######## design 1 ########
File: src/rtl/tag_mem_pkg.sv
`default_nettype none
// ============================================================================
// Module   : tag_mem_pkg
// Purpose  : Shared widths and the tag-slice helper for the tag store.
// Revision : 1.0 - initial release
// ============================================================================
package tag_mem_pkg;
    localparam int ADDR_W   = 14;
    localparam int TAG_W    = 9;
    localparam int OFFSET_W = 5;
    localparam int WAYS     = 8;
    localparam int WAY_W    = 3;

    function automatic logic [TAG_W-1:0] addr_tag(input logic [ADDR_W-1:0] a);
        return a[ADDR_W-1:OFFSET_W];
    endfunction
endpackage
`default_nettype wire

File: src/rtl/tag_mem_lru_tracker.sv
`default_nettype none
// ============================================================================
// Module   : lru_tracker
// Purpose  : True-LRU age matrix for 8 ways; ages stay a permutation of 0..7.
// Revision : 1.0 - initial release
// ============================================================================
module lru_tracker
    import tag_mem_pkg::*;
(
    input  logic             clk,
    input  logic             rst,
    input  logic             i_touch_en,
    input  logic [WAY_W-1:0] i_touch_way,
    output logic [WAY_W-1:0] o_lru_way
);

    logic [WAY_W-1:0] r_age [WAYS];
    logic [WAY_W-1:0] w_touch_age;

    assign w_touch_age = r_age[i_touch_way];

    always_ff @(posedge clk) begin
        if (rst) begin
            for (int i = 0; i < WAYS; i++) begin
                r_age[i] <= WAY_W'(i);
            end
        end else if (i_touch_en) begin
            // Younger-than-touched ways age by one; touched way becomes MRU.
            for (int i = 0; i < WAYS; i++) begin
                if (WAY_W'(i) == i_touch_way) begin
                    r_age[i] <= '0;
                end else if (r_age[i] < w_touch_age) begin
                    r_age[i] <= r_age[i] + 1'b1;
                end
            end
        end
    end

    always_comb begin
        o_lru_way = '0;
        for (int i = 0; i < WAYS; i++) begin
            if (r_age[i] == WAY_W'(WAYS - 1)) begin
                o_lru_way = WAY_W'(i);
            end
        end
    end

endmodule
`default_nettype wire

File: src/rtl/tag_mem.sv
`default_nettype none
// ============================================================================
// Module   : tag_mem
// Purpose  : 8-way fully-associative tag store with true-LRU replacement.
// Revision : 1.0 - initial release
// ============================================================================
module tag_mem
    import tag_mem_pkg::*;
(
    input  logic              clk,
    input  logic              reset_n,
    input  logic [ADDR_W-1:0] addr,
    input  logic              wr,
    input  logic              md,
    output logic [TAG_W-1:0]  tegOut,
    output logic [WAY_W-1:0]  chan,
    output logic              hit
);

    logic [WAYS-1:0]  r_valid;
    logic [TAG_W-1:0] r_tag [WAYS];

    logic [TAG_W-1:0] w_tag;
    logic [WAYS-1:0]  w_match;
    logic [WAY_W-1:0] w_hit_way;
    logic [WAY_W-1:0] w_free_way;
    logic             w_has_free;
    logic [WAY_W-1:0] w_lru_way;
    logic             w_touch_en;

    assign w_tag = addr_tag(addr);

    generate
        for (genvar g = 0; g < WAYS; g++) begin : g_match
            assign w_match[g] = r_valid[g] && (r_tag[g] == w_tag);
        end
    endgenerate

    assign hit = |w_match;

    always_comb begin
        w_hit_way  = '0;
        w_free_way = '0;
        w_has_free = 1'b0;
        for (int i = 0; i < WAYS; i++) begin
            if (w_match[i]) begin
                w_hit_way = WAY_W'(i);
            end
        end
        // Descending scan leaves the lowest invalid index as the winner.
        for (int i = WAYS - 1; i >= 0; i--) begin
            if (!r_valid[i]) begin
                w_free_way = WAY_W'(i);
                w_has_free = 1'b1;
            end
        end
    end

    assign chan   = hit ? w_hit_way : (w_has_free ? w_free_way : w_lru_way);
    assign tegOut = r_tag[chan];

    assign w_touch_en = wr || (md && hit);

    always_ff @(posedge clk) begin
        if (reset_n) begin
            r_valid <= '0;
            for (int i = 0; i < WAYS; i++) begin
                r_tag[i] <= '0;
            end
        end else if (wr && !hit) begin
            r_tag[chan]   <= w_tag;
            r_valid[chan] <= 1'b1;
        end
    end

    lru_tracker u_lru (
        .clk         (clk),
        .rst         (reset_n),
        .i_touch_en  (w_touch_en),
        .i_touch_way (chan),
        .o_lru_way   (w_lru_way)
    );

endmodule
`default_nettype wire

File: config.mk
export PLATFORM = sky130hd
export DESIGN_NAME = tag_mem
export DESIGN_NICKNAME = d
export VERILOG_FILES = /design/src/rtl/tag_mem_pkg.sv /design/src/rtl/tag_mem_lru_tracker.sv /design/src/rtl/tag_mem.sv
export SDC_FILE = /design/constraint.sdc
export NUM_CORES = 1
export LEC_CHECK = 0
export CORE_MARGIN = 10
export CORE_UTILIZATION = 50
export CTS_CLUSTER_SIZE = 16
export DETAILED_ROUTE_END_ITERATION = 10
export PLACE_DENSITY_LB_ADDON = 0.3
export SLEW_MARGIN = 30
export SYNTH_ARGS = -nofsm -noshare
export SYNTH_HDL_FRONTEND = slang
export SYNTH_SLANG_ARGS = --single-unit
File: constraint.sdc
create_clock -name clk -period 15.9 [get_ports clk]
set_clock_uncertainty 0.1 [all_clocks]
set_input_delay 3.18 -clock clk [delete_from_list [all_inputs] [get_ports clk]]
set_output_delay 3.18 -clock clk [all_outputs]
set_load 0.005 [all_outputs]
######## design 2 ########
`config.mk`:
```
export PLATFORM = sky130hd
export DESIGN_NAME = midi_msg_parser_flat
export DESIGN_NICKNAME = d
export VERILOG_FILES = /design/src/rtl/midi_msg_parser_if.sv /design/src/rtl/midi_msg_parser.sv /design/src/flat_wrapper.sv
export SDC_FILE = /design/constraint.sdc
export NUM_CORES = 1
export LEC_CHECK = 0
export CAP_MARGIN = 40
export CORE_MARGIN = 2
export CORE_UTILIZATION = 35
export DETAILED_ROUTE_END_ITERATION = 10
export DONT_BUFFER_PORTS = 1
export GPL_ROUTABILITY_DRIVEN = 1
export MAX_ROUTING_LAYER = met4
export PLACE_DENSITY_LB_ADDON = 0.2
export REMOVE_ABC_BUFFERS = 1
export SLEW_MARGIN = 20
export SYNTH_ARGS = -nofsm -noshare
export SYNTH_HDL_FRONTEND = slang
export SYNTH_SLANG_ARGS = --single-unit
```
`constraint.sdc`:
```
create_clock -name i_clk -period 1.38 [get_ports i_clk]
set_input_delay 0.276 -clock i_clk [delete_from_list [all_inputs] [get_ports i_clk]]
set_output_delay 0.276 -clock i_clk [all_outputs]
set_load 0.02 [all_outputs]
```
`src/rtl/midi_msg_parser_if.sv`:
```
// Byte-stream and decoded-event bundle between the MIDI receiver, the
// message parser and the voice allocator.
interface midi_msg_parser_if;
    logic        i_valid;
    logic [7:0]  i_data;
    logic        o_note_on;
    logic        o_note_off;
    logic        o_cc;
    logic        o_bend_valid;
    logic        o_err;
    logic [3:0]  o_chan;
    logic [6:0]  o_note;
    logic [6:0]  o_vel;
    logic [6:0]  o_cc_num;
    logic [6:0]  o_cc_val;
    logic [13:0] o_bend;

    modport master (
        output i_valid, i_data,
        input  o_note_on, o_note_off, o_cc, o_bend_valid, o_err,
        input  o_chan, o_note, o_vel, o_cc_num, o_cc_val, o_bend
    );

    modport slave (
        input  i_valid, i_data,
        output o_note_on, o_note_off, o_cc, o_bend_valid, o_err,
        output o_chan, o_note, o_vel, o_cc_num, o_cc_val, o_bend
    );
endinterface

```
`src/rtl/midi_msg_parser.sv`:
```
// MIDI byte-to-event decoder with running status, channel filter, realtime skip and SysEx skip.
// Pitch-bend decoding is built only when MIDI_PARSER_BEND_EN is defined.
module midi_msg_parser #(
    parameter logic [3:0] Channel    = 4'd0,
    parameter bit         Omni       = 1'b0,
    parameter bit         VelZeroOff = 1'b1
) (
    input logic               i_clk,
    input logic               i_rst,
    midi_msg_parser_if.slave  bus
);

    typedef enum logic [1:0] {StIdle, StData1, StData2, StSkip} state_e;

    state_e      state_q, state_d;
    logic [7:0]  status_q, status_d;
    logic [6:0]  byte1_q, byte1_d;

    logic        is_data, is_chan, is_sys;
    logic        one_byte, chan_ok, take;

    logic        note_on_q, note_on_d;
    logic        note_off_q, note_off_d;
    logic        cc_q, cc_d;
    logic        err_q, err_d;
    logic [3:0]  chan_q, chan_d;
    logic [6:0]  note_q, note_d;
    logic [6:0]  vel_q, vel_d;
    logic [6:0]  cc_num_q, cc_num_d;
    logic [6:0]  cc_val_q, cc_val_d;

    // Realtime bytes (F8-FF) fall in none of these classes and so leave everything untouched.
    assign is_data  = bus.i_valid && !bus.i_data[7];
    assign is_chan  = bus.i_valid && bus.i_data[7] && (bus.i_data[7:4] != 4'hF);
    assign is_sys   = bus.i_valid && (bus.i_data[7:3] == 5'b11110);
    assign one_byte = (status_q[7:5] == 3'b110);
    assign chan_ok  = Omni || (status_q[3:0] == Channel);
    assign take     = is_data && (state_q == StData2) && chan_ok;

    always_ff @(posedge i_clk) begin
        if (i_rst) begin
            state_q  <= StIdle;
            status_q <= 8'h00;
            byte1_q  <= 7'h00;
        end else begin
            state_q  <= state_d;
            status_q <= status_d;
            byte1_q  <= byte1_d;
        end
    end

    always_comb begin
        state_d  = state_q;
        status_d = status_q;
        byte1_d  = byte1_q;
        if (is_sys) begin
            state_d  = StSkip;
            status_d = 8'h00;
        end else if (is_chan) begin
            state_d  = StData1;
            status_d = bus.i_data;
        end else if (is_data) begin
            case (state_q)
                StData1: begin
                    if (!one_byte) begin
                        byte1_d = bus.i_data[6:0];
                        state_d = StData2;
                    end
                end
                StData2: state_d = StData1;
                default: ;
            endcase
        end
    end

`ifdef MIDI_PARSER_BEND_EN
    logic        bend_valid_q, bend_valid_d;
    logic [13:0] bend_q, bend_d;
`endif

    always_comb begin
        note_on_d  = 1'b0;
        note_off_d = 1'b0;
        cc_d       = 1'b0;
        err_d      = is_data && (state_q == StIdle);
        chan_d     = chan_q;
        note_d     = note_q;
        vel_d      = vel_q;
        cc_num_d   = cc_num_q;
        cc_val_d   = cc_val_q;
`ifdef MIDI_PARSER_BEND_EN
        bend_valid_d = 1'b0;
        bend_d       = bend_q;
`endif
        if (take) begin
            case (status_q[7:4])
                4'h8, 4'h9: begin
                    if (status_q[4] && !(VelZeroOff && (bus.i_data[6:0] == 7'd0))) begin
                        note_on_d = 1'b1;
                    end else begin
                        note_off_d = 1'b1;
                    end
                    chan_d = status_q[3:0];
                    note_d = byte1_q;
                    vel_d  = bus.i_data[6:0];
                end
                4'hB: begin
                    cc_d     = 1'b1;
                    chan_d   = status_q[3:0];
                    cc_num_d = byte1_q;
                    cc_val_d = bus.i_data[6:0];
                end
`ifdef MIDI_PARSER_BEND_EN
                4'hE: begin
                    bend_valid_d = 1'b1;
                    chan_d       = status_q[3:0];
                    bend_d       = {bus.i_data[6:0], byte1_q};
                end
`endif
                default: ;
            endcase
        end
    end

    always_ff @(posedge i_clk) begin
        if (i_rst) begin
            note_on_q  <= 1'b0;
            note_off_q <= 1'b0;
            cc_q       <= 1'b0;
            err_q      <= 1'b0;
            chan_q     <= 4'h0;
            note_q     <= 7'h00;
            vel_q      <= 7'h00;
            cc_num_q   <= 7'h00;
            cc_val_q   <= 7'h00;
        end else begin
            note_on_q  <= note_on_d;
            note_off_q <= note_off_d;
            cc_q       <= cc_d;
            err_q      <= err_d;
            chan_q     <= chan_d;
            note_q     <= note_d;
            vel_q      <= vel_d;
            cc_num_q   <= cc_num_d;
            cc_val_q   <= cc_val_d;
        end
    end

`ifdef MIDI_PARSER_BEND_EN
    always_ff @(posedge i_clk) begin
        if (i_rst) begin
            bend_valid_q <= 1'b0;
            bend_q       <= 14'h2000;
        end else begin
            bend_valid_q <= bend_valid_d;
            bend_q       <= bend_d;
        end
    end

    assign bus.o_bend_valid = bend_valid_q;
    assign bus.o_bend       = bend_q;
`else
    // Bend stays at its centre value when the feature is left out.
    assign bus.o_bend_valid = 1'b0;
    assign bus.o_bend       = 14'h2000;
`endif

    assign bus.o_note_on  = note_on_q;
    assign bus.o_note_off = note_off_q;
    assign bus.o_cc       = cc_q;
    assign bus.o_err      = err_q;
    assign bus.o_chan     = chan_q;
    assign bus.o_note     = note_q;
    assign bus.o_vel      = vel_q;
    assign bus.o_cc_num   = cc_num_q;
    assign bus.o_cc_val   = cc_val_q;

endmodule

```
`src/flat_wrapper.sv`:
```
// flat-port wrapper written by rule: the top's interface ports become plain ports
module midi_msg_parser_flat 
#(
    parameter logic [3:0] Channel    = 4'd0,
    parameter bit         Omni       = 1'b0,
    parameter bit         VelZeroOff = 1'b1
)
  (i_clk, i_rst, bus_i_valid, bus_i_data, bus_o_note_on, bus_o_note_off, bus_o_cc, bus_o_bend_valid, bus_o_err, bus_o_chan, bus_o_note, bus_o_vel, bus_o_cc_num, bus_o_cc_val, bus_o_bend);
  midi_msg_parser_if bus_i ();
  input logic i_clk;
  input logic i_rst;
  input wire logic [$bits(bus_i.i_valid)-1:0] bus_i_valid;
  input wire logic [$bits(bus_i.i_data)-1:0] bus_i_data;
  output wire logic [$bits(bus_i.o_note_on)-1:0] bus_o_note_on;
  output wire logic [$bits(bus_i.o_note_off)-1:0] bus_o_note_off;
  output wire logic [$bits(bus_i.o_cc)-1:0] bus_o_cc;
  output wire logic [$bits(bus_i.o_bend_valid)-1:0] bus_o_bend_valid;
  output wire logic [$bits(bus_i.o_err)-1:0] bus_o_err;
  output wire logic [$bits(bus_i.o_chan)-1:0] bus_o_chan;
  output wire logic [$bits(bus_i.o_note)-1:0] bus_o_note;
  output wire logic [$bits(bus_i.o_vel)-1:0] bus_o_vel;
  output wire logic [$bits(bus_i.o_cc_num)-1:0] bus_o_cc_num;
  output wire logic [$bits(bus_i.o_cc_val)-1:0] bus_o_cc_val;
  output wire logic [$bits(bus_i.o_bend)-1:0] bus_o_bend;
  assign bus_i.i_valid = bus_i_valid;
  assign bus_i.i_data = bus_i_data;
  assign bus_o_note_on = bus_i.o_note_on;
  assign bus_o_note_off = bus_i.o_note_off;
  assign bus_o_cc = bus_i.o_cc;
  assign bus_o_bend_valid = bus_i.o_bend_valid;
  assign bus_o_err = bus_i.o_err;
  assign bus_o_chan = bus_i.o_chan;
  assign bus_o_note = bus_i.o_note;
  assign bus_o_vel = bus_i.o_vel;
  assign bus_o_cc_num = bus_i.o_cc_num;
  assign bus_o_cc_val = bus_i.o_cc_val;
  assign bus_o_bend = bus_i.o_bend;
  midi_msg_parser #(.Channel(Channel), .Omni(Omni), .VelZeroOff(VelZeroOff)) u_core (.i_clk(i_clk), .i_rst(i_rst), .bus(bus_i));
endmodule
```
######## design 3 ########
## src/rtl/aes_job_controller.sv

```systemverilog
// rtl/aes_job_controller.sv - sequences one AES job: word reads, core run, word writes, status
module aes_job_controller #(
    parameter int unsigned ADDR_W    = 32,
    parameter logic [31:0] MAX_BYTES = 32'h0010_0000
) (
    input  logic              hclk,
    input  logic              hreset,
    input  logic              signal,
    input  logic [1:0]        flag,
    input  logic [31:0]       data_read_loc,
    input  logic [31:0]       data_write_loc,
    input  logic [31:0]       size_data,
    output logic              mem_req,
    output logic              mem_we,
    output logic [ADDR_W-1:0] mem_addr,
    output logic [31:0]       mem_wdata,
    input  logic              mem_gnt,
    input  logic              mem_rvalid,
    input  logic [31:0]       mem_rdata,
    output logic              aes_start,
    output logic              aes_mode,
    output logic [127:0]      aes_in,
    input  logic              aes_done,
    input  logic [127:0]      aes_out,
    output logic              busy,
    output logic              done,
    output logic              error
);

    typedef enum logic [2:0] {
        ST_IDLE, ST_CHECK, ST_RD_REQ, ST_RD_WAIT, ST_AES_RUN, ST_WR_REQ, ST_DONE, ST_ERR
    } state_t;

    state_t              state_q;
    logic [1:0]          mode_q;
    logic [ADDR_W-1:0]   rd_ptr_q, wr_ptr_q;
    logic [31:0]         remaining_q;
    logic [1:0]          idx_q;
    logic [127:0]        result_q;
    logic                mem_req_q, mem_we_q, aes_start_q, aes_mode_q;
    logic                busy_q, done_q, error_q;
    logic [ADDR_W-1:0]   mem_addr_q;
    logic [31:0]         mem_wdata_q;
    logic [127:0]        aes_in_q;

    logic [ADDR_W-1:0]   rd_ptr_d, wr_ptr_d;
    logic [31:0]         remaining_d;
    logic [1:0]          idx_d;
    logic [31:0]         wr_word_d;
    logic                cfg_bad;

    always_comb begin
        rd_ptr_d    = rd_ptr_q + ADDR_W'(4);
        wr_ptr_d    = wr_ptr_q + ADDR_W'(4);
        idx_d       = idx_q + 2'd1;
        remaining_d = remaining_q - 32'd16;
        cfg_bad     = !(mode_q == 2'b01 || mode_q == 2'b10) ||
                      (remaining_q[3:0] != 4'd0) ||
                      (remaining_q > MAX_BYTES) ||
                      (rd_ptr_q[1:0] != 2'b00) ||
                      (wr_ptr_q[1:0] != 2'b00);
        // Word following the one currently on the write bus, MSW first.
        case (idx_d)
            2'd0:    wr_word_d = result_q[127:96];
            2'd1:    wr_word_d = result_q[95:64];
            2'd2:    wr_word_d = result_q[63:32];
            default: wr_word_d = result_q[31:0];
        endcase
    end

    always_ff @(posedge hclk or posedge hreset) begin
        if (hreset) begin
            state_q     <= ST_IDLE;
            mode_q      <= 2'b00;
            rd_ptr_q    <= '0;
            wr_ptr_q    <= '0;
            remaining_q <= 32'd0;
            idx_q       <= 2'd0;
            result_q    <= 128'd0;
            mem_req_q   <= 1'b0;
            mem_we_q    <= 1'b0;
            mem_addr_q  <= '0;
            mem_wdata_q <= 32'd0;
            aes_start_q <= 1'b0;
            aes_mode_q  <= 1'b0;
            aes_in_q    <= 128'd0;
            busy_q      <= 1'b0;
            done_q      <= 1'b0;
            error_q     <= 1'b0;
        end else begin
            case (state_q)
                ST_IDLE: if (signal) begin
                    mode_q      <= flag;
                    aes_mode_q  <= (flag == 2'b10);
                    rd_ptr_q    <= data_read_loc[ADDR_W-1:0];
                    wr_ptr_q    <= data_write_loc[ADDR_W-1:0];
                    remaining_q <= size_data;
                    error_q     <= 1'b0;
                    busy_q      <= 1'b1;
                    state_q     <= ST_CHECK;
                end
                ST_CHECK: begin
                    idx_q <= 2'd0;
                    if (cfg_bad) begin
                        error_q <= 1'b1;
                        state_q <= ST_ERR;
                    end else if (remaining_q == 32'd0) begin
                        done_q  <= 1'b1;
                        state_q <= ST_DONE;
                    end else begin
                        mem_req_q  <= 1'b1;
                        mem_we_q   <= 1'b0;
                        mem_addr_q <= rd_ptr_q;
                        state_q    <= ST_RD_REQ;
                    end
                end
                ST_RD_REQ: if (mem_gnt) begin
                    mem_req_q <= 1'b0;
                    state_q   <= ST_RD_WAIT;
                end
                ST_RD_WAIT: if (mem_rvalid) begin
                    case (idx_q)
                        2'd0:    aes_in_q[127:96] <= mem_rdata;
                        2'd1:    aes_in_q[95:64]  <= mem_rdata;
                        2'd2:    aes_in_q[63:32]  <= mem_rdata;
                        default: aes_in_q[31:0]   <= mem_rdata;
                    endcase
                    rd_ptr_q <= rd_ptr_d;
                    if (idx_q == 2'd3) begin
                        aes_start_q <= 1'b1;
                        state_q     <= ST_AES_RUN;
                    end else begin
                        idx_q      <= idx_d;
                        mem_req_q  <= 1'b1;
                        mem_addr_q <= rd_ptr_d;
                        state_q    <= ST_RD_REQ;
                    end
                end
                ST_AES_RUN: begin
                    aes_start_q <= 1'b0;
                    if (aes_done) begin
                        result_q    <= aes_out;
                        idx_q       <= 2'd0;
                        mem_req_q   <= 1'b1;
                        mem_we_q    <= 1'b1;
                        mem_addr_q  <= wr_ptr_q;
                        mem_wdata_q <= aes_out[127:96];
                        state_q     <= ST_WR_REQ;
                    end
                end
                ST_WR_REQ: if (mem_gnt) begin
                    wr_ptr_q <= wr_ptr_d;
                    if (idx_q != 2'd3) begin
                        idx_q       <= idx_d;
                        mem_addr_q  <= wr_ptr_d;
                        mem_wdata_q <= wr_word_d;
                    end else begin
                        mem_we_q    <= 1'b0;
                        idx_q       <= 2'd0;
                        remaining_q <= remaining_d;
                        if (remaining_d == 32'd0) begin
                            mem_req_q <= 1'b0;
                            done_q    <= 1'b1;
                            state_q   <= ST_DONE;
                        end else begin
                            // Request stays up: the next block's first read follows directly.
                            mem_addr_q <= rd_ptr_q;
                            state_q    <= ST_RD_REQ;
                        end
                    end
                end
                ST_DONE: begin
                    done_q  <= 1'b0;
                    busy_q  <= 1'b0;
                    state_q <= ST_IDLE;
                end
                ST_ERR: begin
                    busy_q  <= 1'b0;
                    state_q <= ST_IDLE;
                end
                default: state_q <= ST_IDLE;
            endcase
        end
    end

    assign mem_req   = mem_req_q;
    assign mem_we    = mem_we_q;
    assign mem_addr  = mem_addr_q;
    assign mem_wdata = mem_wdata_q;
    assign aes_start = aes_start_q;
    assign aes_mode  = aes_mode_q;
    assign aes_in    = aes_in_q;
    assign busy      = busy_q;
    assign done      = done_q;
    assign error     = error_q;

endmodule

```

## config.mk

```make
export PLATFORM = sky130hd
export DESIGN_NAME = aes_job_controller
export DESIGN_NICKNAME = d
export VERILOG_FILES = /design/src/rtl/aes_job_controller.sv
export SDC_FILE = /design/constraint.sdc
export NUM_CORES = 1
export LEC_CHECK = 0
export CORE_MARGIN = 1.5
export CORE_UTILIZATION = 55
export DETAILED_ROUTE_END_ITERATION = 8
export HOLD_SLACK_MARGIN = 0.02
export PLACE_DENSITY_LB_ADDON = 0.08
export SLEW_MARGIN = 10
export SYNTH_ARGS = -nofsm -noshare
export SYNTH_HDL_FRONTEND = slang
export SYNTH_SLANG_ARGS = --single-unit
```

## constraint.sdc

```tcl
create_clock -name hclk -period 47.5 [get_ports hclk]
set_input_delay 14.25 -clock hclk [delete_from_list [all_inputs] [get_ports hclk]]
set_output_delay 14.25 -clock hclk [all_outputs]
set_load 0.01 [all_outputs]
```

### A small window of the routed layout, design 3

Region (137, 137) to (162, 162) microns. Cells in grey, sequential cells in the stronger grey; small squares are vias.
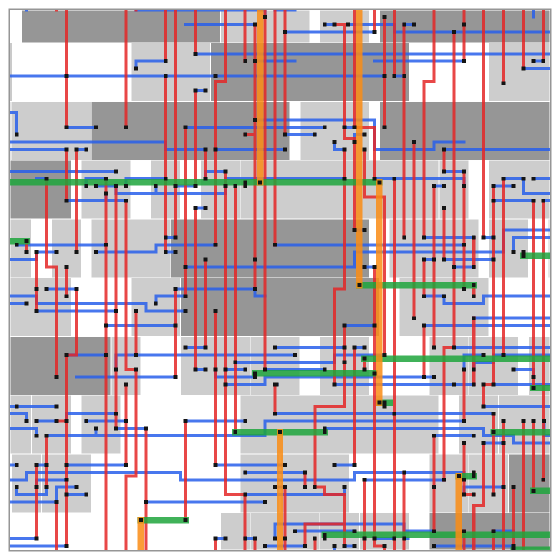
green -> metal 3
red -> metal 2
blue -> metal 1
orange -> metal 4
sequential cells in the window = 9
cells with their middle in the window = 50
netlist names of flops here include = aes_in (5), wr_ptr_q (4)
most frequent = dfrtp_1 (9), a21oi_1 (7)

==> out/qor.yml, design 3 <==
setup_path:
  worstReg2RegStart: "state_q[0]"
  required_ns: 48.07
  endpoint: "result_q[124]"
  crit_buf_inv: 4
  reg2regPathDepth: 7
  rrSetupSlack_ns: 43.76
yosys:
  synth-main-ff-cell: "dfrtp_1"
  common_cells: "nand2_1, dfrtp_1, a21oi_1"
  ys_sh_adder_pct: 0.705
  synth_area_per_cell_sq_um: 9.25
floorplan:
  fp_util_pct: 56.2
power:
  ir_drop_mv: 0.0426
  combinationalPowerShare_pct: 39.4
  switchingPower_w: 0.000654
cts:
  postCtsSetupBuffers: 0
  root_buffer: "clkbuf_16"
  clk_latency_ns: 0.58
  cts_hold_buf: 0
sta:
  layout_setup_ws_ns: 31.00
placed_design:
  place_area_sq_mm: 0.0262
  post-dp-hpwl_microns: 43900
  place.gp.congestion: 0.995
grt:
  antenna_found_initial: 16
  grt-ovfl-total: 0
run_status:
  status: "finished, final reports clean"
routing:
  wire_per_inst_microns: 20.7
  drt-total-wl_microns: 66600
==> design 3: layout make-up <==
type                       count  area (sq um)
antenna                       10          25.0
timing repair buffer         484          4800
inverter                      17          71.3
tap                          511           639
multi-input combinational   1688          9920
sequential                   430         10800
clock buffer                  69          1410
clock inverter                13           224
fill                        2817          9990
==> design 3: flip-flops by register name (all words and copies together), names as in the netlist, 2 cells and up <==
register / count
state_q: 3
rd_ptr_q: 32
mode_q: 2
idx_q: 2
remaining_q: 32
aes_in: 128
mem_wdata: 32
wr_ptr_q: 32
mem_addr: 32
result_q: 128
==> design 3: power groups by stage <==
stage | clock [W] | combinational [W] | sequential [W]
detailed placement | 0 | 0.000701 | 0.000693
floorplan | 0 | 0.000411 | 0.000674
global placement | 0 | 0.000681 | 0.000685
CTS | 0.000394 | 0.000707 | 0.000691
global route | 0.000408 | 0.000769 | 0.000717
finish | 0.000389 | 0.000707 | 0.000697
==> design 3: per-layer routing <==
layer	track usage, %	routed length, microns	vias to the layer above
li1	-	-	8883
met1	40.1	25000	9278
met2	53.1	31900	921
met3	8.46	6130	185
met4	18.3	3500	12
met5	0	82	-
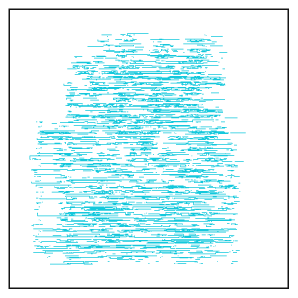
*Metal 1, design 1*
Scale: 2 px per micron.
share of all routed wire = 43%
wire length on this layer = 8200 microns
main direction = horizontal
longest straight run = 47.4 microns

==> out/qor.yml, design 1 <==
power:
  total_leakage_power_nw: 2.90
  ir_drop_mv: 0.0627
yosys:
  synth.net_count: 719
  yosys.area.top_type_share_pct: 40.9
  topCellsByArea: "edfxtp_1, xor2_1, mux2i_1"
  synth_cells: 678
routing:
  drt-total-wl_microns: 19000
  num_vias: 5617
  route.met3.wl_microns: 1150
  drtIter0Drc: 608
  ant_nets: 0
setup_path:
  slowest_stage: "clkdlybuf4s50_1"
  crit_buf_inv: 3
cts:
  cts_buffers: 9
  cts.sinks: 104
  clk_latency_ns: 0.36
run:
  max-cap-violations: 0
cells_and_area:
  mostFrequentLayoutCells: "edfxtp_1, and2_1, nand2_1, xor2_1, and3_1"
  fill_cells: 1159
sta:
  max_clock_freq_ghz: 0.0883
  hold_violations: 0
  finalCritPeriodShare_pct: 71.2
run_status:
  status: "finished, final reports clean"
grt:
  antenna_found_initial: 0
floorplan:
  fp_util_pct: 51.0
## design 1: registers in the layout, indices dropped and copies added, names as in the netlist
name,count
r_valid,8
r_tag,72
u_lru.r_age,24
## design 1: power by group through the flow
stage | registers, W | clock network [W] | logic [W]
after floorplan | 0.000341 | 0 | 0.000143
after global placement | 0.000347 | 0 | 0.000193
after detailed placement | 0.000348 | 0 | 0.000201
after CTS | 0.000342 | 0.000228 | 0.000203
after global routing | 0.000345 | 0.000238 | 0.000224
final | 0.000343 | 0.000229 | 0.000206
## design 1: final cells by class
cell class                 count  area (sq um)  area share [%]
tap                          180           225            2.92
clock inverter                 6          65.1           0.843
inverter                      24          91.3            1.18
clock buffer                  10           229            2.97
sequential                   104          3040            39.4
timing repair buffer          37           340            4.41
multi-input combinational    503          3720            48.2
## design 1: worst paths after layout
| check | end | slack (ns) | startpoint |
|---|---|---|---|
| worst max-delay path | tegOut[8] | 4.57 | addr[10] |
| worst min-delay path | r_valid[7] | 0.46 | r_valid[7] |
| worst max register to register | u_lru.r_age[4][2] | 10.08 | u_lru.r_age[6][1] |
| worst min register to register | r_valid[7] | 0.46 | r_valid[7] |
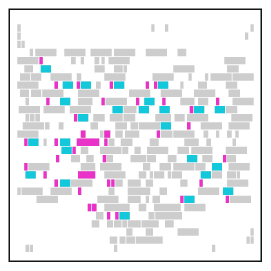
*Gate families picked out, design 2*
Scale: 3 px per micron.
magenta -> nor cells  # cells 39, most used nor2_1
cyan -> mux cells  # cells 25, most used mux2i_1

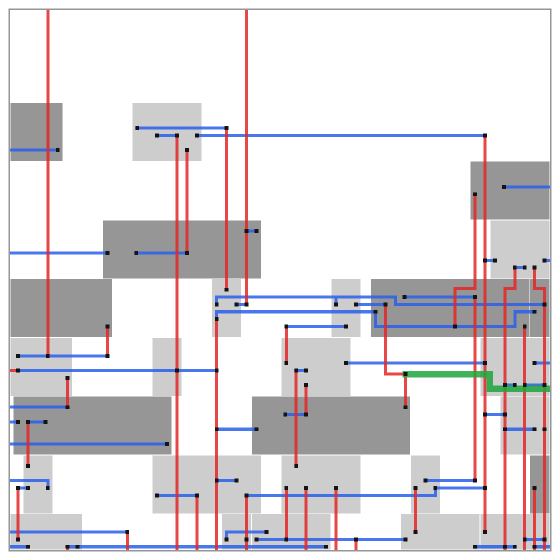
*A small window of the routed layout, design 2*
Region (50, 50) to (75, 75) microns. Cells in grey, sequential cells in the stronger grey; small squares are vias.
green -> metal 3
red -> metal 2
blue -> metal 1
most frequent = dfxtp_1 (6), and4b_2 (4), mux2i_1 (4)
netlist names of flops here include = u_core.bus.o_cc_num (2), u_core.bus.o_note (2)
cells with their middle in the window = 24
sequential cells in the window = 6

==> out/qor.yml, design 2 <==
run_status:
  status: "complete, but fails checks"
  violations: "setup timing"
setup_path:
  arrival_ns: 1.75
yosys:
  ys_warn_count: 0
  ys_area_sq_mm: 0.00221
cells_and_area:
  n_clock_buffer: 6
  fin_area_sq_mm: 0.00259
  drive_gt1_share_pct: 28.1
  comb_cells: 157
  seq_share_pct: 41.1
floorplan:
  die_w_microns: 83.5
grt:
  globalRouteMet2Util_pct: 23.9
  grt_util_all_layers_pct: 14.7
  grt_pass1_wl_microns: 7990
placed_design:
  place.gp.congestion: 0.774
  placedCellCount: 305
cts:
  htree_levels: 2
  clk_latency_ns: 0.30
power:
  combinationalPowerShare_pct: 9.6
routing:
  ant_nets: 0
sta:
  layout_setup_ws_ns: -0.164
  final-setup-viol-count: 36
-- design 2: worst max-delay path: stages, from the launching register on --
cell and delay (ns):
dfxtp_2 0.33, inv_2 0.07, ha_4 0.13, and4bb_2 0.24, buf_4 0.12, nand4b_2 0.16
buf_12 0.19, and4b_2 0.21
-- design 2: metrics by stage --
stage	total power [W]	worst slack [ns]	utilization, %	hold slack [ns]
floorplan	0.00176	-0.705	-	0.345
global route	0.00283	-0.211	43.0	0.0116
finish	0.00270	-0.164	43.0	0.0338
detailed placement	0.00183	-0.150	38.1	0.350
CTS	0.00270	-0.140	40.4	0.0192
global placement	0.00183	-0.122	38.1	0.350
-- design 2: power by group through the flow --
stage	registers [W]	clock network, W	logic [W]
after floorplan	0.00161	0	0.000148
after global placement	0.00162	0	0.000210
after detailed placement	0.00162	0	0.000210
after CTS	0.00159	0.000885	0.000223
after global routing	0.00159	0.000948	0.000284
final	0.00159	0.000852	0.000258
-- design 2: routing by layer --
metal / vias to the layer above / part of all wire [%]
met1: 734 / 46
li1: 778 / -
met3: 2 / 5.5
met2: 43 / 48
met4: 0 / 0.37
met5: - / 0

######## design 4 ########
### Metal 1, design 4

Scale: 3 px per micron.
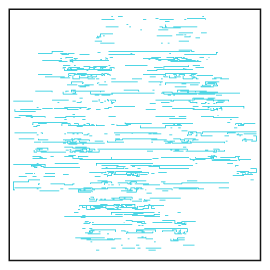

**src/rtl/clock_pkg.sv**
```systemverilog
// Shared timekeeping definitions: alarm FSM encoding, BCD field limits and edit-highlight codes.
package clock_pkg;

  typedef enum logic [2:0] {
    IDLE     = 3'd0,
    SET_HOUR = 3'd1,
    SET_MIN  = 3'd2,
    ARMED    = 3'd3,
    RINGING  = 3'd4,
    SNOOZE   = 3'd5
  } alarm_state_t;

  localparam logic [7:0] BCD_HOUR_MAX = 8'h23;
  localparam logic [7:0] BCD_MIN_MAX  = 8'h59;

  localparam logic [1:0] EDIT_NONE = 2'b00;
  localparam logic [1:0] EDIT_HOUR = 2'b01;
  localparam logic [1:0] EDIT_MIN  = 2'b10;

endpackage

```
**src/rtl/bcd_wrap_inc.sv**
```systemverilog
// Combinational 8-bit BCD increment that wraps to 00 after MAX.
module bcd_wrap_inc #(
  parameter logic [7:0] MAX = 8'h59
) (
  input  logic [7:0] d,
  output logic [7:0] q
);

  // Anything at or beyond MAX (including malformed BCD) folds back to 00.
  always_comb begin
    if (d >= MAX)            q = 8'h00;
    else if (d[3:0] >= 4'd9) q = {d[7:4] + 4'd1, 4'h0};
    else                     q = d + 8'd1;
  end

endmodule

```
**src/rtl/alarm_controller.sv**
```systemverilog
// Alarm stage: stores HH:MM, rings on HH:MM:00, cleared by btn_mode or timeout.
// Optional snooze support is enabled by defining ALARM_SNOOZE_EN.
module alarm_controller
  import clock_pkg::*;
#(
  parameter int unsigned RING_SECONDS   = 60,
  parameter int unsigned SNOOZE_SECONDS = 300,
  parameter logic [7:0]  RST_HOUR       = 8'h07,
  parameter logic [7:0]  RST_MIN        = 8'h00
) (
  input  logic       clk,
  input  logic       rst,
  input  logic       tick_1hz,
  input  logic       blink,
  input  logic [7:0] hour,
  input  logic [7:0] minute,
  input  logic [7:0] second,
  input  logic       btn_mode,
  input  logic       btn_inc,
  output logic [7:0] alarm_hour,
  output logic [7:0] alarm_min,
  output logic [1:0] edit_field,
  output logic       alarm_armed,
  output logic       alarm_ringing,
  output logic [7:0] alarm_led
);

  if (RING_SECONDS < 1 || RING_SECONDS > 255) begin : g_bad_ring
    $error("RING_SECONDS out of range");
  end
  if (SNOOZE_SECONDS < 1 || SNOOZE_SECONDS > 1023) begin : g_bad_snooze
    $error("SNOOZE_SECONDS out of range");
  end

  localparam int RW = (RING_SECONDS > 1) ? $clog2(RING_SECONDS) : 1;
  localparam logic [RW-1:0] RING_LAST = RW'(RING_SECONDS - 1);

  alarm_state_t  state_q, state_d;
  logic [7:0]    ah_d, am_d, ah_inc, am_inc;
  logic [RW-1:0] ring_cnt_q, ring_cnt_d;
  logic          match, match_q, match_rise;

`ifdef ALARM_SNOOZE_EN
  localparam int SW = (SNOOZE_SECONDS > 1) ? $clog2(SNOOZE_SECONDS) : 1;
  localparam logic [SW-1:0] SNZ_LAST = SW'(SNOOZE_SECONDS - 1);
  logic [SW-1:0] snz_cnt_q, snz_cnt_d;
`endif

  bcd_wrap_inc #(.MAX(BCD_HOUR_MAX)) u_hour_inc (.d(alarm_hour), .q(ah_inc));
  bcd_wrap_inc #(.MAX(BCD_MIN_MAX))  u_min_inc  (.d(alarm_min),  .q(am_inc));

  // Edge on match gives one trigger per minute, so a dismiss during :00 cannot re-ring.
  assign match      = (hour == alarm_hour) && (minute == alarm_min) && (second == 8'h00);
  assign match_rise = match & ~match_q;

  always_comb begin
    state_d    = state_q;
    ah_d       = alarm_hour;
    am_d       = alarm_min;
    ring_cnt_d = ring_cnt_q;
`ifdef ALARM_SNOOZE_EN
    snz_cnt_d  = snz_cnt_q;
`endif
    case (state_q)
      IDLE:     if (btn_mode) state_d = SET_HOUR;
      SET_HOUR: if (btn_mode) state_d = SET_MIN;
                else if (btn_inc) ah_d = ah_inc;
      SET_MIN:  if (btn_mode) state_d = ARMED;
                else if (btn_inc) am_d = am_inc;
      ARMED: begin
        if (btn_mode) state_d = IDLE;
        else if (match_rise) begin
          state_d    = RINGING;
          ring_cnt_d = '0;
        end
      end
      RINGING: begin
        if (btn_mode) state_d = ARMED;
`ifdef ALARM_SNOOZE_EN
        else if (btn_inc) begin
          state_d   = SNOOZE;
          snz_cnt_d = '0;
        end
`endif
        else if (tick_1hz) begin
          if (ring_cnt_q == RING_LAST) state_d = ARMED;
          else ring_cnt_d = ring_cnt_q + RW'(1);
        end
      end
`ifdef ALARM_SNOOZE_EN
      SNOOZE: begin
        if (btn_mode) state_d = ARMED;
        else if (tick_1hz) begin
          if (snz_cnt_q == SNZ_LAST) begin
            state_d    = RINGING;
            ring_cnt_d = '0;
          end else snz_cnt_d = snz_cnt_q + SW'(1);
        end
      end
`endif
      default: state_d = IDLE;
    endcase
  end

  always_ff @(posedge clk or negedge rst) begin
    if (!rst) begin
      state_q       <= IDLE;
      alarm_hour    <= RST_HOUR;
      alarm_min     <= RST_MIN;
      ring_cnt_q    <= '0;
      match_q       <= 1'b0;
      edit_field    <= EDIT_NONE;
      alarm_armed   <= 1'b0;
      alarm_ringing <= 1'b0;
`ifdef ALARM_SNOOZE_EN
      snz_cnt_q     <= '0;
`endif
    end else begin
      state_q       <= state_d;
      alarm_hour    <= ah_d;
      alarm_min     <= am_d;
      ring_cnt_q    <= ring_cnt_d;
      match_q       <= match;
      edit_field    <= (state_d == SET_HOUR) ? EDIT_HOUR :
                       (state_d == SET_MIN)  ? EDIT_MIN  : EDIT_NONE;
      alarm_armed   <= (state_d == ARMED) || (state_d == RINGING) || (state_d == SNOOZE);
      alarm_ringing <= (state_d == RINGING);
`ifdef ALARM_SNOOZE_EN
      snz_cnt_q     <= snz_cnt_d;
`endif
    end
  end

  assign alarm_led = (state_q == RINGING) ? {8{blink}} : 8'h00;

endmodule

```
**config.mk**
```make
export PLATFORM = sky130hd
export DESIGN_NAME = alarm_controller
export DESIGN_NICKNAME = d
export VERILOG_FILES = /design/src/rtl/clock_pkg.sv /design/src/rtl/bcd_wrap_inc.sv /design/src/rtl/alarm_controller.sv
export SDC_FILE = /design/constraint.sdc
export NUM_CORES = 1
export LEC_CHECK = 0
export ABC_AREA = 1
export CAP_MARGIN = 20
export CORE_UTILIZATION = 35
export CTS_CLUSTER_SIZE = 16
export DETAILED_ROUTE_END_ITERATION = 10
export PLACE_DENSITY = 0.64
export SLEW_MARGIN = 20
export SYNTH_ARGS = -nofsm -noshare
export SYNTH_HDL_FRONTEND = slang
export SYNTH_HIERARCHICAL = 1
export SYNTH_SLANG_ARGS = --single-unit
```
**constraint.sdc**
```tcl
create_clock -name clk -period 4 [get_ports clk]
set_input_delay 1 -clock clk [delete_from_list [all_inputs] [get_ports clk]]
set_output_delay 1 -clock clk [all_outputs]
set_load 0.02 [all_outputs]
```
######## design 5 ########
**config.mk**
```make
export PLATFORM = sky130hd
export DESIGN_NAME = ahb_split_slave_mq
export DESIGN_NICKNAME = d
export VERILOG_FILES = /design/src/rtl/ahb_split_slave_mq.sv
export SDC_FILE = /design/constraint.sdc
export NUM_CORES = 2
export LEC_CHECK = 0
export CORE_UTILIZATION = 42
export DETAILED_ROUTE_END_ITERATION = 6
export SLEW_MARGIN = 15
export SYNTH_ARGS = -nofsm -noshare
export SYNTH_HDL_FRONTEND = slang
export SYNTH_SLANG_ARGS = --single-unit
export TNS_END_PERCENT = 1
```
**constraint.sdc**
```tcl
create_clock -name HCLK -period 9.6 [get_ports HCLK]
set_input_delay 1.92 -clock HCLK [delete_from_list [all_inputs] [get_ports HCLK]]
set_output_delay 1.92 -clock HCLK [all_outputs]
set_load 0.005 [all_outputs]
```
**src/rtl/ahb_split_slave_mq.sv**
```systemverilog
// ahb_split_slave_mq
// AHB slave with SPLIT support for several masters. Each eligible transfer
// gets a two-cycle SPLIT response and its master is queued in a small FIFO.
// A release engine pops one master at a time and waits SPLIT_DELAY cycles.
// It then pulses HSPLIT for that master and marks it ready, so its retry
// completes with OKAY against the backing memory.
//
// Optional feature: define SPLIT_SLV_ERR_EN to answer out-of-range word
// indices with a two-cycle ERROR. Without it, addresses wrap modulo MEM_WORDS.
//
// Handshake: a transfer is taken when HSEL & HREADY & HTRANS[1] is high and
// this slave is driving HREADYOUT=1. The data phase is the following cycle.
// A low HREADYOUT stalls the bus for that cycle.
//
// Ports
//   HCLK, HRESET       clock, synchronous active-high reset
//   HSEL..HREADY       AHB address/control/write-data inputs
//   HMASTER, HMASTLOCK current master ID, locked transfer
//   HRDATA             read data (0 outside a completed data phase)
//   HREADYOUT, HRESP   transfer response (OKAY/ERROR/RETRY/SPLIT = 00/01/10/11)
//   HSPLIT             one-hot, one-cycle release pulse per master
//   rsp_state_o        response FSM state (debug)
//   eng_state_o        release engine state (debug)
//   fifo_count_o       split FIFO occupancy (debug)
//   ready_mask_o       masters released and allowed to complete (debug)
//   queued_mask_o      masters waiting for release (debug)
module ahb_split_slave_mq #(
    parameter int NUM_MASTERS = 4,
    parameter int DATA_W      = 32,
    parameter int MEM_WORDS   = 64,
    parameter int SPLIT_DELAY = 8,
    localparam int MW         = $clog2(NUM_MASTERS)
) (
    input  logic                   HCLK,
    input  logic                   HRESET,
    input  logic                   HSEL,
    input  logic [31:0]            HADDR,
    input  logic [1:0]             HTRANS,
    input  logic                   HWRITE,
    input  logic [2:0]             HSIZE,
    input  logic [DATA_W-1:0]      HWDATA,
    input  logic                   HREADY,
    input  logic [MW-1:0]          HMASTER,
    input  logic                   HMASTLOCK,
    output logic [DATA_W-1:0]      HRDATA,
    output logic                   HREADYOUT,
    output logic [1:0]             HRESP,
    output logic [NUM_MASTERS-1:0] HSPLIT,
    output logic [2:0]             rsp_state_o,
    output logic [1:0]             eng_state_o,
    output logic [MW:0]            fifo_count_o,
    output logic [NUM_MASTERS-1:0] ready_mask_o,
    output logic [NUM_MASTERS-1:0] queued_mask_o
);
    localparam int AW  = $clog2(MEM_WORDS);
    localparam int BSH = $clog2(DATA_W / 8);
    localparam logic [1:0]    RESP_OKAY  = 2'b00;
    localparam logic [1:0]    RESP_SPLIT = 2'b11;
    localparam logic [MW:0]   NM         = (MW + 1)'(NUM_MASTERS);
    localparam logic [MW-1:0] LAST_PTR   = MW'(NUM_MASTERS - 1);
    localparam logic [7:0]    DELAY      = 8'(SPLIT_DELAY);

    typedef enum logic [2:0] {
        S_IDLE   = 3'd0,
        S_SPLIT1 = 3'd1,
        S_SPLIT2 = 3'd2
`ifdef SPLIT_SLV_ERR_EN
        ,
        S_ERR1   = 3'd3,
        S_ERR2   = 3'd4
`endif
    } rsp_e;

    typedef enum logic [1:0] {
        E_IDLE  = 2'd0,
        E_COUNT = 2'd1,
        E_REL   = 2'd2
    } eng_e;

    rsp_e                   rsp_q;
    eng_e                   eng_q;
    logic                   hreadyout_q;
    logic [1:0]             hresp_q;
    logic                   dphase_q;
    logic                   dwrite_q;
    logic [AW-1:0]          didx_q;
    logic [MW-1:0]          dmaster_q;
    logic [MW-1:0]          fifo_q [NUM_MASTERS];
    logic [MW-1:0]          wr_q, rd_q, cur_q;
    logic [MW:0]            count_q;
    logic [7:0]             cnt_q;
    logic [NUM_MASTERS-1:0] hsplit_q, ready_mask_q, queued_mask_q;
    logic [DATA_W-1:0]      mem [MEM_WORDS];

    logic [31:0]   word_full;
    logic [AW-1:0] word_idx;
    logic          accept, hm_ok, split_elig, go_err, go_split, go_data, push, pop;
    logic          unused_ok;

    assign word_full  = HADDR >> BSH;
    assign word_idx   = word_full[AW-1:0];
    assign accept     = HSEL & HREADY & HTRANS[1] & hreadyout_q;
    assign hm_ok      = {1'b0, HMASTER} < NM;
    assign split_elig = hm_ok & ~HMASTLOCK & ~ready_mask_q[HMASTER];
`ifdef SPLIT_SLV_ERR_EN
    assign go_err     = accept & (word_full >= 32'(MEM_WORDS));
`else
    assign go_err     = 1'b0;
`endif
    // ERROR wins over SPLIT; an already-queued master is answered SPLIT but not re-enqueued.
    assign go_split   = accept & ~go_err & split_elig;
    assign go_data    = accept & ~go_err & ~split_elig;
    assign push       = go_split & ~queued_mask_q[HMASTER];
    assign pop        = (eng_q == E_IDLE) && (count_q != '0);
    assign unused_ok  = ^{HSIZE, HADDR, word_full};

    function automatic logic [MW-1:0] ptr_inc(input logic [MW-1:0] p);
        return (p == LAST_PTR) ? '0 : p + 1'b1;
    endfunction

    // Response FSM. SPLIT2 and ERR2 drive HREADYOUT=1, so they may take the next transfer just like IDLE.
    always_ff @(posedge HCLK) begin
        if (HRESET) begin
            rsp_q       <= S_IDLE;
            hreadyout_q <= 1'b1;
            hresp_q     <= RESP_OKAY;
            dphase_q    <= 1'b0;
            dwrite_q    <= 1'b0;
            didx_q      <= '0;
            dmaster_q   <= '0;
        end else begin
            dphase_q <= go_data;
            if (go_data) begin
                dwrite_q  <= HWRITE;
                didx_q    <= word_idx;
                dmaster_q <= HMASTER;
            end
            case (rsp_q)
                S_SPLIT1: begin
                    rsp_q       <= S_SPLIT2;
                    hreadyout_q <= 1'b1;
                    hresp_q     <= RESP_SPLIT;
                end
`ifdef SPLIT_SLV_ERR_EN
                S_ERR1: begin
                    rsp_q       <= S_ERR2;
                    hreadyout_q <= 1'b1;
                    hresp_q     <= 2'b01;
                end
`endif
                default: begin
                    if (go_err) begin
`ifdef SPLIT_SLV_ERR_EN
                        rsp_q       <= S_ERR1;
                        hreadyout_q <= 1'b0;
                        hresp_q     <= 2'b01;
`endif
                    end else if (go_split) begin
                        rsp_q       <= S_SPLIT1;
                        hreadyout_q <= 1'b0;
                        hresp_q     <= RESP_SPLIT;
                    end else begin
                        rsp_q       <= S_IDLE;
                        hreadyout_q <= 1'b1;
                        hresp_q     <= RESP_OKAY;
                    end
                end
            endcase
        end
    end

    // Split FIFO, master masks and release engine share one block because
    // enqueue and release both update the masks.
    always_ff @(posedge HCLK) begin
        if (HRESET) begin
            eng_q         <= E_IDLE;
            cnt_q         <= '0;
            cur_q         <= '0;
            hsplit_q      <= '0;
            wr_q          <= '0;
            rd_q          <= '0;
            count_q       <= '0;
            queued_mask_q <= '0;
            ready_mask_q  <= '0;
        end else begin
            hsplit_q <= '0;
            if (push) begin
                fifo_q[wr_q]           <= HMASTER;
                wr_q                   <= ptr_inc(wr_q);
                queued_mask_q[HMASTER] <= 1'b1;
            end
            if (pop) begin
                rd_q <= ptr_inc(rd_q);
            end
            case ({push, pop})
                2'b10:   count_q <= count_q + 1'b1;
                2'b01:   count_q <= count_q - 1'b1;
                default: count_q <= count_q;
            endcase
            // A retried transfer consumes its release.
            if (dphase_q) begin
                ready_mask_q[dmaster_q] <= 1'b0;
            end
            case (eng_q)
                E_IDLE: begin
                    if (pop) begin
                        cur_q <= fifo_q[rd_q];
                        cnt_q <= DELAY;
                        eng_q <= E_COUNT;
                    end
                end
                E_COUNT: begin
                    cnt_q <= cnt_q - 1'b1;
                    if (cnt_q == 8'd1) begin
                        eng_q <= E_REL;
                    end
                end
                E_REL: begin
                    hsplit_q[cur_q]      <= 1'b1;
                    ready_mask_q[cur_q]  <= 1'b1;
                    queued_mask_q[cur_q] <= 1'b0;
                    eng_q                <= E_IDLE;
                end
                default: eng_q <= E_IDLE;
            endcase
        end
    end

    // Backing memory is never reset.
    always_ff @(posedge HCLK) begin
        if (!HRESET && dphase_q && dwrite_q) begin
            mem[didx_q] <= HWDATA;
        end
    end

    assign HRDATA        = dphase_q ? mem[didx_q] : '0;
    assign HREADYOUT     = hreadyout_q;
    assign HRESP         = hresp_q;
    assign HSPLIT        = hsplit_q;
    assign rsp_state_o   = rsp_q;
    assign eng_state_o   = eng_q;
    assign fifo_count_o  = count_q;
    assign ready_mask_o  = ready_mask_q;
    assign queued_mask_o = queued_mask_q;

endmodule
```

==> layout pictures side by side <==
Where the registers sit.
picture 1
Scale: 6 px per micron. Other sequential cells in the stronger grey, the rest of the logic in the fainter grey.
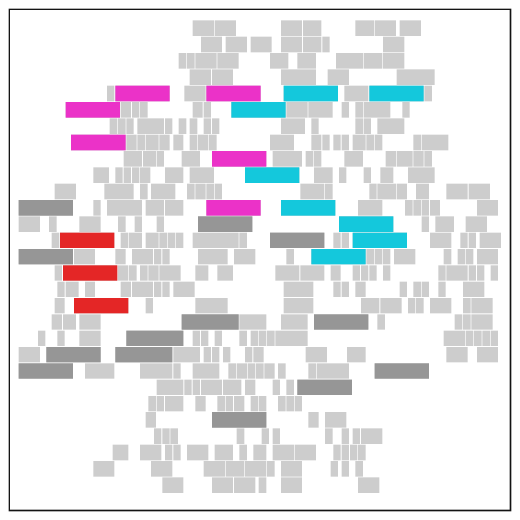
picture 2
Scale: 1 px per micron. Other sequential cells in the stronger grey, the rest of the logic in the fainter grey.
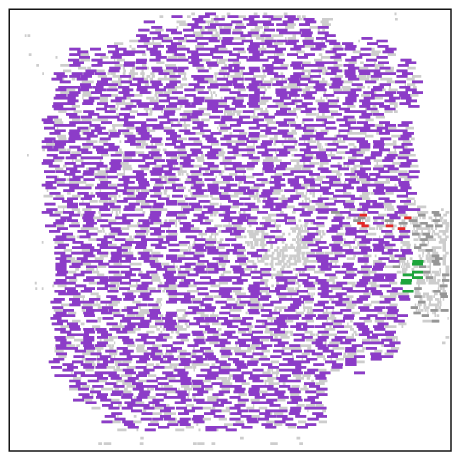
Picture 2 is design 5.
Picture 1 is design 4.
Of these, most sequential cells: picture 2
Of these, largest die: picture 2

### Routing congestion, design 5

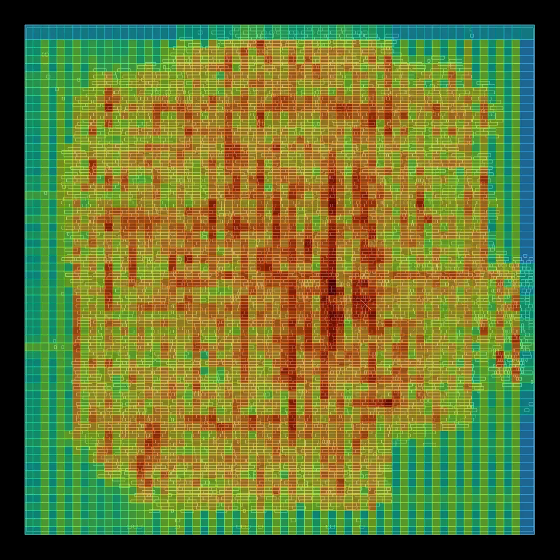
grt met1 use: 32.4%
met2 Track Usage GR: 35.4%

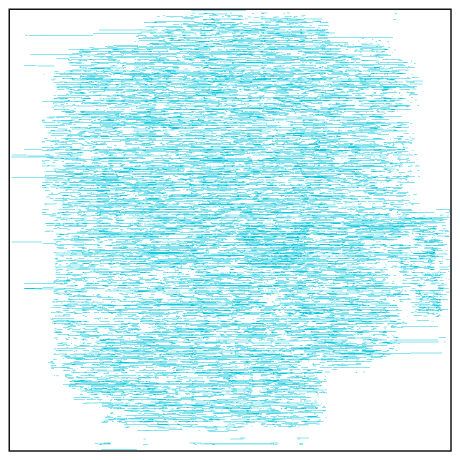
*Metal 1, design 5*
Scale: 1 px per micron.
share of all routed wire = 41%
nets with wire on the layer = 3787
main direction = horizontal
wire length on this layer = 89.9 mm

==> out/qor.yml, design 5 <==
run_status:
  status: "complete, but fails checks"
  violations: "DRC"
floorplan:
  io_pins: 132
yosys:
  most_common_cell: "edfxtp_1"
  synth.net_count: 3687
run:
  tool_warnings: 67
cells_and_area:
  syn2layout_area_growth_pct: 13.7
grt:
  grt_util_all_layers_pct: 22.8
sta:
  finalCritPeriodShare_pct: 72.8
  worst_slew_pin_slew_ns: 1.19
routing:
  ant_nets: 0
  drc: 2
setup_path:
  required_ns: 7.68
  reg2reg_to: "mem[15][31]"
  slowest_stage: "nor2b_4"
cts:
  cts.repair.resized: 0
  clk_pin_slew_ns: 0.06
min_path:
  hp-start: "cur_q[0]"
-- design 5: layout make-up --
type / count / area share [%]
Timing Repair Buffer: 219 / 2.06
Tap cell: 2511 / 3.42
Antenna cell: 2 / 0.00545
Inverter: 19 / 0.0804
Multi-Input combinational cell: 1283 / 19.0
Clock buffer: 255 / 5.91
Sequential cell: 2107 / 68.4
Clock inverter: 122 / 1.12
-- design 5: metal layers --
layer	vias to the layer above	GRT usage [%]
met4	8	6.77
li1	15800	-
met2	1968	35.4
met3	324	4.86
met1	21500	32.4
met5	-	0
-- design 5: power groups by stage --
stage               sequential (W)  clock [W]  combinational, W
floorplan                   0.0103          0          0.000321
global placement            0.0103          0          0.000573
detailed placement          0.0103          0          0.000585
CTS                         0.0102    0.00791          0.000587
global route                0.0102    0.00826          0.000636
finish                      0.0102    0.00781          0.000584
-- design 5: critical path: cells and delay by family, from the launching register on --
kind | cells | cell delay [ns]
buffers and inverters | 2 | 1.02
flip-flops | 1 | 0.52
AND/OR/NAND/NOR | 2 | 1.53
AND-OR/OR-AND | 2 | 1.12
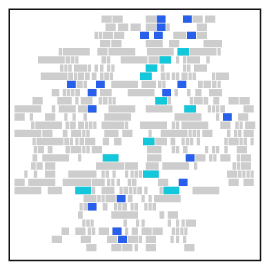
*Gate families picked out, design 4*
Scale: 3 px per micron.
blue -> xor and xnor cells  # cells 19, most used xnor2_1
cyan -> mux cells  # cells 11, most used mux2_2

About 'Metal 1' of design 4:
wire length on this layer = 2170 microns
share of all routed wire = 48%
grt met1 use: 18.4%
DR vias: 1903
final WL: 4490 microns

==> out/qor.yml, design 4 <==
run_status:
  status: "finished, final reports clean"
cells_and_area:
  buffers: 58
  fill_cells: 618
  clkCellAreaFrac_pct: 3.18
  seq_share_pct: 25.2
sta:
  finalCritPeriodShare_pct: 87.5
  rsz0062_at_grt: "false"
cts:
  cts_buffers: 5
  clk_pin_slew_ns: 0.06
yosys:
  ys_top_logic_family: "simple AND/OR/NAND/NOR gates"
  topCellsByArea: "dfrtp_1, nand2_1, inv_1"
  most_common_cell: "nand2_1"
  synth_cells: 299
  syn_area_sq_mm: 0.00231
placed_design:
  portBuffers: 57
## design 4: tightest hold or removal path, delay by kind of cell (launching register included)
kind	cells	cell delay [ns]
flip-flops	1	0.37
AND/OR/NAND/NOR	2	0.11
## design 4: final timing paths
path	from	to	slack [ns]	cells after the start
worst max register to register	alarm_hour[2]	ring_cnt_q[1]	2.29	11
worst max-delay path	blink	alarm_led[0]	0.50	4
worst min-delay path	ring_cnt_q[5]	ring_cnt_q[5]	0.52	2
max in group asynchronous	rst	alarm_hour[2]	2.57	2
worst min register to register	ring_cnt_q[5]	ring_cnt_q[5]	0.52	2
min in group asynchronous	rst	alarm_hour[3]	1.09	2
## design 4: metal layers
layer  GRT usage [%]  vias up
li1                -     1009
met5               0        -
met3            3.48        8
met2            23.0       33
met4            5.64        0
met1            18.4      853
## design 4: metrics by stage
stage          util [%]  hold WS (ns)  power (W)  instance area [sq um]
5_1_grt            47.1         0.574    0.00174                   2990
6_report           47.1         0.516    0.00160                   2990
3_5_place_dp       45.6         0.512    0.00136                   2900
2_1_floorplan         -         0.481    0.00108                   2320
4_1_cts            47.1         0.526    0.00163                   2990
3_3_place_gp       45.6         0.501    0.00134                   2900

######## design 6 ########
### A small window of the routed layout, design 6

Region (60, 60) to (85, 85) microns. Cells in grey, sequential cells in the stronger grey; small squares are vias.
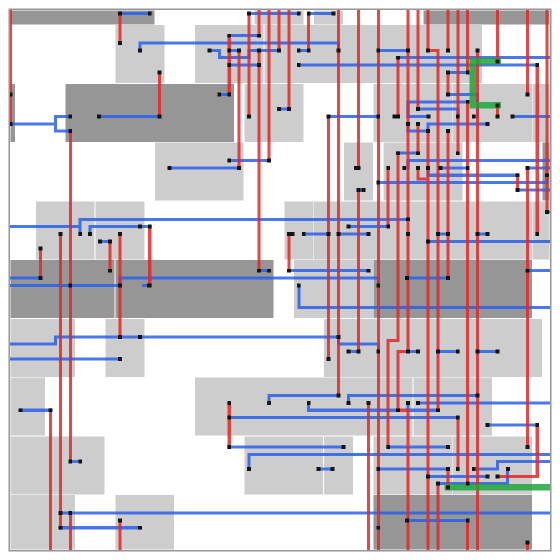

### src/rtl/ram32_arbiter.sv
// ram32_arbiter: shares one RAM32 single-port macro between two requesters.
// Round-robin valid/ready arbitration feeds a registered command stage
// that drives the RAM. An in-order response stage then returns the RAM's
// registered read data to the port that issued the command.
// Optional feature: define RAM32_ARB_LOCK_EN to add req0_lock/req1_lock.
// A locked transfer keeps the grant on one port until that port has an
// unlocked transfer accepted.

module ram32_arbiter #(
  parameter int DATA_W = 32,
  parameter int ADDR_W = 5
) (
  input  logic              CLK,
  input  logic              RST,

  input  logic              req0_valid,
  output logic              req0_ready,
  input  logic [ADDR_W-1:0] req0_addr,
  input  logic [3:0]        req0_we,
  input  logic [DATA_W-1:0] req0_wdata,
`ifdef RAM32_ARB_LOCK_EN
  input  logic              req0_lock,
`endif
  output logic              rsp0_valid,
  output logic [DATA_W-1:0] rsp0_rdata,

  input  logic              req1_valid,
  output logic              req1_ready,
  input  logic [ADDR_W-1:0] req1_addr,
  input  logic [3:0]        req1_we,
  input  logic [DATA_W-1:0] req1_wdata,
`ifdef RAM32_ARB_LOCK_EN
  input  logic              req1_lock,
`endif
  output logic              rsp1_valid,
  output logic [DATA_W-1:0] rsp1_rdata,

  output logic              ram_en,
  output logic [ADDR_W-1:0] ram_a,
  output logic [3:0]        ram_we,
  output logic [DATA_W-1:0] ram_di,
  input  logic [DATA_W-1:0] ram_do,

  output logic              idle
);

  // Round-robin pointer: the port that had the most recent accepted transfer.
  logic last;

  // Combinational grant for this cycle, at most one high.
  logic grant0;
  logic grant1;
  logic elig0;
  logic elig1;
  logic accept;
  logic winner;

  // Payload of the winning port.
  logic [ADDR_W-1:0] sel_addr;
  logic [3:0]        sel_we;
  logic [DATA_W-1:0] sel_wdata;

  // Pipeline occupancy and owner tags. Owner 0 is port 0 and owner 1 is port 1.
  logic s1_valid;
  logic s1_owner;
  logic s2_valid;
  logic s2_owner;

  // Asserted when a held lock shuts the named port out of arbitration.
  logic block0;
  logic block1;

`ifdef RAM32_ARB_LOCK_EN
  typedef enum logic {
    LOCK_FREE = 1'b0,
    LOCK_HELD = 1'b1
  } lock_state_t;

  lock_state_t lock_state;
  lock_state_t lock_state_next;
  logic        lock_owner;
  logic        lock_owner_next;
  logic        sel_lock;

  assign sel_lock = winner ? req1_lock : req0_lock;

  // Lock state register. Reset always releases any held lock.
  always_ff @(posedge CLK) begin
    if (RST) begin
      lock_state <= LOCK_FREE;
      lock_owner <= 1'b0;
    end else begin
      lock_state <= lock_state_next;
      lock_owner <= lock_owner_next;
    end
  end

  // Lock next-state logic. Every accepted transfer either takes the lock or
  // releases it, based on its own lock bit. While the lock is held, only the
  // owner can be accepted.
  always_comb begin
    lock_state_next = lock_state;
    lock_owner_next = lock_owner;
    if (accept) begin
      if (sel_lock) begin
        lock_state_next = LOCK_HELD;
        lock_owner_next = winner;
      end else begin
        lock_state_next = LOCK_FREE;
      end
    end
  end

  assign block0 = (lock_state == LOCK_HELD) &&  lock_owner;
  assign block1 = (lock_state == LOCK_HELD) && !lock_owner;
`else
  assign block0 = 1'b0;
  assign block1 = 1'b0;
`endif

  assign elig0 = req0_valid && !block0;
  assign elig1 = req1_valid && !block1;

  // Arbiter. A lone eligible port wins. On a tie, the port that did not win
  // last time wins. Nothing is granted while reset is held.
  always_comb begin
    grant0 = 1'b0;
    grant1 = 1'b0;
    if (!RST) begin
      if (elig0 && elig1) begin
        grant0 = last;
        grant1 = !last;
      end else begin
        grant0 = elig0;
        grant1 = elig1;
      end
    end
  end

  assign req0_ready = grant0;
  assign req1_ready = grant1;
  assign accept     = grant0 || grant1;
  assign winner     = grant1;

  assign sel_addr  = winner ? req1_addr  : req0_addr;
  assign sel_we    = winner ? req1_we    : req0_we;
  assign sel_wdata = winner ? req1_wdata : req0_wdata;

  // Priority pointer. It moves only when a transfer is accepted, so an idle
  // cycle does not change who wins the next tie.
  always_ff @(posedge CLK) begin
    if (RST) begin
      last <= 1'b1;
    end else if (accept) begin
      last <= winner;
    end
  end

  // Command stage. It captures the winner's payload and drives the RAM
  // directly. Address and data hold when idle, but the write enables drop so
  // an idle cycle never writes.
  always_ff @(posedge CLK) begin
    if (RST) begin
      s1_valid <= 1'b0;
      s1_owner <= 1'b0;
      ram_a    <= '0;
      ram_we   <= '0;
      ram_di   <= '0;
    end else begin
      s1_valid <= accept;
      if (accept) begin
        s1_owner <= winner;
        ram_a    <= sel_addr;
        ram_we   <= sel_we;
        ram_di   <= sel_wdata;
      end else begin
        ram_we   <= '0;
      end
    end
  end

  // Response stage. It follows the command stage by one cycle, lining up
  // with the RAM's registered read data. Reset drops anything in flight.
  always_ff @(posedge CLK) begin
    if (RST) begin
      s2_valid <= 1'b0;
      s2_owner <= 1'b0;
    end else begin
      s2_valid <= s1_valid;
      s2_owner <= s1_owner;
    end
  end

  assign ram_en     = s1_valid;
  assign rsp0_valid = s2_valid && !s2_owner;
  assign rsp1_valid = s2_valid &&  s2_owner;
  assign rsp0_rdata = ram_do;
  assign rsp1_rdata = ram_do;
  assign idle       = !s1_valid && !s2_valid;

endmodule

### config.mk
export PLATFORM = sky130hd
export DESIGN_NAME = ram32_arbiter
export DESIGN_NICKNAME = d
export VERILOG_FILES = /design/src/rtl/ram32_arbiter.sv
export SDC_FILE = /design/constraint.sdc
export NUM_CORES = 1
export LEC_CHECK = 0
export CAP_MARGIN = 20
export CORE_UTILIZATION = 29
export DETAILED_ROUTE_END_ITERATION = 8
export GPL_ROUTABILITY_DRIVEN = 0
export GPL_TIMING_DRIVEN = 0
export PLACE_DENSITY_LB_ADDON = 0.3
export SLEW_MARGIN = 20
export SYNTH_ARGS = -nofsm -noshare
export SYNTH_HDL_FRONTEND = slang
export SYNTH_SLANG_ARGS = --single-unit
### constraint.sdc
create_clock -name CLK -period 1.25 [get_ports CLK]
set_clock_uncertainty 0.05 [all_clocks]
set_input_delay 0.1875 -clock CLK [delete_from_list [all_inputs] [get_ports CLK]]
set_output_delay 0.1875 -clock CLK [all_outputs]
set_load 0.05 [all_outputs]
######## design 7 ########
<file path="src/rtl/muldiv_seq.sv">
// Multi-cycle MULT/MULTU/DIV/DIVU sequencer that owns every HI/LO write.
// Restoring radix-2 division on magnitudes, then a sign fix-up cycle.
module muldiv_seq #(
  parameter int MUL_STAGES = 1
) (
  input  logic        clk,
  input  logic        rst_n,
  input  logic        start,
  input  logic [1:0]  op,
  input  logic [31:0] src_a,
  input  logic [31:0] src_b,
  input  logic        cancel,
  output logic        busy,
  output logic        done,
  output logic        hilowe,
  output logic [31:0] hi_i,
  output logic [31:0] lo_i
);

  typedef enum logic [2:0] {IDLE, MUL, DIV, FIX, DONE} state_t;

  localparam logic [1:0] MCNT_LAST = 2'(MUL_STAGES - 1);

  state_t      state;
  logic [1:0]  op_q;
  logic [31:0] a_q;
  logic [31:0] b_q;
  logic [31:0] rem;
  logic [31:0] quo;
  logic        sign_q;
  logic        sign_r;
  logic [1:0]  mcnt;
  logic [4:0]  dcnt;

  logic [63:0] mul_a;
  logic [63:0] mul_b;
  logic [63:0] product;
  logic [32:0] shifted;
  logic [32:0] diff;
  logic [31:0] abs_a;
  logic [31:0] abs_b;
  logic        div_signed;

  // Sign-extending for MULT lets one 64-bit truncating multiply serve both ops.
  always_comb begin
    mul_a   = op_q[0] ? {32'b0, a_q} : {{32{a_q[31]}}, a_q};
    mul_b   = op_q[0] ? {32'b0, b_q} : {{32{b_q[31]}}, b_q};
    product = mul_a * mul_b;
  end

  always_comb begin
    shifted    = {rem, quo[31]};
    diff       = shifted - {1'b0, b_q};
    div_signed = ~op[0];
    abs_a      = (div_signed && src_a[31]) ? -src_a : src_a;
    abs_b      = (div_signed && src_b[31]) ? -src_b : src_b;
  end

  assign busy   = (state != IDLE);
  assign done   = (state == DONE);
  assign hilowe = (state == DONE);

  always_ff @(posedge clk) begin
    if (!rst_n) begin
      state  <= IDLE;
      op_q   <= 2'd0;
      a_q    <= 32'd0;
      b_q    <= 32'd0;
      rem    <= 32'd0;
      quo    <= 32'd0;
      sign_q <= 1'b0;
      sign_r <= 1'b0;
      mcnt   <= 2'd0;
      dcnt   <= 5'd0;
      hi_i   <= 32'd0;
      lo_i   <= 32'd0;
    end else begin
      case (state)
        IDLE: begin
          if (start && !cancel) begin
            op_q <= op;
            a_q  <= src_a;
            b_q  <= src_b;
            mcnt <= 2'd0;
            dcnt <= 5'd0;
            if (!op[1]) begin
              state <= MUL;
            end else if (src_b == 32'd0) begin
              hi_i  <= src_a;
              lo_i  <= 32'hFFFF_FFFF;
              state <= DONE;
            end else begin
              b_q    <= abs_b;
              rem    <= 32'd0;
              quo    <= abs_a;
              sign_q <= div_signed & (src_a[31] ^ src_b[31]);
              sign_r <= div_signed & src_a[31];
              state  <= DIV;
            end
          end
        end
        MUL: begin
          if (cancel) begin
            state <= IDLE;
          end else begin
            if (mcnt == 2'd0) {rem, quo} <= product;
            mcnt <= mcnt + 2'd1;
            if (mcnt == MCNT_LAST) begin
              {hi_i, lo_i} <= (mcnt == 2'd0) ? product : {rem, quo};
              state        <= DONE;
            end
          end
        end
        DIV: begin
          if (cancel) begin
            state <= IDLE;
          end else begin
            if (!diff[32]) begin
              rem <= diff[31:0];
              quo <= {quo[30:0], 1'b1};
            end else begin
              rem <= shifted[31:0];
              quo <= {quo[30:0], 1'b0};
            end
            dcnt <= dcnt + 5'd1;
            if (dcnt == 5'd31) state <= FIX;
          end
        end
        FIX: begin
          if (cancel) begin
            state <= IDLE;
          end else begin
            lo_i  <= sign_q ? -quo : quo;
            hi_i  <= sign_r ? -rem : rem;
            state <= DONE;
          end
        end
        DONE: state <= IDLE;
        default: state <= IDLE;
      endcase
    end
  end

endmodule

</file>
<file path="config.mk">
export PLATFORM = sky130hd
export DESIGN_NAME = muldiv_seq
export DESIGN_NICKNAME = d
export VERILOG_FILES = /design/src/rtl/muldiv_seq.sv
export SDC_FILE = /design/constraint.sdc
export NUM_CORES = 2
export LEC_CHECK = 0
export ABC_AREA = 1
export CAP_MARGIN = 15
export CORE_ASPECT_RATIO = 0.7
export CORE_MARGIN = 2
export CORE_UTILIZATION = 35
export CTS_BUF_LIST = sky130_fd_sc_hd__clkbuf_2
export DETAILED_ROUTE_END_ITERATION = 6
export PLACE_DENSITY = 0.61
export SYNTH_ARGS = -nofsm -noshare
export SYNTH_HDL_FRONTEND = slang
export SYNTH_SLANG_ARGS = --single-unit
</file>
<file path="constraint.sdc">
create_clock -name clk -period 19.86 [get_ports clk]
set_input_delay 4.965 -clock clk [delete_from_list [all_inputs] [get_ports clk]]
set_output_delay 4.965 -clock clk [all_outputs]
set_load 0.02 [all_outputs]
</file>
######## design 8 ########
==> src/rtl/video_pkg.sv <==
// Shared video definitions: colour layout, idle levels and the control tag
// that travels alongside the sprite RAM read.
package video_pkg;

  localparam int COLOR_BITS = 9;
  localparam logic [COLOR_BITS-1:0] COLOR_BLACK               = '0;
  localparam logic [COLOR_BITS-1:0] COLOR_TRANSPARENT_DEFAULT = 9'b111_000_111;
  localparam logic SYNC_IDLE = 1'b1;

  typedef struct packed {
    logic [2:0] r;
    logic [2:0] g;
    logic [2:0] b;
  } rgb_t;

  typedef struct packed {
    logic active;
    logic print;
    logic hsync;
    logic vsync;
  } ctrl_t;

  localparam ctrl_t CTRL_IDLE = '{active: 1'b0, print: 1'b0, hsync: SYNC_IDLE, vsync: SYNC_IDLE};

  function automatic rgb_t rgb_split(input logic [COLOR_BITS-1:0] color);
    return rgb_t'(color);
  endfunction

endpackage

==> src/rtl/delay_line.sv <==
// Fixed-depth shift register with a synchronous reset value; DEPTH cycles of
// latency, no flow control.
module delay_line #(
  parameter int               WIDTH     = 1,
  parameter int               DEPTH     = 1,
  parameter logic [WIDTH-1:0] RESET_VAL = '0
) (
  input  logic             i_clk,
  input  logic             i_rst,
  input  logic [WIDTH-1:0] i_dat,
  output logic [WIDTH-1:0] o_dat
);

  logic [WIDTH-1:0] r_stage [DEPTH];

  always_ff @(posedge i_clk) begin
    if (i_rst) begin
      for (int i = 0; i < DEPTH; i++) r_stage[i] <= RESET_VAL;
    end else begin
      r_stage[0] <= i_dat;
      for (int i = 1; i < DEPTH; i++) r_stage[i] <= r_stage[i-1];
    end
  end

  assign o_dat = r_stage[DEPTH-1];

endmodule

==> src/rtl/color_output_module.sv <==
// Final pixel stage: sprite RAM read, transparency against a frame-latched
// background, RGB and syncs out MEM_LATENCY+2 clocks after input.
module color_output_module
  import video_pkg::*;
#(
  parameter int                    size_address = 17,
  parameter int                    color_bits   = COLOR_BITS,
  parameter int                    MEM_LATENCY  = 2,
  parameter logic [color_bits-1:0] TRANSPARENT  = COLOR_TRANSPARENT_DEFAULT
) (
  input  logic                    clk_pixel,
  input  logic                    reset,
  input  logic [size_address-1:0] memory_address,
  input  logic                    printtingScreen,
  input  logic                    active_area,
  input  logic                    hsync_in,
  input  logic                    vsync_in,
  output logic [size_address-1:0] mem_rd_addr,
  input  logic [color_bits-1:0]   mem_rdata,
  input  logic                    bg_wr,
  input  logic [color_bits-1:0]   bg_data,
  output logic [2:0]              R,
  output logic [2:0]              G,
  output logic [2:0]              B,
  output logic                    hsync_out,
  output logic                    vsync_out,
  output logic                    frame_start,
  output logic [7:0]              frame_count
);

  ctrl_t                   w_ctrl_in;
  ctrl_t                   w_ctrl_dly;
  logic [color_bits-1:0]   w_pix;
  rgb_t                    w_rgb;

  logic [size_address-1:0] r_mem_rd_addr;
  logic [color_bits-1:0]   r_pix;
  logic                    r_hsync;
  logic                    r_vsync;
  logic                    r_vsync_prev;
  logic                    r_frame_start;
  logic [7:0]              r_frame_count;
  logic [color_bits-1:0]   r_bg_pending;
  logic [color_bits-1:0]   r_bg_current;

  assign w_ctrl_in = '{active: active_area, print: printtingScreen, hsync: hsync_in, vsync: vsync_in};

  // One extra stage beyond the RAM latency covers the address register.
  delay_line #(
    .WIDTH     ($bits(ctrl_t)),
    .DEPTH     (MEM_LATENCY + 1),
    .RESET_VAL (CTRL_IDLE)
  ) u_ctrl_dly (
    .i_clk (clk_pixel),
    .i_rst (reset),
    .i_dat (w_ctrl_in),
    .o_dat (w_ctrl_dly)
  );

  always_comb begin
    w_pix = COLOR_BLACK;
    if (w_ctrl_dly.active) begin
      if (!w_ctrl_dly.print || mem_rdata == TRANSPARENT) w_pix = r_bg_current;
      else                                               w_pix = mem_rdata;
    end
  end

  always_ff @(posedge clk_pixel) begin
    if (reset) begin
      r_mem_rd_addr <= '0;
      r_pix         <= COLOR_BLACK;
      r_hsync       <= SYNC_IDLE;
      r_vsync       <= SYNC_IDLE;
    end else begin
      r_mem_rd_addr <= memory_address;
      r_pix         <= w_pix;
      r_hsync       <= w_ctrl_dly.hsync;
      r_vsync       <= w_ctrl_dly.vsync;
    end
  end

  // Previous vsync resets low so a vsync already low at release is not a new frame.
  always_ff @(posedge clk_pixel) begin
    if (reset) begin
      r_vsync_prev  <= 1'b0;
      r_frame_start <= 1'b0;
      r_frame_count <= 8'd0;
      r_bg_pending  <= COLOR_BLACK;
      r_bg_current  <= COLOR_BLACK;
    end else begin
      r_vsync_prev  <= vsync_in;
      r_frame_start <= r_vsync_prev & ~vsync_in;
      if (bg_wr) r_bg_pending <= bg_data;
      if (r_frame_start) begin
        r_bg_current  <= bg_wr ? bg_data : r_bg_pending;
        r_frame_count <= r_frame_count + 8'd1;
      end
    end
  end

  assign w_rgb       = rgb_split(r_pix);
  assign R           = w_rgb.r;
  assign G           = w_rgb.g;
  assign B           = w_rgb.b;
  assign hsync_out   = r_hsync;
  assign vsync_out   = r_vsync;
  assign mem_rd_addr = r_mem_rd_addr;
  assign frame_start = r_frame_start;
  assign frame_count = r_frame_count;

endmodule

==> config.mk <==
export PLATFORM = sky130hd
export DESIGN_NAME = color_output_module
export DESIGN_NICKNAME = d
export VERILOG_FILES = /design/src/rtl/video_pkg.sv /design/src/rtl/delay_line.sv /design/src/rtl/color_output_module.sv
export SDC_FILE = /design/constraint.sdc
export NUM_CORES = 1
export LEC_CHECK = 0
export ABC_AREA = 1
export ABC_CLOCK_PERIOD_IN_PS = 2450
export CAP_MARGIN = 10
export CORE_MARGIN = 1
export CORE_UTILIZATION = 40
export DETAILED_ROUTE_END_ITERATION = 8
export GPL_ROUTABILITY_DRIVEN = 0
export HOLD_SLACK_MARGIN = 0.03
export PLACE_DENSITY = 0.71
export SLEW_MARGIN = 20
export SYNTH_ARGS = -nofsm -noshare
export SYNTH_HDL_FRONTEND = slang
export SYNTH_SLANG_ARGS = --single-unit
==> constraint.sdc <==
create_clock -name clk_pixel -period 2.45 [get_ports clk_pixel]
set_input_delay 0.49 -clock clk_pixel [delete_from_list [all_inputs] [get_ports clk_pixel]]
set_output_delay 0.49 -clock clk_pixel [all_outputs]
set_load 0.02 [all_outputs]
######## design 9 ########
File: src/rtl/mux_arbiter.sv
// N-channel registered mux with valid/ready handshake, round-robin or fixed-priority
// arbitration, and packet locking so multi-beat packets are never interleaved.
module mux_arbiter #(
  parameter int unsigned WIDTH    = 64,
  parameter int unsigned CHANNELS = 4,
  localparam int unsigned SW      = $clog2(CHANNELS)
) (
  input  logic                      clk,
  input  logic                      rst_n,
  input  logic                      mode,
  input  logic [CHANNELS-1:0]       in_valid,
  input  logic [CHANNELS-1:0]       in_last,
  input  logic [CHANNELS*WIDTH-1:0] in_data,
  output logic [CHANNELS-1:0]       in_ready,
  output logic                      out_valid,
  output logic [WIDTH-1:0]          out_data,
  output logic                      out_last,
  output logic [SW-1:0]             out_sel,
  input  logic                      out_ready
);

  localparam logic [SW-1:0] LastCh = SW'(CHANNELS - 1);

  typedef enum logic [0:0] {StIdle, StLocked} state_e;

  state_e        state_q;
  logic [SW-1:0] rr_ptr_q;
  logic [SW-1:0] lock_ch_q;
  logic          lock_mode_q;

  logic [WIDTH-1:0] ch_data [CHANNELS];
  logic [SW-1:0]    grant;
  logic             grant_hit;
  logic             space;
  logic             load;
  logic             eff_mode;

  for (genvar c = 0; c < CHANNELS; c++) begin : g_split
    assign ch_data[c] = in_data[c*WIDTH +: WIDTH];
  end

  // Mode only matters when a new packet is arbitrated; a locked packet keeps the
  // mode that was live when it started.
  assign eff_mode = (state_q == StIdle) ? mode : lock_mode_q;

  always_comb begin
    grant     = '0;
    grant_hit = 1'b0;
    if (state_q == StLocked) begin
      grant     = lock_ch_q;
      grant_hit = in_valid[lock_ch_q];
    end else if (mode) begin
      for (int i = int'(CHANNELS) - 1; i >= 0; i--) begin
        if (in_valid[i]) begin
          grant     = SW'(i);
          grant_hit = 1'b1;
        end
      end
    end else begin
      // Descending offset so the closest channel after rr_ptr is assigned last.
      for (int k = int'(CHANNELS) - 1; k >= 0; k--) begin
        if (in_valid[(int'(rr_ptr_q) + k) % CHANNELS]) begin
          grant     = SW'((int'(rr_ptr_q) + k) % CHANNELS);
          grant_hit = 1'b1;
        end
      end
    end
  end

  assign space = !out_valid || out_ready;
  assign load  = rst_n && space && grant_hit;

  always_comb begin
    in_ready = '0;
    if (load) in_ready[grant] = 1'b1;
  end

  always_ff @(posedge clk or negedge rst_n) begin
    if (!rst_n) begin
      out_valid   <= 1'b0;
      out_data    <= '0;
      out_last    <= 1'b0;
      out_sel     <= '0;
      rr_ptr_q    <= '0;
      lock_ch_q   <= '0;
      lock_mode_q <= 1'b0;
      state_q     <= StIdle;
    end else if (load) begin
      out_valid <= 1'b1;
      out_data  <= ch_data[grant];
      out_last  <= in_last[grant];
      out_sel   <= grant;
      if (!eff_mode && in_last[grant]) begin
        rr_ptr_q <= (grant == LastCh) ? '0 : grant + 1'b1;
      end
      unique case (state_q)
        StIdle: begin
          if (!in_last[grant]) begin
            state_q     <= StLocked;
            lock_ch_q   <= grant;
            lock_mode_q <= mode;
          end
        end
        StLocked: begin
          if (in_last[grant]) state_q <= StIdle;
        end
      endcase
    end else if (out_ready) begin
      out_valid <= 1'b0;
    end
  end

endmodule

File: config.mk
export PLATFORM = sky130hd
export DESIGN_NAME = mux_arbiter
export DESIGN_NICKNAME = d
export VERILOG_FILES = /design/src/rtl/mux_arbiter.sv
export SDC_FILE = /design/constraint.sdc
export NUM_CORES = 1
export LEC_CHECK = 0
export CAP_MARGIN = 25
export CORE_ASPECT_RATIO = 0.75
export CORE_MARGIN = 2
export CORE_UTILIZATION = 36
export CTS_BUF_LIST = sky130_fd_sc_hd__clkbuf_8 sky130_fd_sc_hd__clkbuf_16
export DETAILED_ROUTE_END_ITERATION = 7
export PLACE_DENSITY = 0.75
export SLEW_MARGIN = 20
export SYNTH_ARGS = -nofsm -noshare
export SYNTH_HDL_FRONTEND = slang
export SYNTH_SLANG_ARGS = --single-unit
File: constraint.sdc
create_clock -name clk -period 2.3 [get_ports clk]
set_input_delay 0.23 -clock clk [delete_from_list [all_inputs] [get_ports clk]]
set_output_delay 0.23 -clock clk [all_outputs]
set_load 0.005 [all_outputs]
######## design 10 ########
===== src/rtl/bus_sequencer.sv =====
// Bus move sequencer: copies one register's held value to another register over a shared bus.
// Optional external-source moves are enabled by defining BUS_SEQ_EXT_SRC_EN.
module bus_sequencer #(
  parameter int unsigned NREG = 4,
  parameter int unsigned W    = 8
) (
  input  logic              clk,
  input  logic              rst_n,
  input  logic              req_valid,
  output logic              req_ready,
  input  logic [2:0]        req_src,
  input  logic [2:0]        req_dst,
  input  logic              req_ext,
  input  logic [W-1:0]      ext_data,
  input  logic [NREG*W-1:0] reg_out,
  output logic [NREG-1:0]   bw_en,
  output logic [NREG-1:0]   br_en,
  output logic [W-1:0]      bus,
  output logic              done,
  output logic              err
);

  localparam logic [3:0] NREG_L = 4'(NREG);

  typedef enum logic [2:0] {IDLE, DRIVE, CAPTURE, FINISH, ERROR} state_t;

  state_t          state_q, state_d;
  logic [2:0]      src_q, src_d;
  logic [2:0]      dst_q, dst_d;
  logic [NREG-1:0] bw_en_q, bw_en_d;
  logic [NREG-1:0] br_en_q, br_en_d;
  logic            done_q, done_d;
  logic            err_q, err_d;
  logic            req_ext_eff;
  logic            dst_bad, src_bad, reject;
  logic [W-1:0]    src_val;

`ifdef BUS_SEQ_EXT_SRC_EN
  logic            ext_q, ext_d;
  logic [W-1:0]    data_q, data_d;
  assign req_ext_eff = req_ext;
`else
  logic            unused_ext;
  assign req_ext_eff = 1'b0;
  assign unused_ext  = ^{req_ext, ext_data};
`endif

  assign dst_bad = ({1'b0, req_dst} >= NREG_L);
  assign src_bad = ({1'b0, req_src} >= NREG_L) || (req_src == req_dst);
  assign reject  = dst_bad || (!req_ext_eff && src_bad);

  always_comb begin
    state_d = state_q;
    src_d   = src_q;
    dst_d   = dst_q;
    bw_en_d = '0;
    br_en_d = '0;
    done_d  = 1'b0;
    err_d   = 1'b0;
`ifdef BUS_SEQ_EXT_SRC_EN
    ext_d   = ext_q;
    data_d  = data_q;
`endif
    unique case (state_q)
      IDLE: begin
        if (req_valid) begin
          src_d = req_src;
          dst_d = req_dst;
`ifdef BUS_SEQ_EXT_SRC_EN
          ext_d  = req_ext;
          data_d = ext_data;
`endif
          // Enables are registered, so the first enable is decoded from the raw request here.
          if (reject) begin
            state_d = ERROR;
            err_d   = 1'b1;
          end else if (req_ext_eff) begin
            state_d = CAPTURE;
            for (int unsigned i = 0; i < NREG; i++) br_en_d[i] = (req_dst == 3'(i));
          end else begin
            state_d = DRIVE;
            for (int unsigned i = 0; i < NREG; i++) bw_en_d[i] = (req_src == 3'(i));
          end
        end
      end
      DRIVE: begin
        state_d = CAPTURE;
        for (int unsigned i = 0; i < NREG; i++) br_en_d[i] = (dst_q == 3'(i));
      end
      CAPTURE: begin
        state_d = FINISH;
        done_d  = 1'b1;
      end
      FINISH:  state_d = IDLE;
      ERROR:   state_d = IDLE;
      default: state_d = IDLE;
    endcase
  end

  always_comb begin
    src_val = '0;
    for (int unsigned i = 0; i < NREG; i++) begin
      if (src_q == 3'(i)) src_val = reg_out[i*W +: W];
    end
  end

  always_ff @(posedge clk or negedge rst_n) begin
    if (!rst_n) begin
      state_q <= IDLE;
      src_q   <= '0;
      dst_q   <= '0;
      bw_en_q <= '0;
      br_en_q <= '0;
      done_q  <= 1'b0;
      err_q   <= 1'b0;
`ifdef BUS_SEQ_EXT_SRC_EN
      ext_q   <= 1'b0;
      data_q  <= '0;
`endif
    end else begin
      state_q <= state_d;
      src_q   <= src_d;
      dst_q   <= dst_d;
      bw_en_q <= bw_en_d;
      br_en_q <= br_en_d;
      done_q  <= done_d;
      err_q   <= err_d;
`ifdef BUS_SEQ_EXT_SRC_EN
      ext_q   <= ext_d;
      data_q  <= data_d;
`endif
    end
  end

  // Bus follows reg_out live in CAPTURE: the source register only updates at the end of DRIVE.
`ifdef BUS_SEQ_EXT_SRC_EN
  assign bus = (state_q == CAPTURE) ? (ext_q ? data_q : src_val) : '0;
`else
  assign bus = (state_q == CAPTURE) ? src_val : '0;
`endif

  assign req_ready = rst_n && (state_q == IDLE);
  assign bw_en     = bw_en_q;
  assign br_en     = br_en_q;
  assign done      = done_q;
  assign err       = err_q;

endmodule


===== config.mk =====
export PLATFORM = sky130hd
export DESIGN_NAME = bus_sequencer
export DESIGN_NICKNAME = d
export VERILOG_FILES = /design/src/rtl/bus_sequencer.sv
export SDC_FILE = /design/constraint.sdc
export NUM_CORES = 1
export LEC_CHECK = 0
export CAP_MARGIN = 20
export CELL_PAD_IN_SITES_DETAIL_PLACEMENT = 0
export CELL_PAD_IN_SITES_GLOBAL_PLACEMENT = 2
export CORE_MARGIN = 4
export CORE_UTILIZATION = 20
export DETAILED_ROUTE_END_ITERATION = 7
export GPL_TIMING_DRIVEN = 0
export PLACE_DENSITY = 0.92
export SLEW_MARGIN = 20
export SYNTH_ARGS = -nofsm -noshare
export SYNTH_HDL_FRONTEND = slang
export SYNTH_SLANG_ARGS = --single-unit

===== constraint.sdc =====
create_clock -name clk -period 3.2 [get_ports clk]
set_clock_uncertainty 0.15 [all_clocks]
set_input_delay 0.32 -clock clk [delete_from_list [all_inputs] [get_ports clk]]
set_output_delay 0.32 -clock clk [all_outputs]
set_load 0.02 [all_outputs]


==> gallery <==
Routing congestion.
image #1
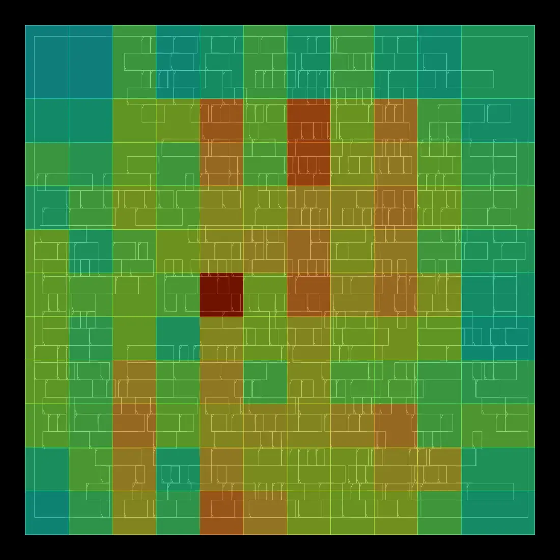
image #2
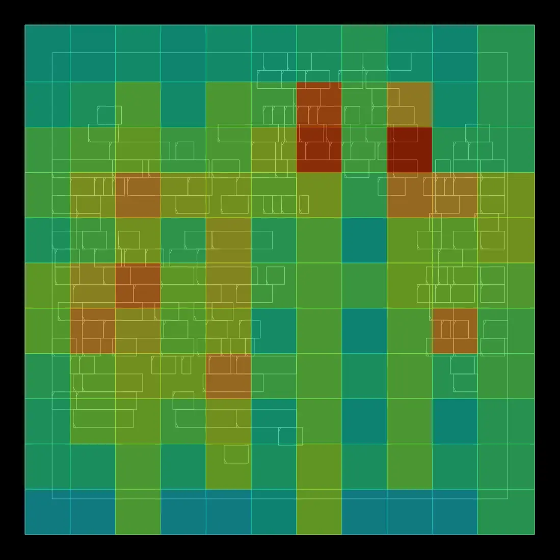
image #3
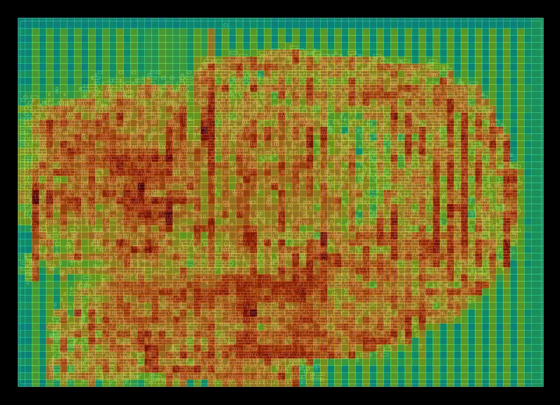
image #4
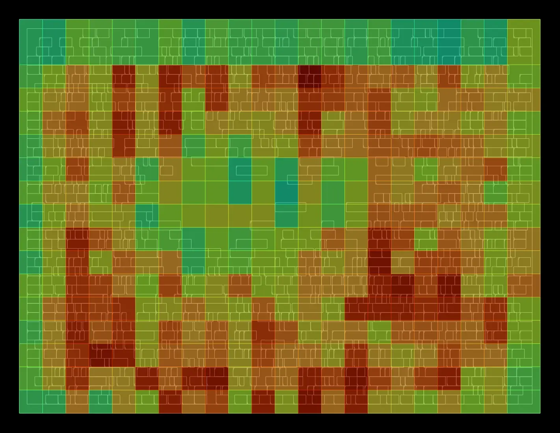
image #5
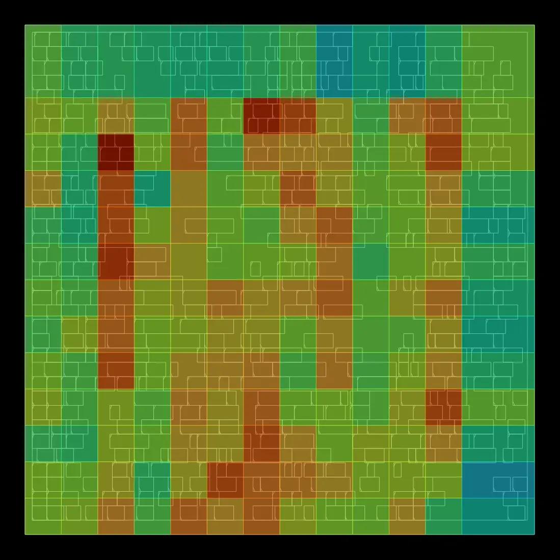
Image #2 is design 10.
Image #4 is design 9.
Image #5 is design 6.
Image #1 is design 8.
Image #3 is design 7.

### A small window of the routed layout, design 7

Region (374, 259) to (399, 284) microns. Cells in grey, sequential cells in the stronger grey; small squares are vias.
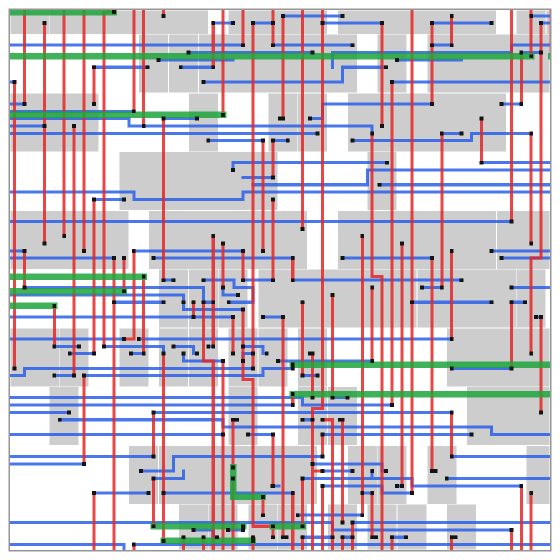
blue -> metal 1
green -> metal 3
red -> metal 2
cells with their middle in the window = 47
most frequent = inv_1 (25), fa_1 (11), nand2_1 (9)
sequential cells in the window = 0

==> out/qor.yml, design 7 <==
min_path:
  hp-start: "dcnt[4]"
floorplan:
  rows: 131
yosys:
  topCellsByArea: "fa_1, inv_1, nand2_1"
sta:
  finalMaxSlewViolations: 0
  final.setup.tns_ns: 0
setup_path:
  required_ns: 20.95
grt:
  antenna_found_initial: 22
routing:
  drtPass1Iterations: 6
  drc: 0
run_status:
  status: "finished, final reports clean"
cts:
  cts_hold_buf: 0
  root_buffer: "clkbuf_2"
placed_design:
  post-dp-hpwl_microns: 214000
  place.gp.congestion: 1.07
cells_and_area:
  syn2layout_area_growth_pct: 6.95
  seq_share_pct: 6.02
==> design 7: per-layer routing <==
layer | share of wire [%] | vias to the layer above
met4 | 2.4 | 10
met1 | 46 | 28200
met5 | 0.023 | -
li1 | - | 24500
met2 | 38 | 2992
met3 | 14 | 321
==> design 7: synthesized netlist by cell type (8+ instances only) <==
library cell  instances
inv_1              2563
nand2_1            1766
fa_1               1420
nor2_1              443
o21ai_0             348
ha_1                347
clkbuf_1            321
a21oi_1             316
nand3_1             265
dfxtp_1             205
nor3_1               57
xor2_1               38
nand4_1              37
a31oi_1              35
o211ai_1             29
buf_2                24
xnor2_1              24
o21bai_1             22
o22ai_1              21
a41oi_1              20
o21ai_1              19
or2_2                19
o221ai_1             18
nand3b_1             17
a21o_1               14
buf_1                11
nor3_2                9
a21boi_0              8
==> design 7: kinds of logic after synthesis <==
family / Yosys count / share of synthesized area, %
compound gates: 883 / 7.73
xor+xnor: 62 / 0.847
fa+ha+maj: 1767 / 51.1
buf+inv: 2935 / 17.3
flops: 205 / 6.41
mux: 1 / 0.0156
simple gates: 2631 / 16.5
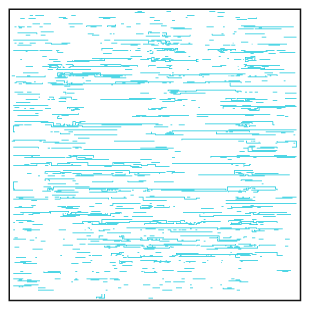
*Metal 1, design 6*
Scale: 3 px per micron.
wire length on this layer = 3730 microns
share of all routed wire = 38%
nets with wire on the layer = 527
main direction = horizontal
final WL: 9820 microns
DR vias: 2918

## Picture notes: 'A small window of the routed layout' of design 6
blue -> metal 1
green -> metal 3
red -> metal 2
cells with their middle in the window = 31
sequential cells in the window = 5
netlist names of flops here include = ram_di (2)

==> out/qor.yml, design 6 <==
yosys:
  yosys.area.top_type_share_pct: 35.5
  numSynthFlops: 46
  yosys.cell_types.count: 24
  synth.net_count: 394
sta:
  hold_violations: 0
  final-setup-viol-count: 40
  layout_setup_ws_ns: -0.201
  finalCritPeriodShare_pct: 116
cells_and_area:
  fin_area_sq_mm: 0.00530
  fill_cells: 778
setup_path:
  arrival_ns: 1.59
run_status:
  violations: "setup timing"
  status: "complete, but fails checks"
grt:
  grt_max_degree: 14
power:
  total_power_w: 0.00482
==> design 6: critical path: cells and delay by family (launching register included) <==
kind	cells	cell delay, ns
buffers and inverters	3	0.39
DFF	1	0.36
AOI/OAI and AO/OA	1	0.35
and+or+nand+nor	2	0.19
==> design 6: state kept, by name (all words and copies together), names as in the netlist <==
name      count
ram_a         5
s1_owner      1
s2_valid      1
s2_owner      1
last          1
ram_en        1
ram_we        4
ram_di       32
==> design 6: worst paths after layout <==
check | end
setup / recovery | ram_di[10]
setup reg to reg | ram_di[10]
hold reg to reg | s2_owner
hold / removal | ram_we[2]
==> design 6: final cells by class <==
cell class / count / area (sq um) / share of cell area (%)
Timing Repair Buffer: 209 / 1860 / 35.1
Multi-Input combinational cell: 104 / 1440 / 27.2
Sequential cell: 46 / 926 / 17.5
Buffer: 88 / 718 / 13.6
Inverter: 38 / 143 / 2.69
Tap cell: 108 / 135 / 2.55
Clock buffer: 5 / 68.8 / 1.30
Clock inverter: 2 / 10.0 / 0.189
==> design 6: per-layer routing <==
metal  vias to the layer above  share of wire [%]  track usage (%)
met1                      1375                 38             21.3
met4                         0               0.92             5.51
met2                       149                 54             35.9
li1                       1385                  -                -
met5                         -                  0                0
met3                         9                7.5             4.85
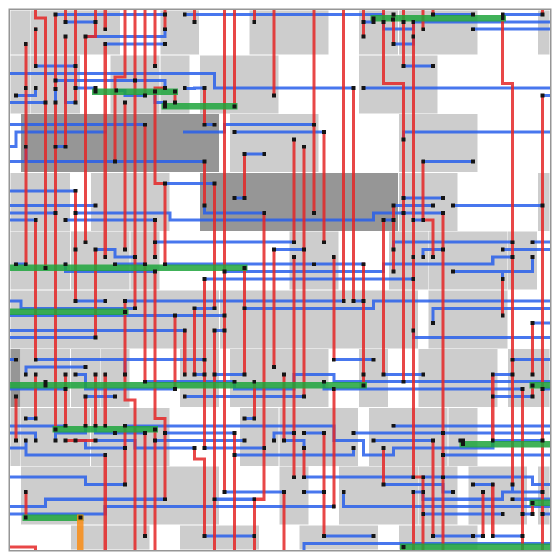
*A small window of the routed layout, design 9*
Region (103, 75) to (128, 100) microns. Cells in grey, sequential cells in the stronger grey; small squares are vias.
green -> metal 3
blue -> metal 1
red -> metal 2
orange -> metal 4
most frequent = clkdlybuf4s50_1 (9)
cells with their middle in the window = 47
sequential cells in the window = 2
netlist names of flops here include = out_data (2)

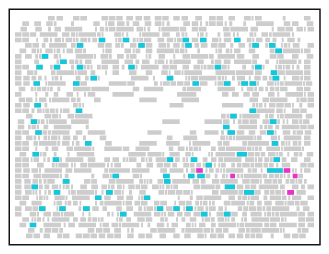
*Gate families picked out, design 9*
Scale: 2 px per micron.
magenta -> non-inverting ao/oa cells  # cells 5, most used a21o_1
cyan -> mux cells  # cells 72, most used mux2i_1, where spread over the die

==> out/qor.yml, design 9 <==
run_status:
  status: "complete, but fails checks"
  violations: "setup timing"
yosys:
  syn_area_sq_mm: 0.00613
  ys_seq_share_pct: 30.2
  ys_sh_xor_pct: 0
  mux_share_pct: 12.1
  synth-async-reset-ratio_pct: 100
  synth-edff-count: 0
routing:
  top_layer: "met4"
cts:
  cts_hold_buf: 0
  clk_latency_ns: 0.34
setup_path:
  max_stage_delay_ns: 0.40
  reg2reg_to: "rr_ptr_q[1]"
  endpoint: "rr_ptr_q[1]"
  crit_buf_inv: 1
  critPathLaunch: "rr_ptr_q[1]"
grt:
  grt_util_all_layers_pct: 30.3
  grt_pass1_vias: 7560
sta:
  final-setup-viol-count: 9
  finalMaxSlewViolations: 0
  layout_setup_ws_ns: -0.209
cells_and_area:
  num-nets-final: 1449
[design 9: cells in the final DEF (no fill, tap or decap), types with 9 or more instances in the layout]
cell	count
buf_4	51
a21boi_2	39
a21oi_1	104
clkbuf_16	17
a221oi_1	21
clkdlybuf4s50_1	333
nand2_1	170
nor2_1	69
a21boi_1	18
a211oi_1	35
buf_6	9
mux2i_1	66
a31oi_1	64
dfrtp_1	72
buf_12	11
[design 9: cell families after synthesis]
kind of cell,count (synthesis)
buffers and inverters,89
and+or+nand+nor,269
muxes,72
AOI/OAI and AO/OA,315
adders and majority gates,4
DFF,74
[design 9: cells in the mapped netlist (14+ instances only)]
library cell	count	area, sq um
a211oi_1	39	293
a21boi_0	50	375
a21boi_1	14	105
a21oi_1	104	521
a221oi_1	26	228
a31oi_1	64	400
clkbuf_1	69	259
dfrtp_1	74	1850
mux2i_1	66	661
nand2_1	172	646
nor2_1	70	263
[design 9: where the power goes]
group	leakage [nW]	internal (W)	switching, W
Sequential	0.825	0.00197	0.000414
Clock	0.184	0.00120	0.000602
Combinational	3.53	0.00464	0.00437
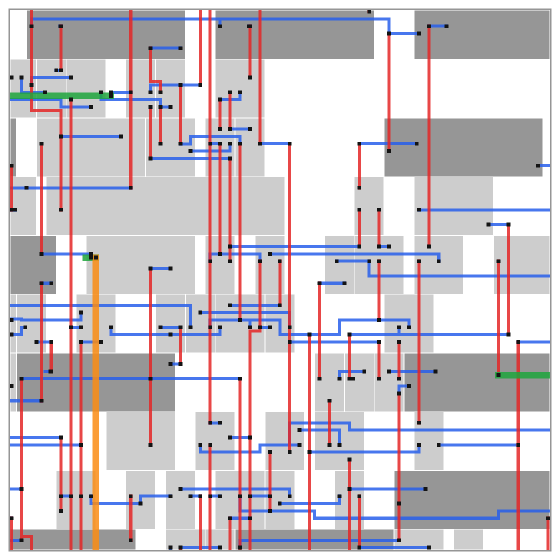
*A small window of the routed layout, design 8*
Region (48, 48) to (73, 73) microns. Cells in grey, sequential cells in the stronger grey; small squares are vias.
green -> metal 3
blue -> metal 1
red -> metal 2
orange -> metal 4
most frequent = nand2_1 (9), dfxtp_1 (7)
sequential cells in the window = 7
cells with their middle in the window = 49
netlist names of flops here include = r_pix (5), r_bg_current (2)

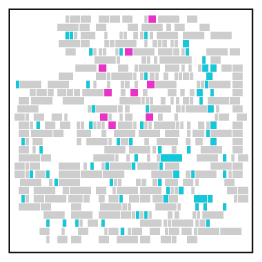
*Gate families picked out, design 8*
Scale: 3 px per micron.
magenta -> non-inverting ao/oa cells  # cells 9, most used o21a_1
cyan -> nor cells  # cells 66, most used nor2_1, where spread over the die
most frequent logic cell in the layout: clkdlybuf4s50_1
Finished Layout Cells: 466
multi-input gate share of total cell area: 22.0%

==> out/qor.yml, design 8 <==
setup_path:
  max_stage_delay_ns: 0.68
  required_ns: 1.96
  worstReg2RegStart: "frame_start"
  path_depth: 1
  reg2regPathDepth: 5
  crit_buf_inv: 1
sta:
  skew_ns: 0.0117
yosys:
  synth-async-reset-ratio_pct: 0
  yosysCellCount: 306
  ys_sh_adder_pct: 0.507
  synth-main-ff-cell: "dfxtp_1"
  ys_sh_xor_pct: 0
  ys_seq_share_pct: 55.1
  mux_share_pct: 0
power:
  p_per_area_mw_per_mm2: 660
  total_power_w: 0.00229
  clock_power_share_pct: 39.7
placed_design:
  portBuffers: 78
grt:
  grt_util_all_layers_pct: 15.8
  grt_pass1_vias: 1818
cts:
  cts_hold_buf: 0
  root_buffer: "clkbuf_8"
run_status:
  status: "finished, final reports clean"
run:
  max-cap-violations: 0
min_path:
  whs_endpoint: "u_ctrl_dly.r_stage[0][10]"
routing:
  post_drt_via_cell_ratio: 4.24
  ant_nets: 0
-- design 8: routing by layer --
| layer | vias up | share of wire, % | track usage (%) |
|---|---|---|---|
| li1 | 1052 | - | - |
| met1 | 859 | 46 | 17.8 |
| met2 | 57 | 46 | 25.5 |
| met3 | 8 | 5.6 | 4.32 |
| met4 | 0 | 2.4 | 11.1 |
| met5 | - | 0 | 0 |
-- design 8: layout make-up --
class	instances	area, sq um	share of cell area (%)
clock buffer	9	124	3.57
clock inverter	7	75.1	2.16
tap	75	93.8	2.70
timing repair buffer	80	791	22.8
inverter	71	267	7.67
multi-input combinational	156	763	22.0
sequential	68	1360	39.2
-- design 8: power by group through the flow --
stage | Combinational (W) | Clock, W | Sequential [W]
4_1_cts | 0.000228 | 0.000938 | 0.00116
5_1_grt | 0.000248 | 0.000988 | 0.00116
3_3_place_gp | 0.000222 | 0 | 0.00118
3_5_place_dp | 0.000226 | 0 | 0.00119
2_1_floorplan | 0.0000922 | 0 | 0.00121
6_report | 0.000224 | 0.000909 | 0.00116
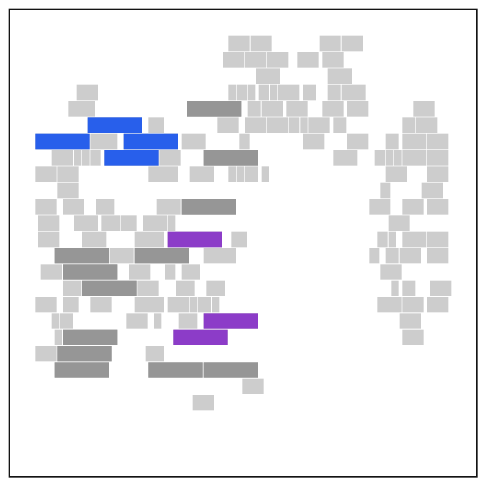
*Where the registers sit, design 10*
Scale: 6 px per micron. Other sequential cells in the stronger grey, the rest of the logic in the fainter grey.
purple -> state_q  # flops 3
blue -> bw_en  # flops 4, where upper left
not coloured = 12
register area: 475 sq um
Flop+latch power: 0.000374 W
sequential share of cell area: 28.0%
Final Util: 36.0%

==> out/qor.yml, design 10 <==
floorplan:
  coreArea_sq_mm: 0.00472
  die_area_sq_mm: 0.00603
cts:
  cts_tree: "yes"
yosys:
  syn_area_sq_um: 971
  ys_area_sq_um: 971
  mux_share_pct: 16.2
  common_cells: "dfrtp_1, mux2_2, nor2_1"
  synth_top_cell_by_area: "dfrtp_1"
  ys_sh_adder_pct: 0
setup_path:
  required_ns: 2.73
  arrival_ns: 2.36
  worstReg2RegStart: "state_q[2]"
  reg2reg_to: "bw_en[1]"
  rrSetupSlack_ns: 1.25
  path_max_fanout: 20
cells_and_area:
  lay_top_count: "clkdlybuf4s50_1"
  num-nets-final: 203
run_status:
  status: "finished, final reports clean"
sta:
  finalCritPeriodShare_pct: 88.5
  max_clock_freq_ghz: 0.353
  layout_min_cycle_time_ns: 2.83
routing:
  drtPass1Iterations: 4
  ant_nets: 0
  wire_per_inst_microns: 13.7
power:
  sw_frac_of_total_pct: 37.1
grt:
  grt_util_all_layers_pct: 9.79
## design 10: worst min path at each step
stage,start,to,cells after the start
2_1_floorplan,rst_n,br_en[0],0
3_3_place_gp,dst_q[1],br_en[1],1
3_5_place_dp,dst_q[1],br_en[1],1
4_1_cts,dst_q[1],br_en[1],1
5_1_grt,dst_q[1],br_en[1],1
6_report,dst_q[1],br_en[1],1
## design 10: critical path: stages
cell             delay (ns)
clkdlybuf4s50_1        1.02
nor4b_1                0.33
clkdlybuf4s50_1        0.68
## design 10: power by group through the flow
stage               clock network [W]  registers, W  logic [W]
floorplan                           0      0.000380   0.000330
global placement                    0      0.000370   0.000559
detailed placement                  0      0.000378   0.000573
CTS                          0.000173      0.000374   0.000576
global route                 0.000179      0.000384   0.000618
finish                       0.000165      0.000374   0.000566
## design 10: final cells by class
cell class / count / area, sq um
fillers: 479 / 3020
plain buffers: 4 / 16.3
multi-input cells: 66 / 485
repair buffers: 59 / 591
well taps: 67 / 83.8
clock buffers: 3 / 41.3
clock inverters: 1 / 7.51
flip-flops and latches: 19 / 475
## design 10: sequential cells by signal (all words and copies together) (netlist names)
signal / flops
done: 1
src_q: 3
br_en: 4
bw_en: 4
err: 1
state_q: 3
dst_q: 3

######## design 11 ########
### Metal 1, design 11

Scale: 4 px per micron.
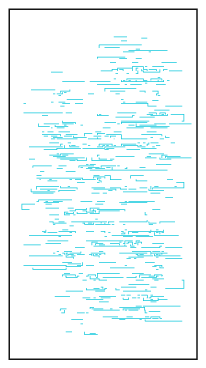

$ cat config.mk
export PLATFORM = sky130hd
export DESIGN_NAME = spi_reg_writer
export DESIGN_NICKNAME = d
export VERILOG_FILES = /design/src/rtl/spi_reg_pkg.sv /design/src/rtl/spi_sclk_gen.sv /design/src/rtl/spi_reg_writer.sv
export SDC_FILE = /design/constraint.sdc
export NUM_CORES = 1
export LEC_CHECK = 0
export CORE_ASPECT_RATIO = 2
export CORE_MARGIN = 3
export CORE_UTILIZATION = 48
export DETAILED_ROUTE_END_ITERATION = 10
export PLACE_DENSITY = 0.77
export SETUP_SLACK_MARGIN = 0.15
export SYNTH_ARGS = -nofsm -noshare
export SYNTH_HDL_FRONTEND = slang
export SYNTH_HIERARCHICAL = 1
export SYNTH_SLANG_ARGS = --single-unit
$ cat constraint.sdc
create_clock -name clk -period 2.4 [get_ports clk]
set_clock_uncertainty 0.05 [all_clocks]
set_input_delay 0.48 -clock clk [delete_from_list [all_inputs] [get_ports clk]]
set_output_delay 0.48 -clock clk [all_outputs]
set_load 0.02 [all_outputs]
$ cat src/rtl/spi_reg_pkg.sv
// Shared constants for the SPI register writer: frame layout, register map
// and FSM state encodings.
package spi_reg_pkg;

    localparam int FRAME_BITS = 16;
    localparam logic WRITE_BIT = 1'b1;

    // Peripheral register map
    localparam logic [6:0] EN_OUT_7_0  = 7'h00;
    localparam logic [6:0] EN_OUT_15_8 = 7'h01;
    localparam logic [6:0] EN_PWM_7_0  = 7'h02;
    localparam logic [6:0] EN_PWM_15_8 = 7'h03;
    localparam logic [6:0] PWM_DUTY    = 7'h04;
    localparam logic [6:0] MAX_ADDR    = 7'h04;

    // FSM state encoding, kept as plain constants for legacy tools
    typedef logic [2:0] state_t;
    localparam state_t ST_IDLE  = 3'd0;
    localparam state_t ST_SETUP = 3'd1;
    localparam state_t ST_SHIFT = 3'd2;
    localparam state_t ST_HOLD  = 3'd3;
    localparam state_t ST_DONE  = 3'd4;

    // Assemble the 16-bit write frame sent MSB first
    function automatic logic [FRAME_BITS-1:0] build_frame(input logic [6:0] a,
                                                          input logic [7:0] d);
        return {WRITE_BIT, a, d};
    endfunction

endpackage

$ cat src/rtl/spi_sclk_gen.sv
// Half-period timer and SPI clock level generator. While run is high the
// 8-bit counter cycles 0..CLK_DIV-1 and tick marks the last cycle of each
// half-period; sclk flips on tick only when toggle is high.
module spi_sclk_gen #(
    parameter int CLK_DIV = 4
) (
    input  logic clk,
    input  logic rst,
    input  logic run,
    input  logic toggle,
    output logic tick,
    output logic sclk
);

    localparam logic [7:0] LAST = 8'(CLK_DIV - 1);

    logic [7:0] half_cnt;

    assign tick = run && (half_cnt == LAST);

    // Half-period counter: held at zero while idle, wraps after CLK_DIV cycles
    always_ff @(posedge clk or posedge rst) begin
        if (rst)
            half_cnt <= 8'd0;
        else if (!run || tick)
            half_cnt <= 8'd0;
        else
            half_cnt <= half_cnt + 8'd1;
    end

    // SPI clock level: idles low, flips at the end of each half-period
    always_ff @(posedge clk or posedge rst) begin
        if (rst)
            sclk <= 1'b0;
        else if (!run)
            sclk <= 1'b0;
        else if (tick && toggle)
            sclk <= ~sclk;
    end

endmodule

$ cat src/rtl/spi_reg_writer.sv
// SPI mode-0 register writer: sends one 16-bit write frame
// {1, addr[6:0], wdata[7:0]} MSB first per accepted start.
// Optional macro SPI_REG_WRITER_ADDR_CHECK_EN adds an err output and rejects
// addresses above MAX_ADDR without driving a frame.
module spi_reg_writer
    import spi_reg_pkg::*;
#(
    parameter int CLK_DIV = 4
) (
    input  logic       clk,
    input  logic       rst,
    input  logic       start,
    input  logic [6:0] addr,
    input  logic [7:0] wdata,
    output logic       busy,
    output logic       done,
    output logic       sclk,
    output logic       ncs,
    output logic       copi
`ifdef SPI_REG_WRITER_ADDR_CHECK_EN
    ,
    output logic       err
`endif
);

    state_t                state;
    logic [FRAME_BITS-1:0] shift_reg;
    logic [3:0]            bit_cnt;
    logic                  active;
    logic                  tick;
    logic                  addr_ok;
    logic                  accept;

`ifdef SPI_REG_WRITER_ADDR_CHECK_EN
    assign addr_ok = (addr <= MAX_ADDR);
`else
    assign addr_ok = 1'b1;
`endif

    assign active = (state == ST_SETUP) || (state == ST_SHIFT) || (state == ST_HOLD);
    assign accept = (state == ST_IDLE) && start && addr_ok;

    assign ncs  = ~active;
    assign busy = active;
    assign done = (state == ST_DONE);
    assign copi = shift_reg[FRAME_BITS-1];

    spi_sclk_gen #(
        .CLK_DIV(CLK_DIV)
    ) u_sclk_gen (
        .clk   (clk),
        .rst   (rst),
        .run   (active),
        .toggle(state == ST_SHIFT),
        .tick  (tick),
        .sclk  (sclk)
    );

    // Frame sequencer: capture on accept, shift on each sclk fall, then hold
    // ncs for one half-period before reporting completion
    always_ff @(posedge clk or posedge rst) begin
        if (rst) begin
            state     <= ST_IDLE;
            shift_reg <= '0;
            bit_cnt   <= 4'd0;
        end else begin
            case (state)
                ST_IDLE: begin
                    if (accept) begin
                        state     <= ST_SETUP;
                        shift_reg <= build_frame(addr, wdata);
                        bit_cnt   <= 4'd0;
                    end
                end
                ST_SETUP: begin
                    if (tick)
                        state <= ST_SHIFT;
                end
                ST_SHIFT: begin
                    if (tick && sclk) begin
                        shift_reg <= {shift_reg[FRAME_BITS-2:0], 1'b0};
                        if (bit_cnt == 4'd15)
                            state <= ST_HOLD;
                        else
                            bit_cnt <= bit_cnt + 4'd1;
                    end
                end
                ST_HOLD: begin
                    if (tick)
                        state <= ST_DONE;
                end
                ST_DONE: begin
                    state <= ST_IDLE;
                end
                default: begin
                    state <= ST_IDLE;
                end
            endcase
        end
    end

`ifdef SPI_REG_WRITER_ADDR_CHECK_EN
    // Out-of-range request: one-cycle error pulse, the FSM stays idle
    always_ff @(posedge clk or posedge rst) begin
        if (rst)
            err <= 1'b0;
        else
            err <= (state == ST_IDLE) && start && !addr_ok;
    end
`endif

endmodule
######## design 12 ########
[config.mk]
export PLATFORM = sky130hd
export DESIGN_NAME = fetch_ctrl
export DESIGN_NICKNAME = d
export VERILOG_FILES = /design/src/rtl/fetch_ctrl.sv
export SDC_FILE = /design/constraint.sdc
export NUM_CORES = 1
export LEC_CHECK = 0
export CAP_MARGIN = 20
export CELL_PAD_IN_SITES_DETAIL_PLACEMENT = 0
export CELL_PAD_IN_SITES_GLOBAL_PLACEMENT = 1
export CORE_ASPECT_RATIO = 0.5
export CORE_MARGIN = 2
export CORE_UTILIZATION = 36
export CTS_BUF_LIST = sky130_fd_sc_hd__clkbuf_4
export CTS_CLUSTER_SIZE = 30
export DETAILED_ROUTE_END_ITERATION = 7
export PLACE_DENSITY = 0.95
export RECOVER_POWER = 100
export SLEW_MARGIN = 20
export SYNTH_ARGS = -nofsm -noshare
export SYNTH_HDL_FRONTEND = slang
export SYNTH_SLANG_ARGS = --single-unit
[constraint.sdc]
create_clock -name clk -period 3.8 [get_ports clk]
set_input_delay 0.38 -clock clk [delete_from_list [all_inputs] [get_ports clk]]
set_output_delay 0.38 -clock clk [all_outputs]
set_load 0.01 [all_outputs]
[src/rtl/fetch_ctrl.sv]
// Instruction fetch controller: drives the PC register and a single-outstanding
// instruction memory request, buffering one instruction when decode stalls.
module fetch_ctrl #(
  parameter int PC_BITS   = 32,
  parameter int INST_BITS = 32
) (
  input  logic                 clk,
  input  logic                 rst,
  input  logic [PC_BITS-1:0]   pc_cur_i,
  output logic                 pc_write_o,
  output logic [PC_BITS-1:0]   pc_next_o,
  output logic                 im_req_o,
  output logic                 im_read_o,
  output logic [PC_BITS-1:0]   im_addr_o,
  input  logic                 im_ready_i,
  input  logic [INST_BITS-1:0] im_rdata_i,
  input  logic                 stall_i,
  input  logic                 redirect_i,
  input  logic [PC_BITS-1:0]   redirect_pc_i,
  output logic                 inst_valid_o,
  output logic [INST_BITS-1:0] inst_o,
  output logic [PC_BITS-1:0]   inst_pc_o
);

  typedef enum logic [1:0] {
    IDLE = 2'd0,
    REQ  = 2'd1,
    HOLD = 2'd2,
    DROP = 2'd3
  } state_t;

  state_t               state_r, state_s;
  logic [INST_BITS-1:0] hold_inst_r;
  logic [PC_BITS-1:0]   hold_pc_r;
  logic [PC_BITS-1:0]   drop_addr_r;
  logic                 hold_load_s;
  logic                 drop_load_s;
  logic [PC_BITS-1:0]   pc_inc_s;

  assign pc_inc_s  = pc_cur_i + PC_BITS'(3'd4);
  assign im_read_o = im_req_o;

  // State register
  always_ff @(posedge clk or posedge rst) begin
    if (rst) begin
      state_r <= IDLE;
    end else begin
      state_r <= state_s;
    end
  end

  // Stall hold buffer and address of the abandoned in-flight request
  always_ff @(posedge clk or posedge rst) begin
    if (rst) begin
      hold_inst_r <= '0;
      hold_pc_r   <= '0;
      drop_addr_r <= '0;
    end else begin
      if (hold_load_s) begin
        hold_inst_r <= im_rdata_i;
        hold_pc_r   <= pc_cur_i;
      end
      if (drop_load_s) begin
        drop_addr_r <= pc_cur_i;
      end
    end
  end

  // Next-state and output decode; reset masks everything so nothing leaks out combinationally
  always_comb begin
    state_s      = state_r;
    pc_write_o   = 1'b0;
    pc_next_o    = '0;
    im_req_o     = 1'b0;
    im_addr_o    = '0;
    inst_valid_o = 1'b0;
    inst_o       = '0;
    inst_pc_o    = '0;
    hold_load_s  = 1'b0;
    drop_load_s  = 1'b0;
    if (rst) begin
      state_s = IDLE;
    end else begin
      case (state_r)
        IDLE: begin
          state_s = REQ;
          if (redirect_i) begin
            pc_write_o = 1'b1;
            pc_next_o  = redirect_pc_i;
          end else begin
            pc_write_o = 1'b0;
          end
        end
        REQ: begin
          im_req_o     = 1'b1;
          im_addr_o    = pc_cur_i;
          inst_valid_o = im_ready_i & ~redirect_i;
          inst_o       = im_rdata_i;
          inst_pc_o    = pc_cur_i;
          if (redirect_i) begin
            pc_write_o = 1'b1;
            pc_next_o  = redirect_pc_i;
            if (im_ready_i) begin
              state_s = REQ;
            end else begin
              // The memory still owes us this beat; remember its address to keep the bus stable
              state_s     = DROP;
              drop_load_s = 1'b1;
            end
          end else if (im_ready_i) begin
            if (stall_i) begin
              hold_load_s = 1'b1;
              state_s     = HOLD;
            end else begin
              pc_write_o = 1'b1;
              pc_next_o  = pc_inc_s;
              state_s    = REQ;
            end
          end else begin
            state_s = REQ;
          end
        end
        HOLD: begin
          inst_o    = hold_inst_r;
          inst_pc_o = hold_pc_r;
          if (redirect_i) begin
            inst_valid_o = 1'b0;
            pc_write_o   = 1'b1;
            pc_next_o    = redirect_pc_i;
            state_s      = REQ;
          end else if (!stall_i) begin
            inst_valid_o = 1'b1;
            pc_write_o   = 1'b1;
            pc_next_o    = pc_inc_s;
            state_s      = REQ;
          end else begin
            inst_valid_o = 1'b1;
            state_s      = HOLD;
          end
        end
        DROP: begin
          im_req_o  = 1'b1;
          im_addr_o = drop_addr_r;
          if (redirect_i) begin
            pc_write_o = 1'b1;
            pc_next_o  = redirect_pc_i;
          end else begin
            pc_write_o = 1'b0;
          end
          if (im_ready_i) begin
            state_s = REQ;
          end else begin
            state_s = DROP;
          end
        end
        default: begin
          state_s = IDLE;
        end
      endcase
    end
  end

endmodule

### Routing congestion, design 12

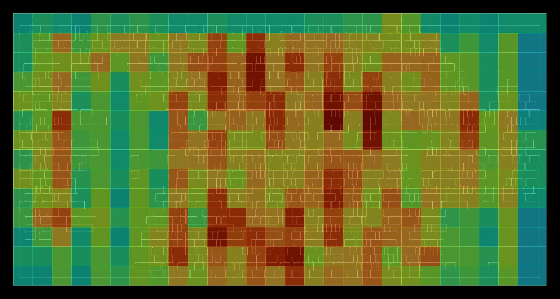
grt met1 use: 28.7%
met2 Track Usage GR: 38.3%
gr busiest metal: met2

==> out/qor.yml, design 12 <==
cts:
  cts_hold_buf: 0
  ctsLongestPathBuffers: 2
setup_path:
  arrival_ns: 3.22
  reg2regPathDepth: 5
  reg2reg_to: "hold_pc_r[12]"
sta:
  relSlewSlack_pct: -4.50
  finalMaxSlewViolations: 63
  finalCritPeriodShare_pct: 94.9
yosys:
  synth.net_count: 792
  synth_cells: 685
cells_and_area:
  buffers: 255
  num-nets-final: 997
grt:
  grt_util_all_layers_pct: 22.5
run_status:
  violations: "capacitance limit, slew limit"
  status: "complete, but fails checks"
min_path:
  whs_endpoint: "drop_addr_r[21]"
run:
  max-cap-violations: 1
-- design 12: power breakdown --
group / switching [W] / leakage [nW] / internal (W)
clock: 0.000361 / 0.0745 / 0.000214
sequential: 0.000143 / 1.21 / 0.00132
combinational: 0.000362 / 2.27 / 0.000464
-- design 12: routing by layer --
| metal | global-route usage (%) | up-vias | part of all wire (%) |
|---|---|---|---|
| met2 | 38.3 | 187 | 49 |
| met1 | 28.7 | 2950 | 43 |
| met4 | 8.71 | 0 | 3.1 |
| li1 | - | 2807 | - |
| met5 | 0 | - | 0 |
| met3 | 3.66 | 41 | 4.9 |
-- design 12: worst max-delay path by stage --
stage / depth (start not counted) / slack (ns) / endpoint
2_1_floorplan: 6 / 0.91 / inst_pc_o[10]
3_3_place_gp: 8 / 0.34 / pc_next_o[22]
3_5_place_dp: 8 / 0.28 / pc_next_o[22]
4_1_cts: 8 / 0.21 / pc_next_o[10]
5_1_grt: 6 / 0.004 / inst_o[12]
6_report: 6 / 0.20 / inst_o[18]
-- design 12: registers in the layout, indices dropped and copies added (netlist names) --
| name | cells |
|---|---|
| drop_addr_r | 32 |
| state_r | 2 |
| hold_pc_r | 32 |
| hold_inst_r | 32 |
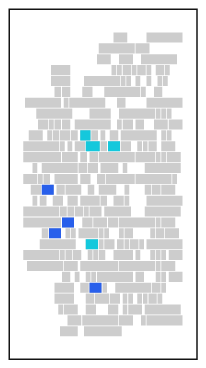
*Gate families picked out, design 11*
Scale: 4 px per micron.
blue -> xor and xnor cells  # cells 4, most used xor2_1
cyan -> non-inverting ao/oa cells  # cells 4, most used a211o_1, where centre
Finished Layout Cells: 245
most frequent logic cell in the layout: nand2_1

About 'Metal 1' of design 11:
share of all routed wire = 35%
wire length on this layer = 1310 microns
main direction = horizontal
nets with wire on the layer = 214
longest straight run = 19.3 microns
DR vias: 1410
final WL: 3730 microns

==> out/qor.yml, design 11 <==
cells_and_area:
  comb_cells: 126
  buf_share_pct: 19.5
  seq_area_sq_um: 806
  seq_share_pct: 38.1
  drive_gt1_share_pct: 20.5
yosys:
  most_common_cell: "nand2_1"
  synth_top_cell_by_area: "dfrtp_1"
run:
  max-cap-violations: 0
setup_path:
  path_depth: 7
  crit_buf_inv: 1
power:
  clock_power_share_pct: 43.2
  pwr-share-seq_pct: 52.8
  p_int_w: 0.000820
run_status:
  status: "finished, final reports clean"
sta:
  relSlewSlack_pct: 78.4
  final-setup-viol-count: 0
  layout_setup_ws_ns: 0.244
min_path:
  hold_path_class: "input port to async pin"
floorplan:
  die_w_microns: 46.6
  fp.dieH_microns: 87.1
routing:
  drc: 0
==> design 11: per-stage QoR <==
| step | hold WS, ns | instances |
|---|---|---|
| 2_1_floorplan | 0.258 | 174 |
| 3_3_place_gp | 0.420 | 224 |
| 3_5_place_dp | 0.427 | 224 |
| 4_1_cts | 0.441 | 232 |
| 5_1_grt | 0.470 | 245 |
| 6_report | 0.446 | 245 |
==> design 11: worst reg2reg max path, delay by kind of cell, from the launching register on <==
family	cells	cell delay [ns]
AOI/OAI and AO/OA	1	0.21
buffers and inverters	1	0.14
and+or+nand+nor	4	0.92
muxes	1	0.30
DFF	1	0.43
==> design 11: per-layer routing <==
metal	routed length (microns)	share of wire (%)	up-vias
met5	0	0	-
met4	146	3.9	0
met3	153	4.1	14
met2	2130	57	36
met1	1310	35	686
li1	-	-	674
==> design 11: power groups by stage <==
stage / logic, W / clock network, W / registers [W]
floorplan: 0.00000841 / 0 / 0.000549
finish: 0.0000404 / 0.000442 / 0.000539
detailed placement: 0.0000407 / 0 / 0.000549
global route: 0.0000437 / 0.000477 / 0.000539
CTS: 0.0000411 / 0.000456 / 0.000539
global placement: 0.0000404 / 0 / 0.000549


## Gallery

Metal 1.
Plate I
Scale: 1 px per micron.
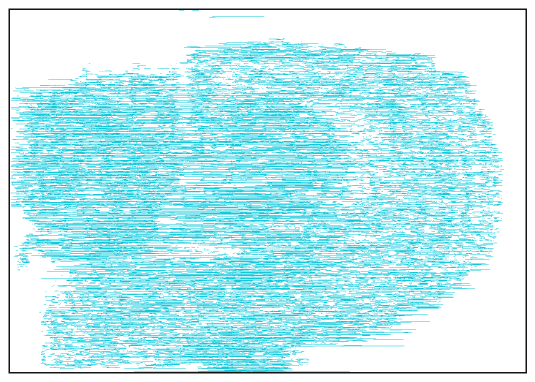
Plate II
Scale: 4 px per micron.
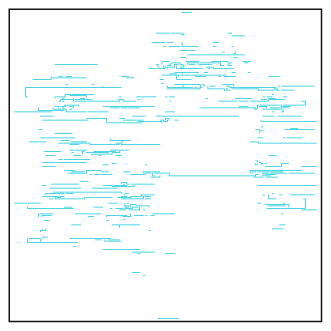
Plate III
Scale: 3 px per micron.
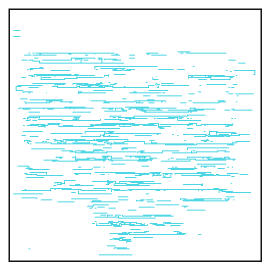
Plate IV
Scale: 2 px per micron.
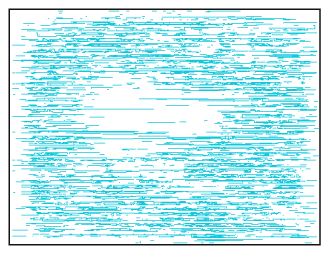
Plate V
Scale: 3 px per micron.
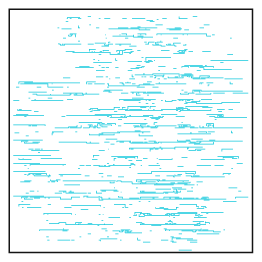
Plate VI
Scale: 2 px per micron.
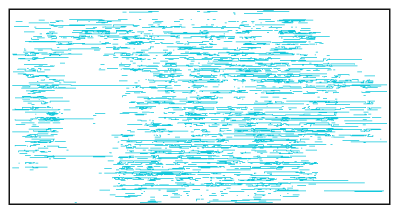
design 7: Plate I
design 12: Plate VI
design 9: Plate IV
design 8: Plate V
design 10: Plate II
design 2: Plate III
- largest die: Plate I

Key to Plate II:
longest straight run = 23.9 microns
wire length on this layer = 1170 microns
share of all routed wire = 39%
nets with wire on the layer = 160
main direction = horizontal


## Gallery

Where the registers sit.
shot_01.png
Scale: 3 px per micron. Other sequential cells in the stronger grey, the rest of the logic in the fainter grey.
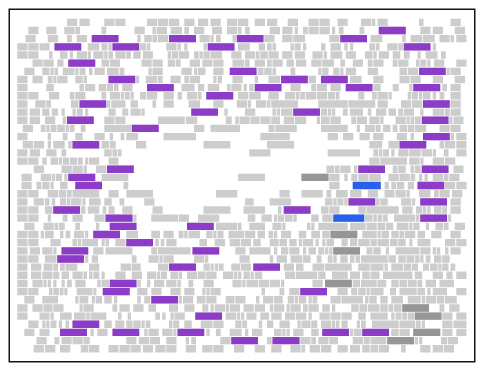
shot_02.png
Scale: 6 px per micron. Other sequential cells in the stronger grey, the rest of the logic in the fainter grey.
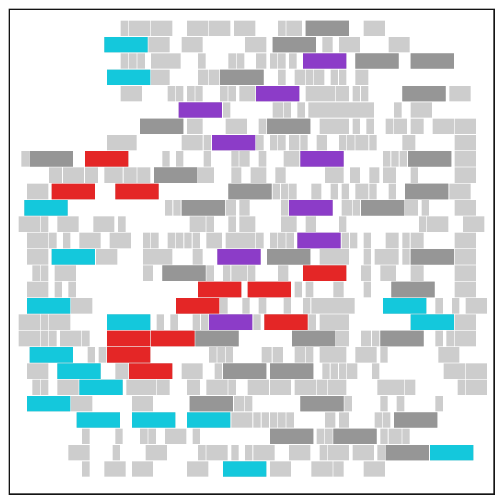
shot_03.png
Scale: 6 px per micron. Other sequential cells in the stronger grey, the rest of the logic in the fainter grey.
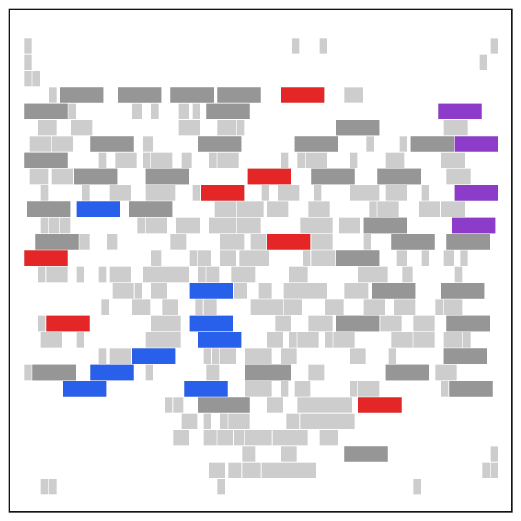
shot_04.png
Scale: 3 px per micron. Other cells in grey.
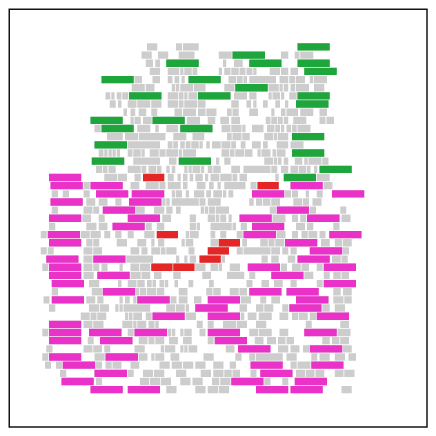
shot_05.png
Scale: 2 px per micron. Other sequential cells in the stronger grey, the rest of the logic in the fainter grey.
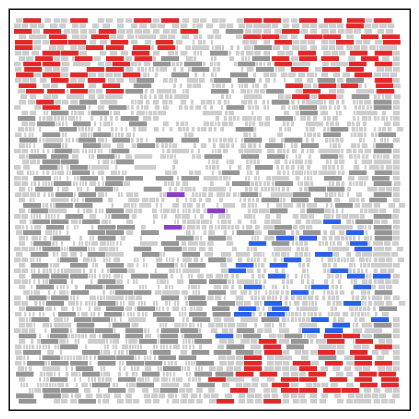
shot_06.png
Scale: 4 px per micron. Other sequential cells in the stronger grey, the rest of the logic in the fainter grey.
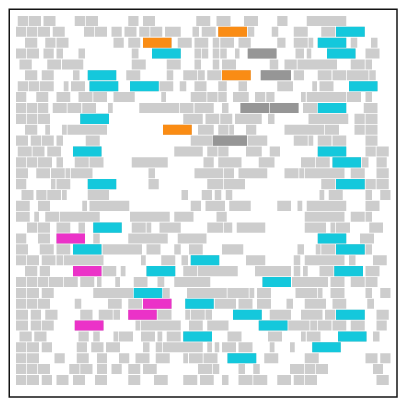
Design 9 is shot_01.png.
Design 8 is shot_02.png.
Design 3 is shot_05.png.
Design 6 is shot_06.png.
Design 2 is shot_03.png.
Design 1 is shot_04.png.
- largest die: shot_05.png
- fewest cells: shot_03.png

Key to shot_06.png:
magenta -> ram_a  # flops 5, where lower left
cyan -> ram_di  # flops 32, where spread over the die
orange -> ram_we  # flops 4, where top centre
not coloured = 5

Power is estimated from default activity; no workload was simulated.
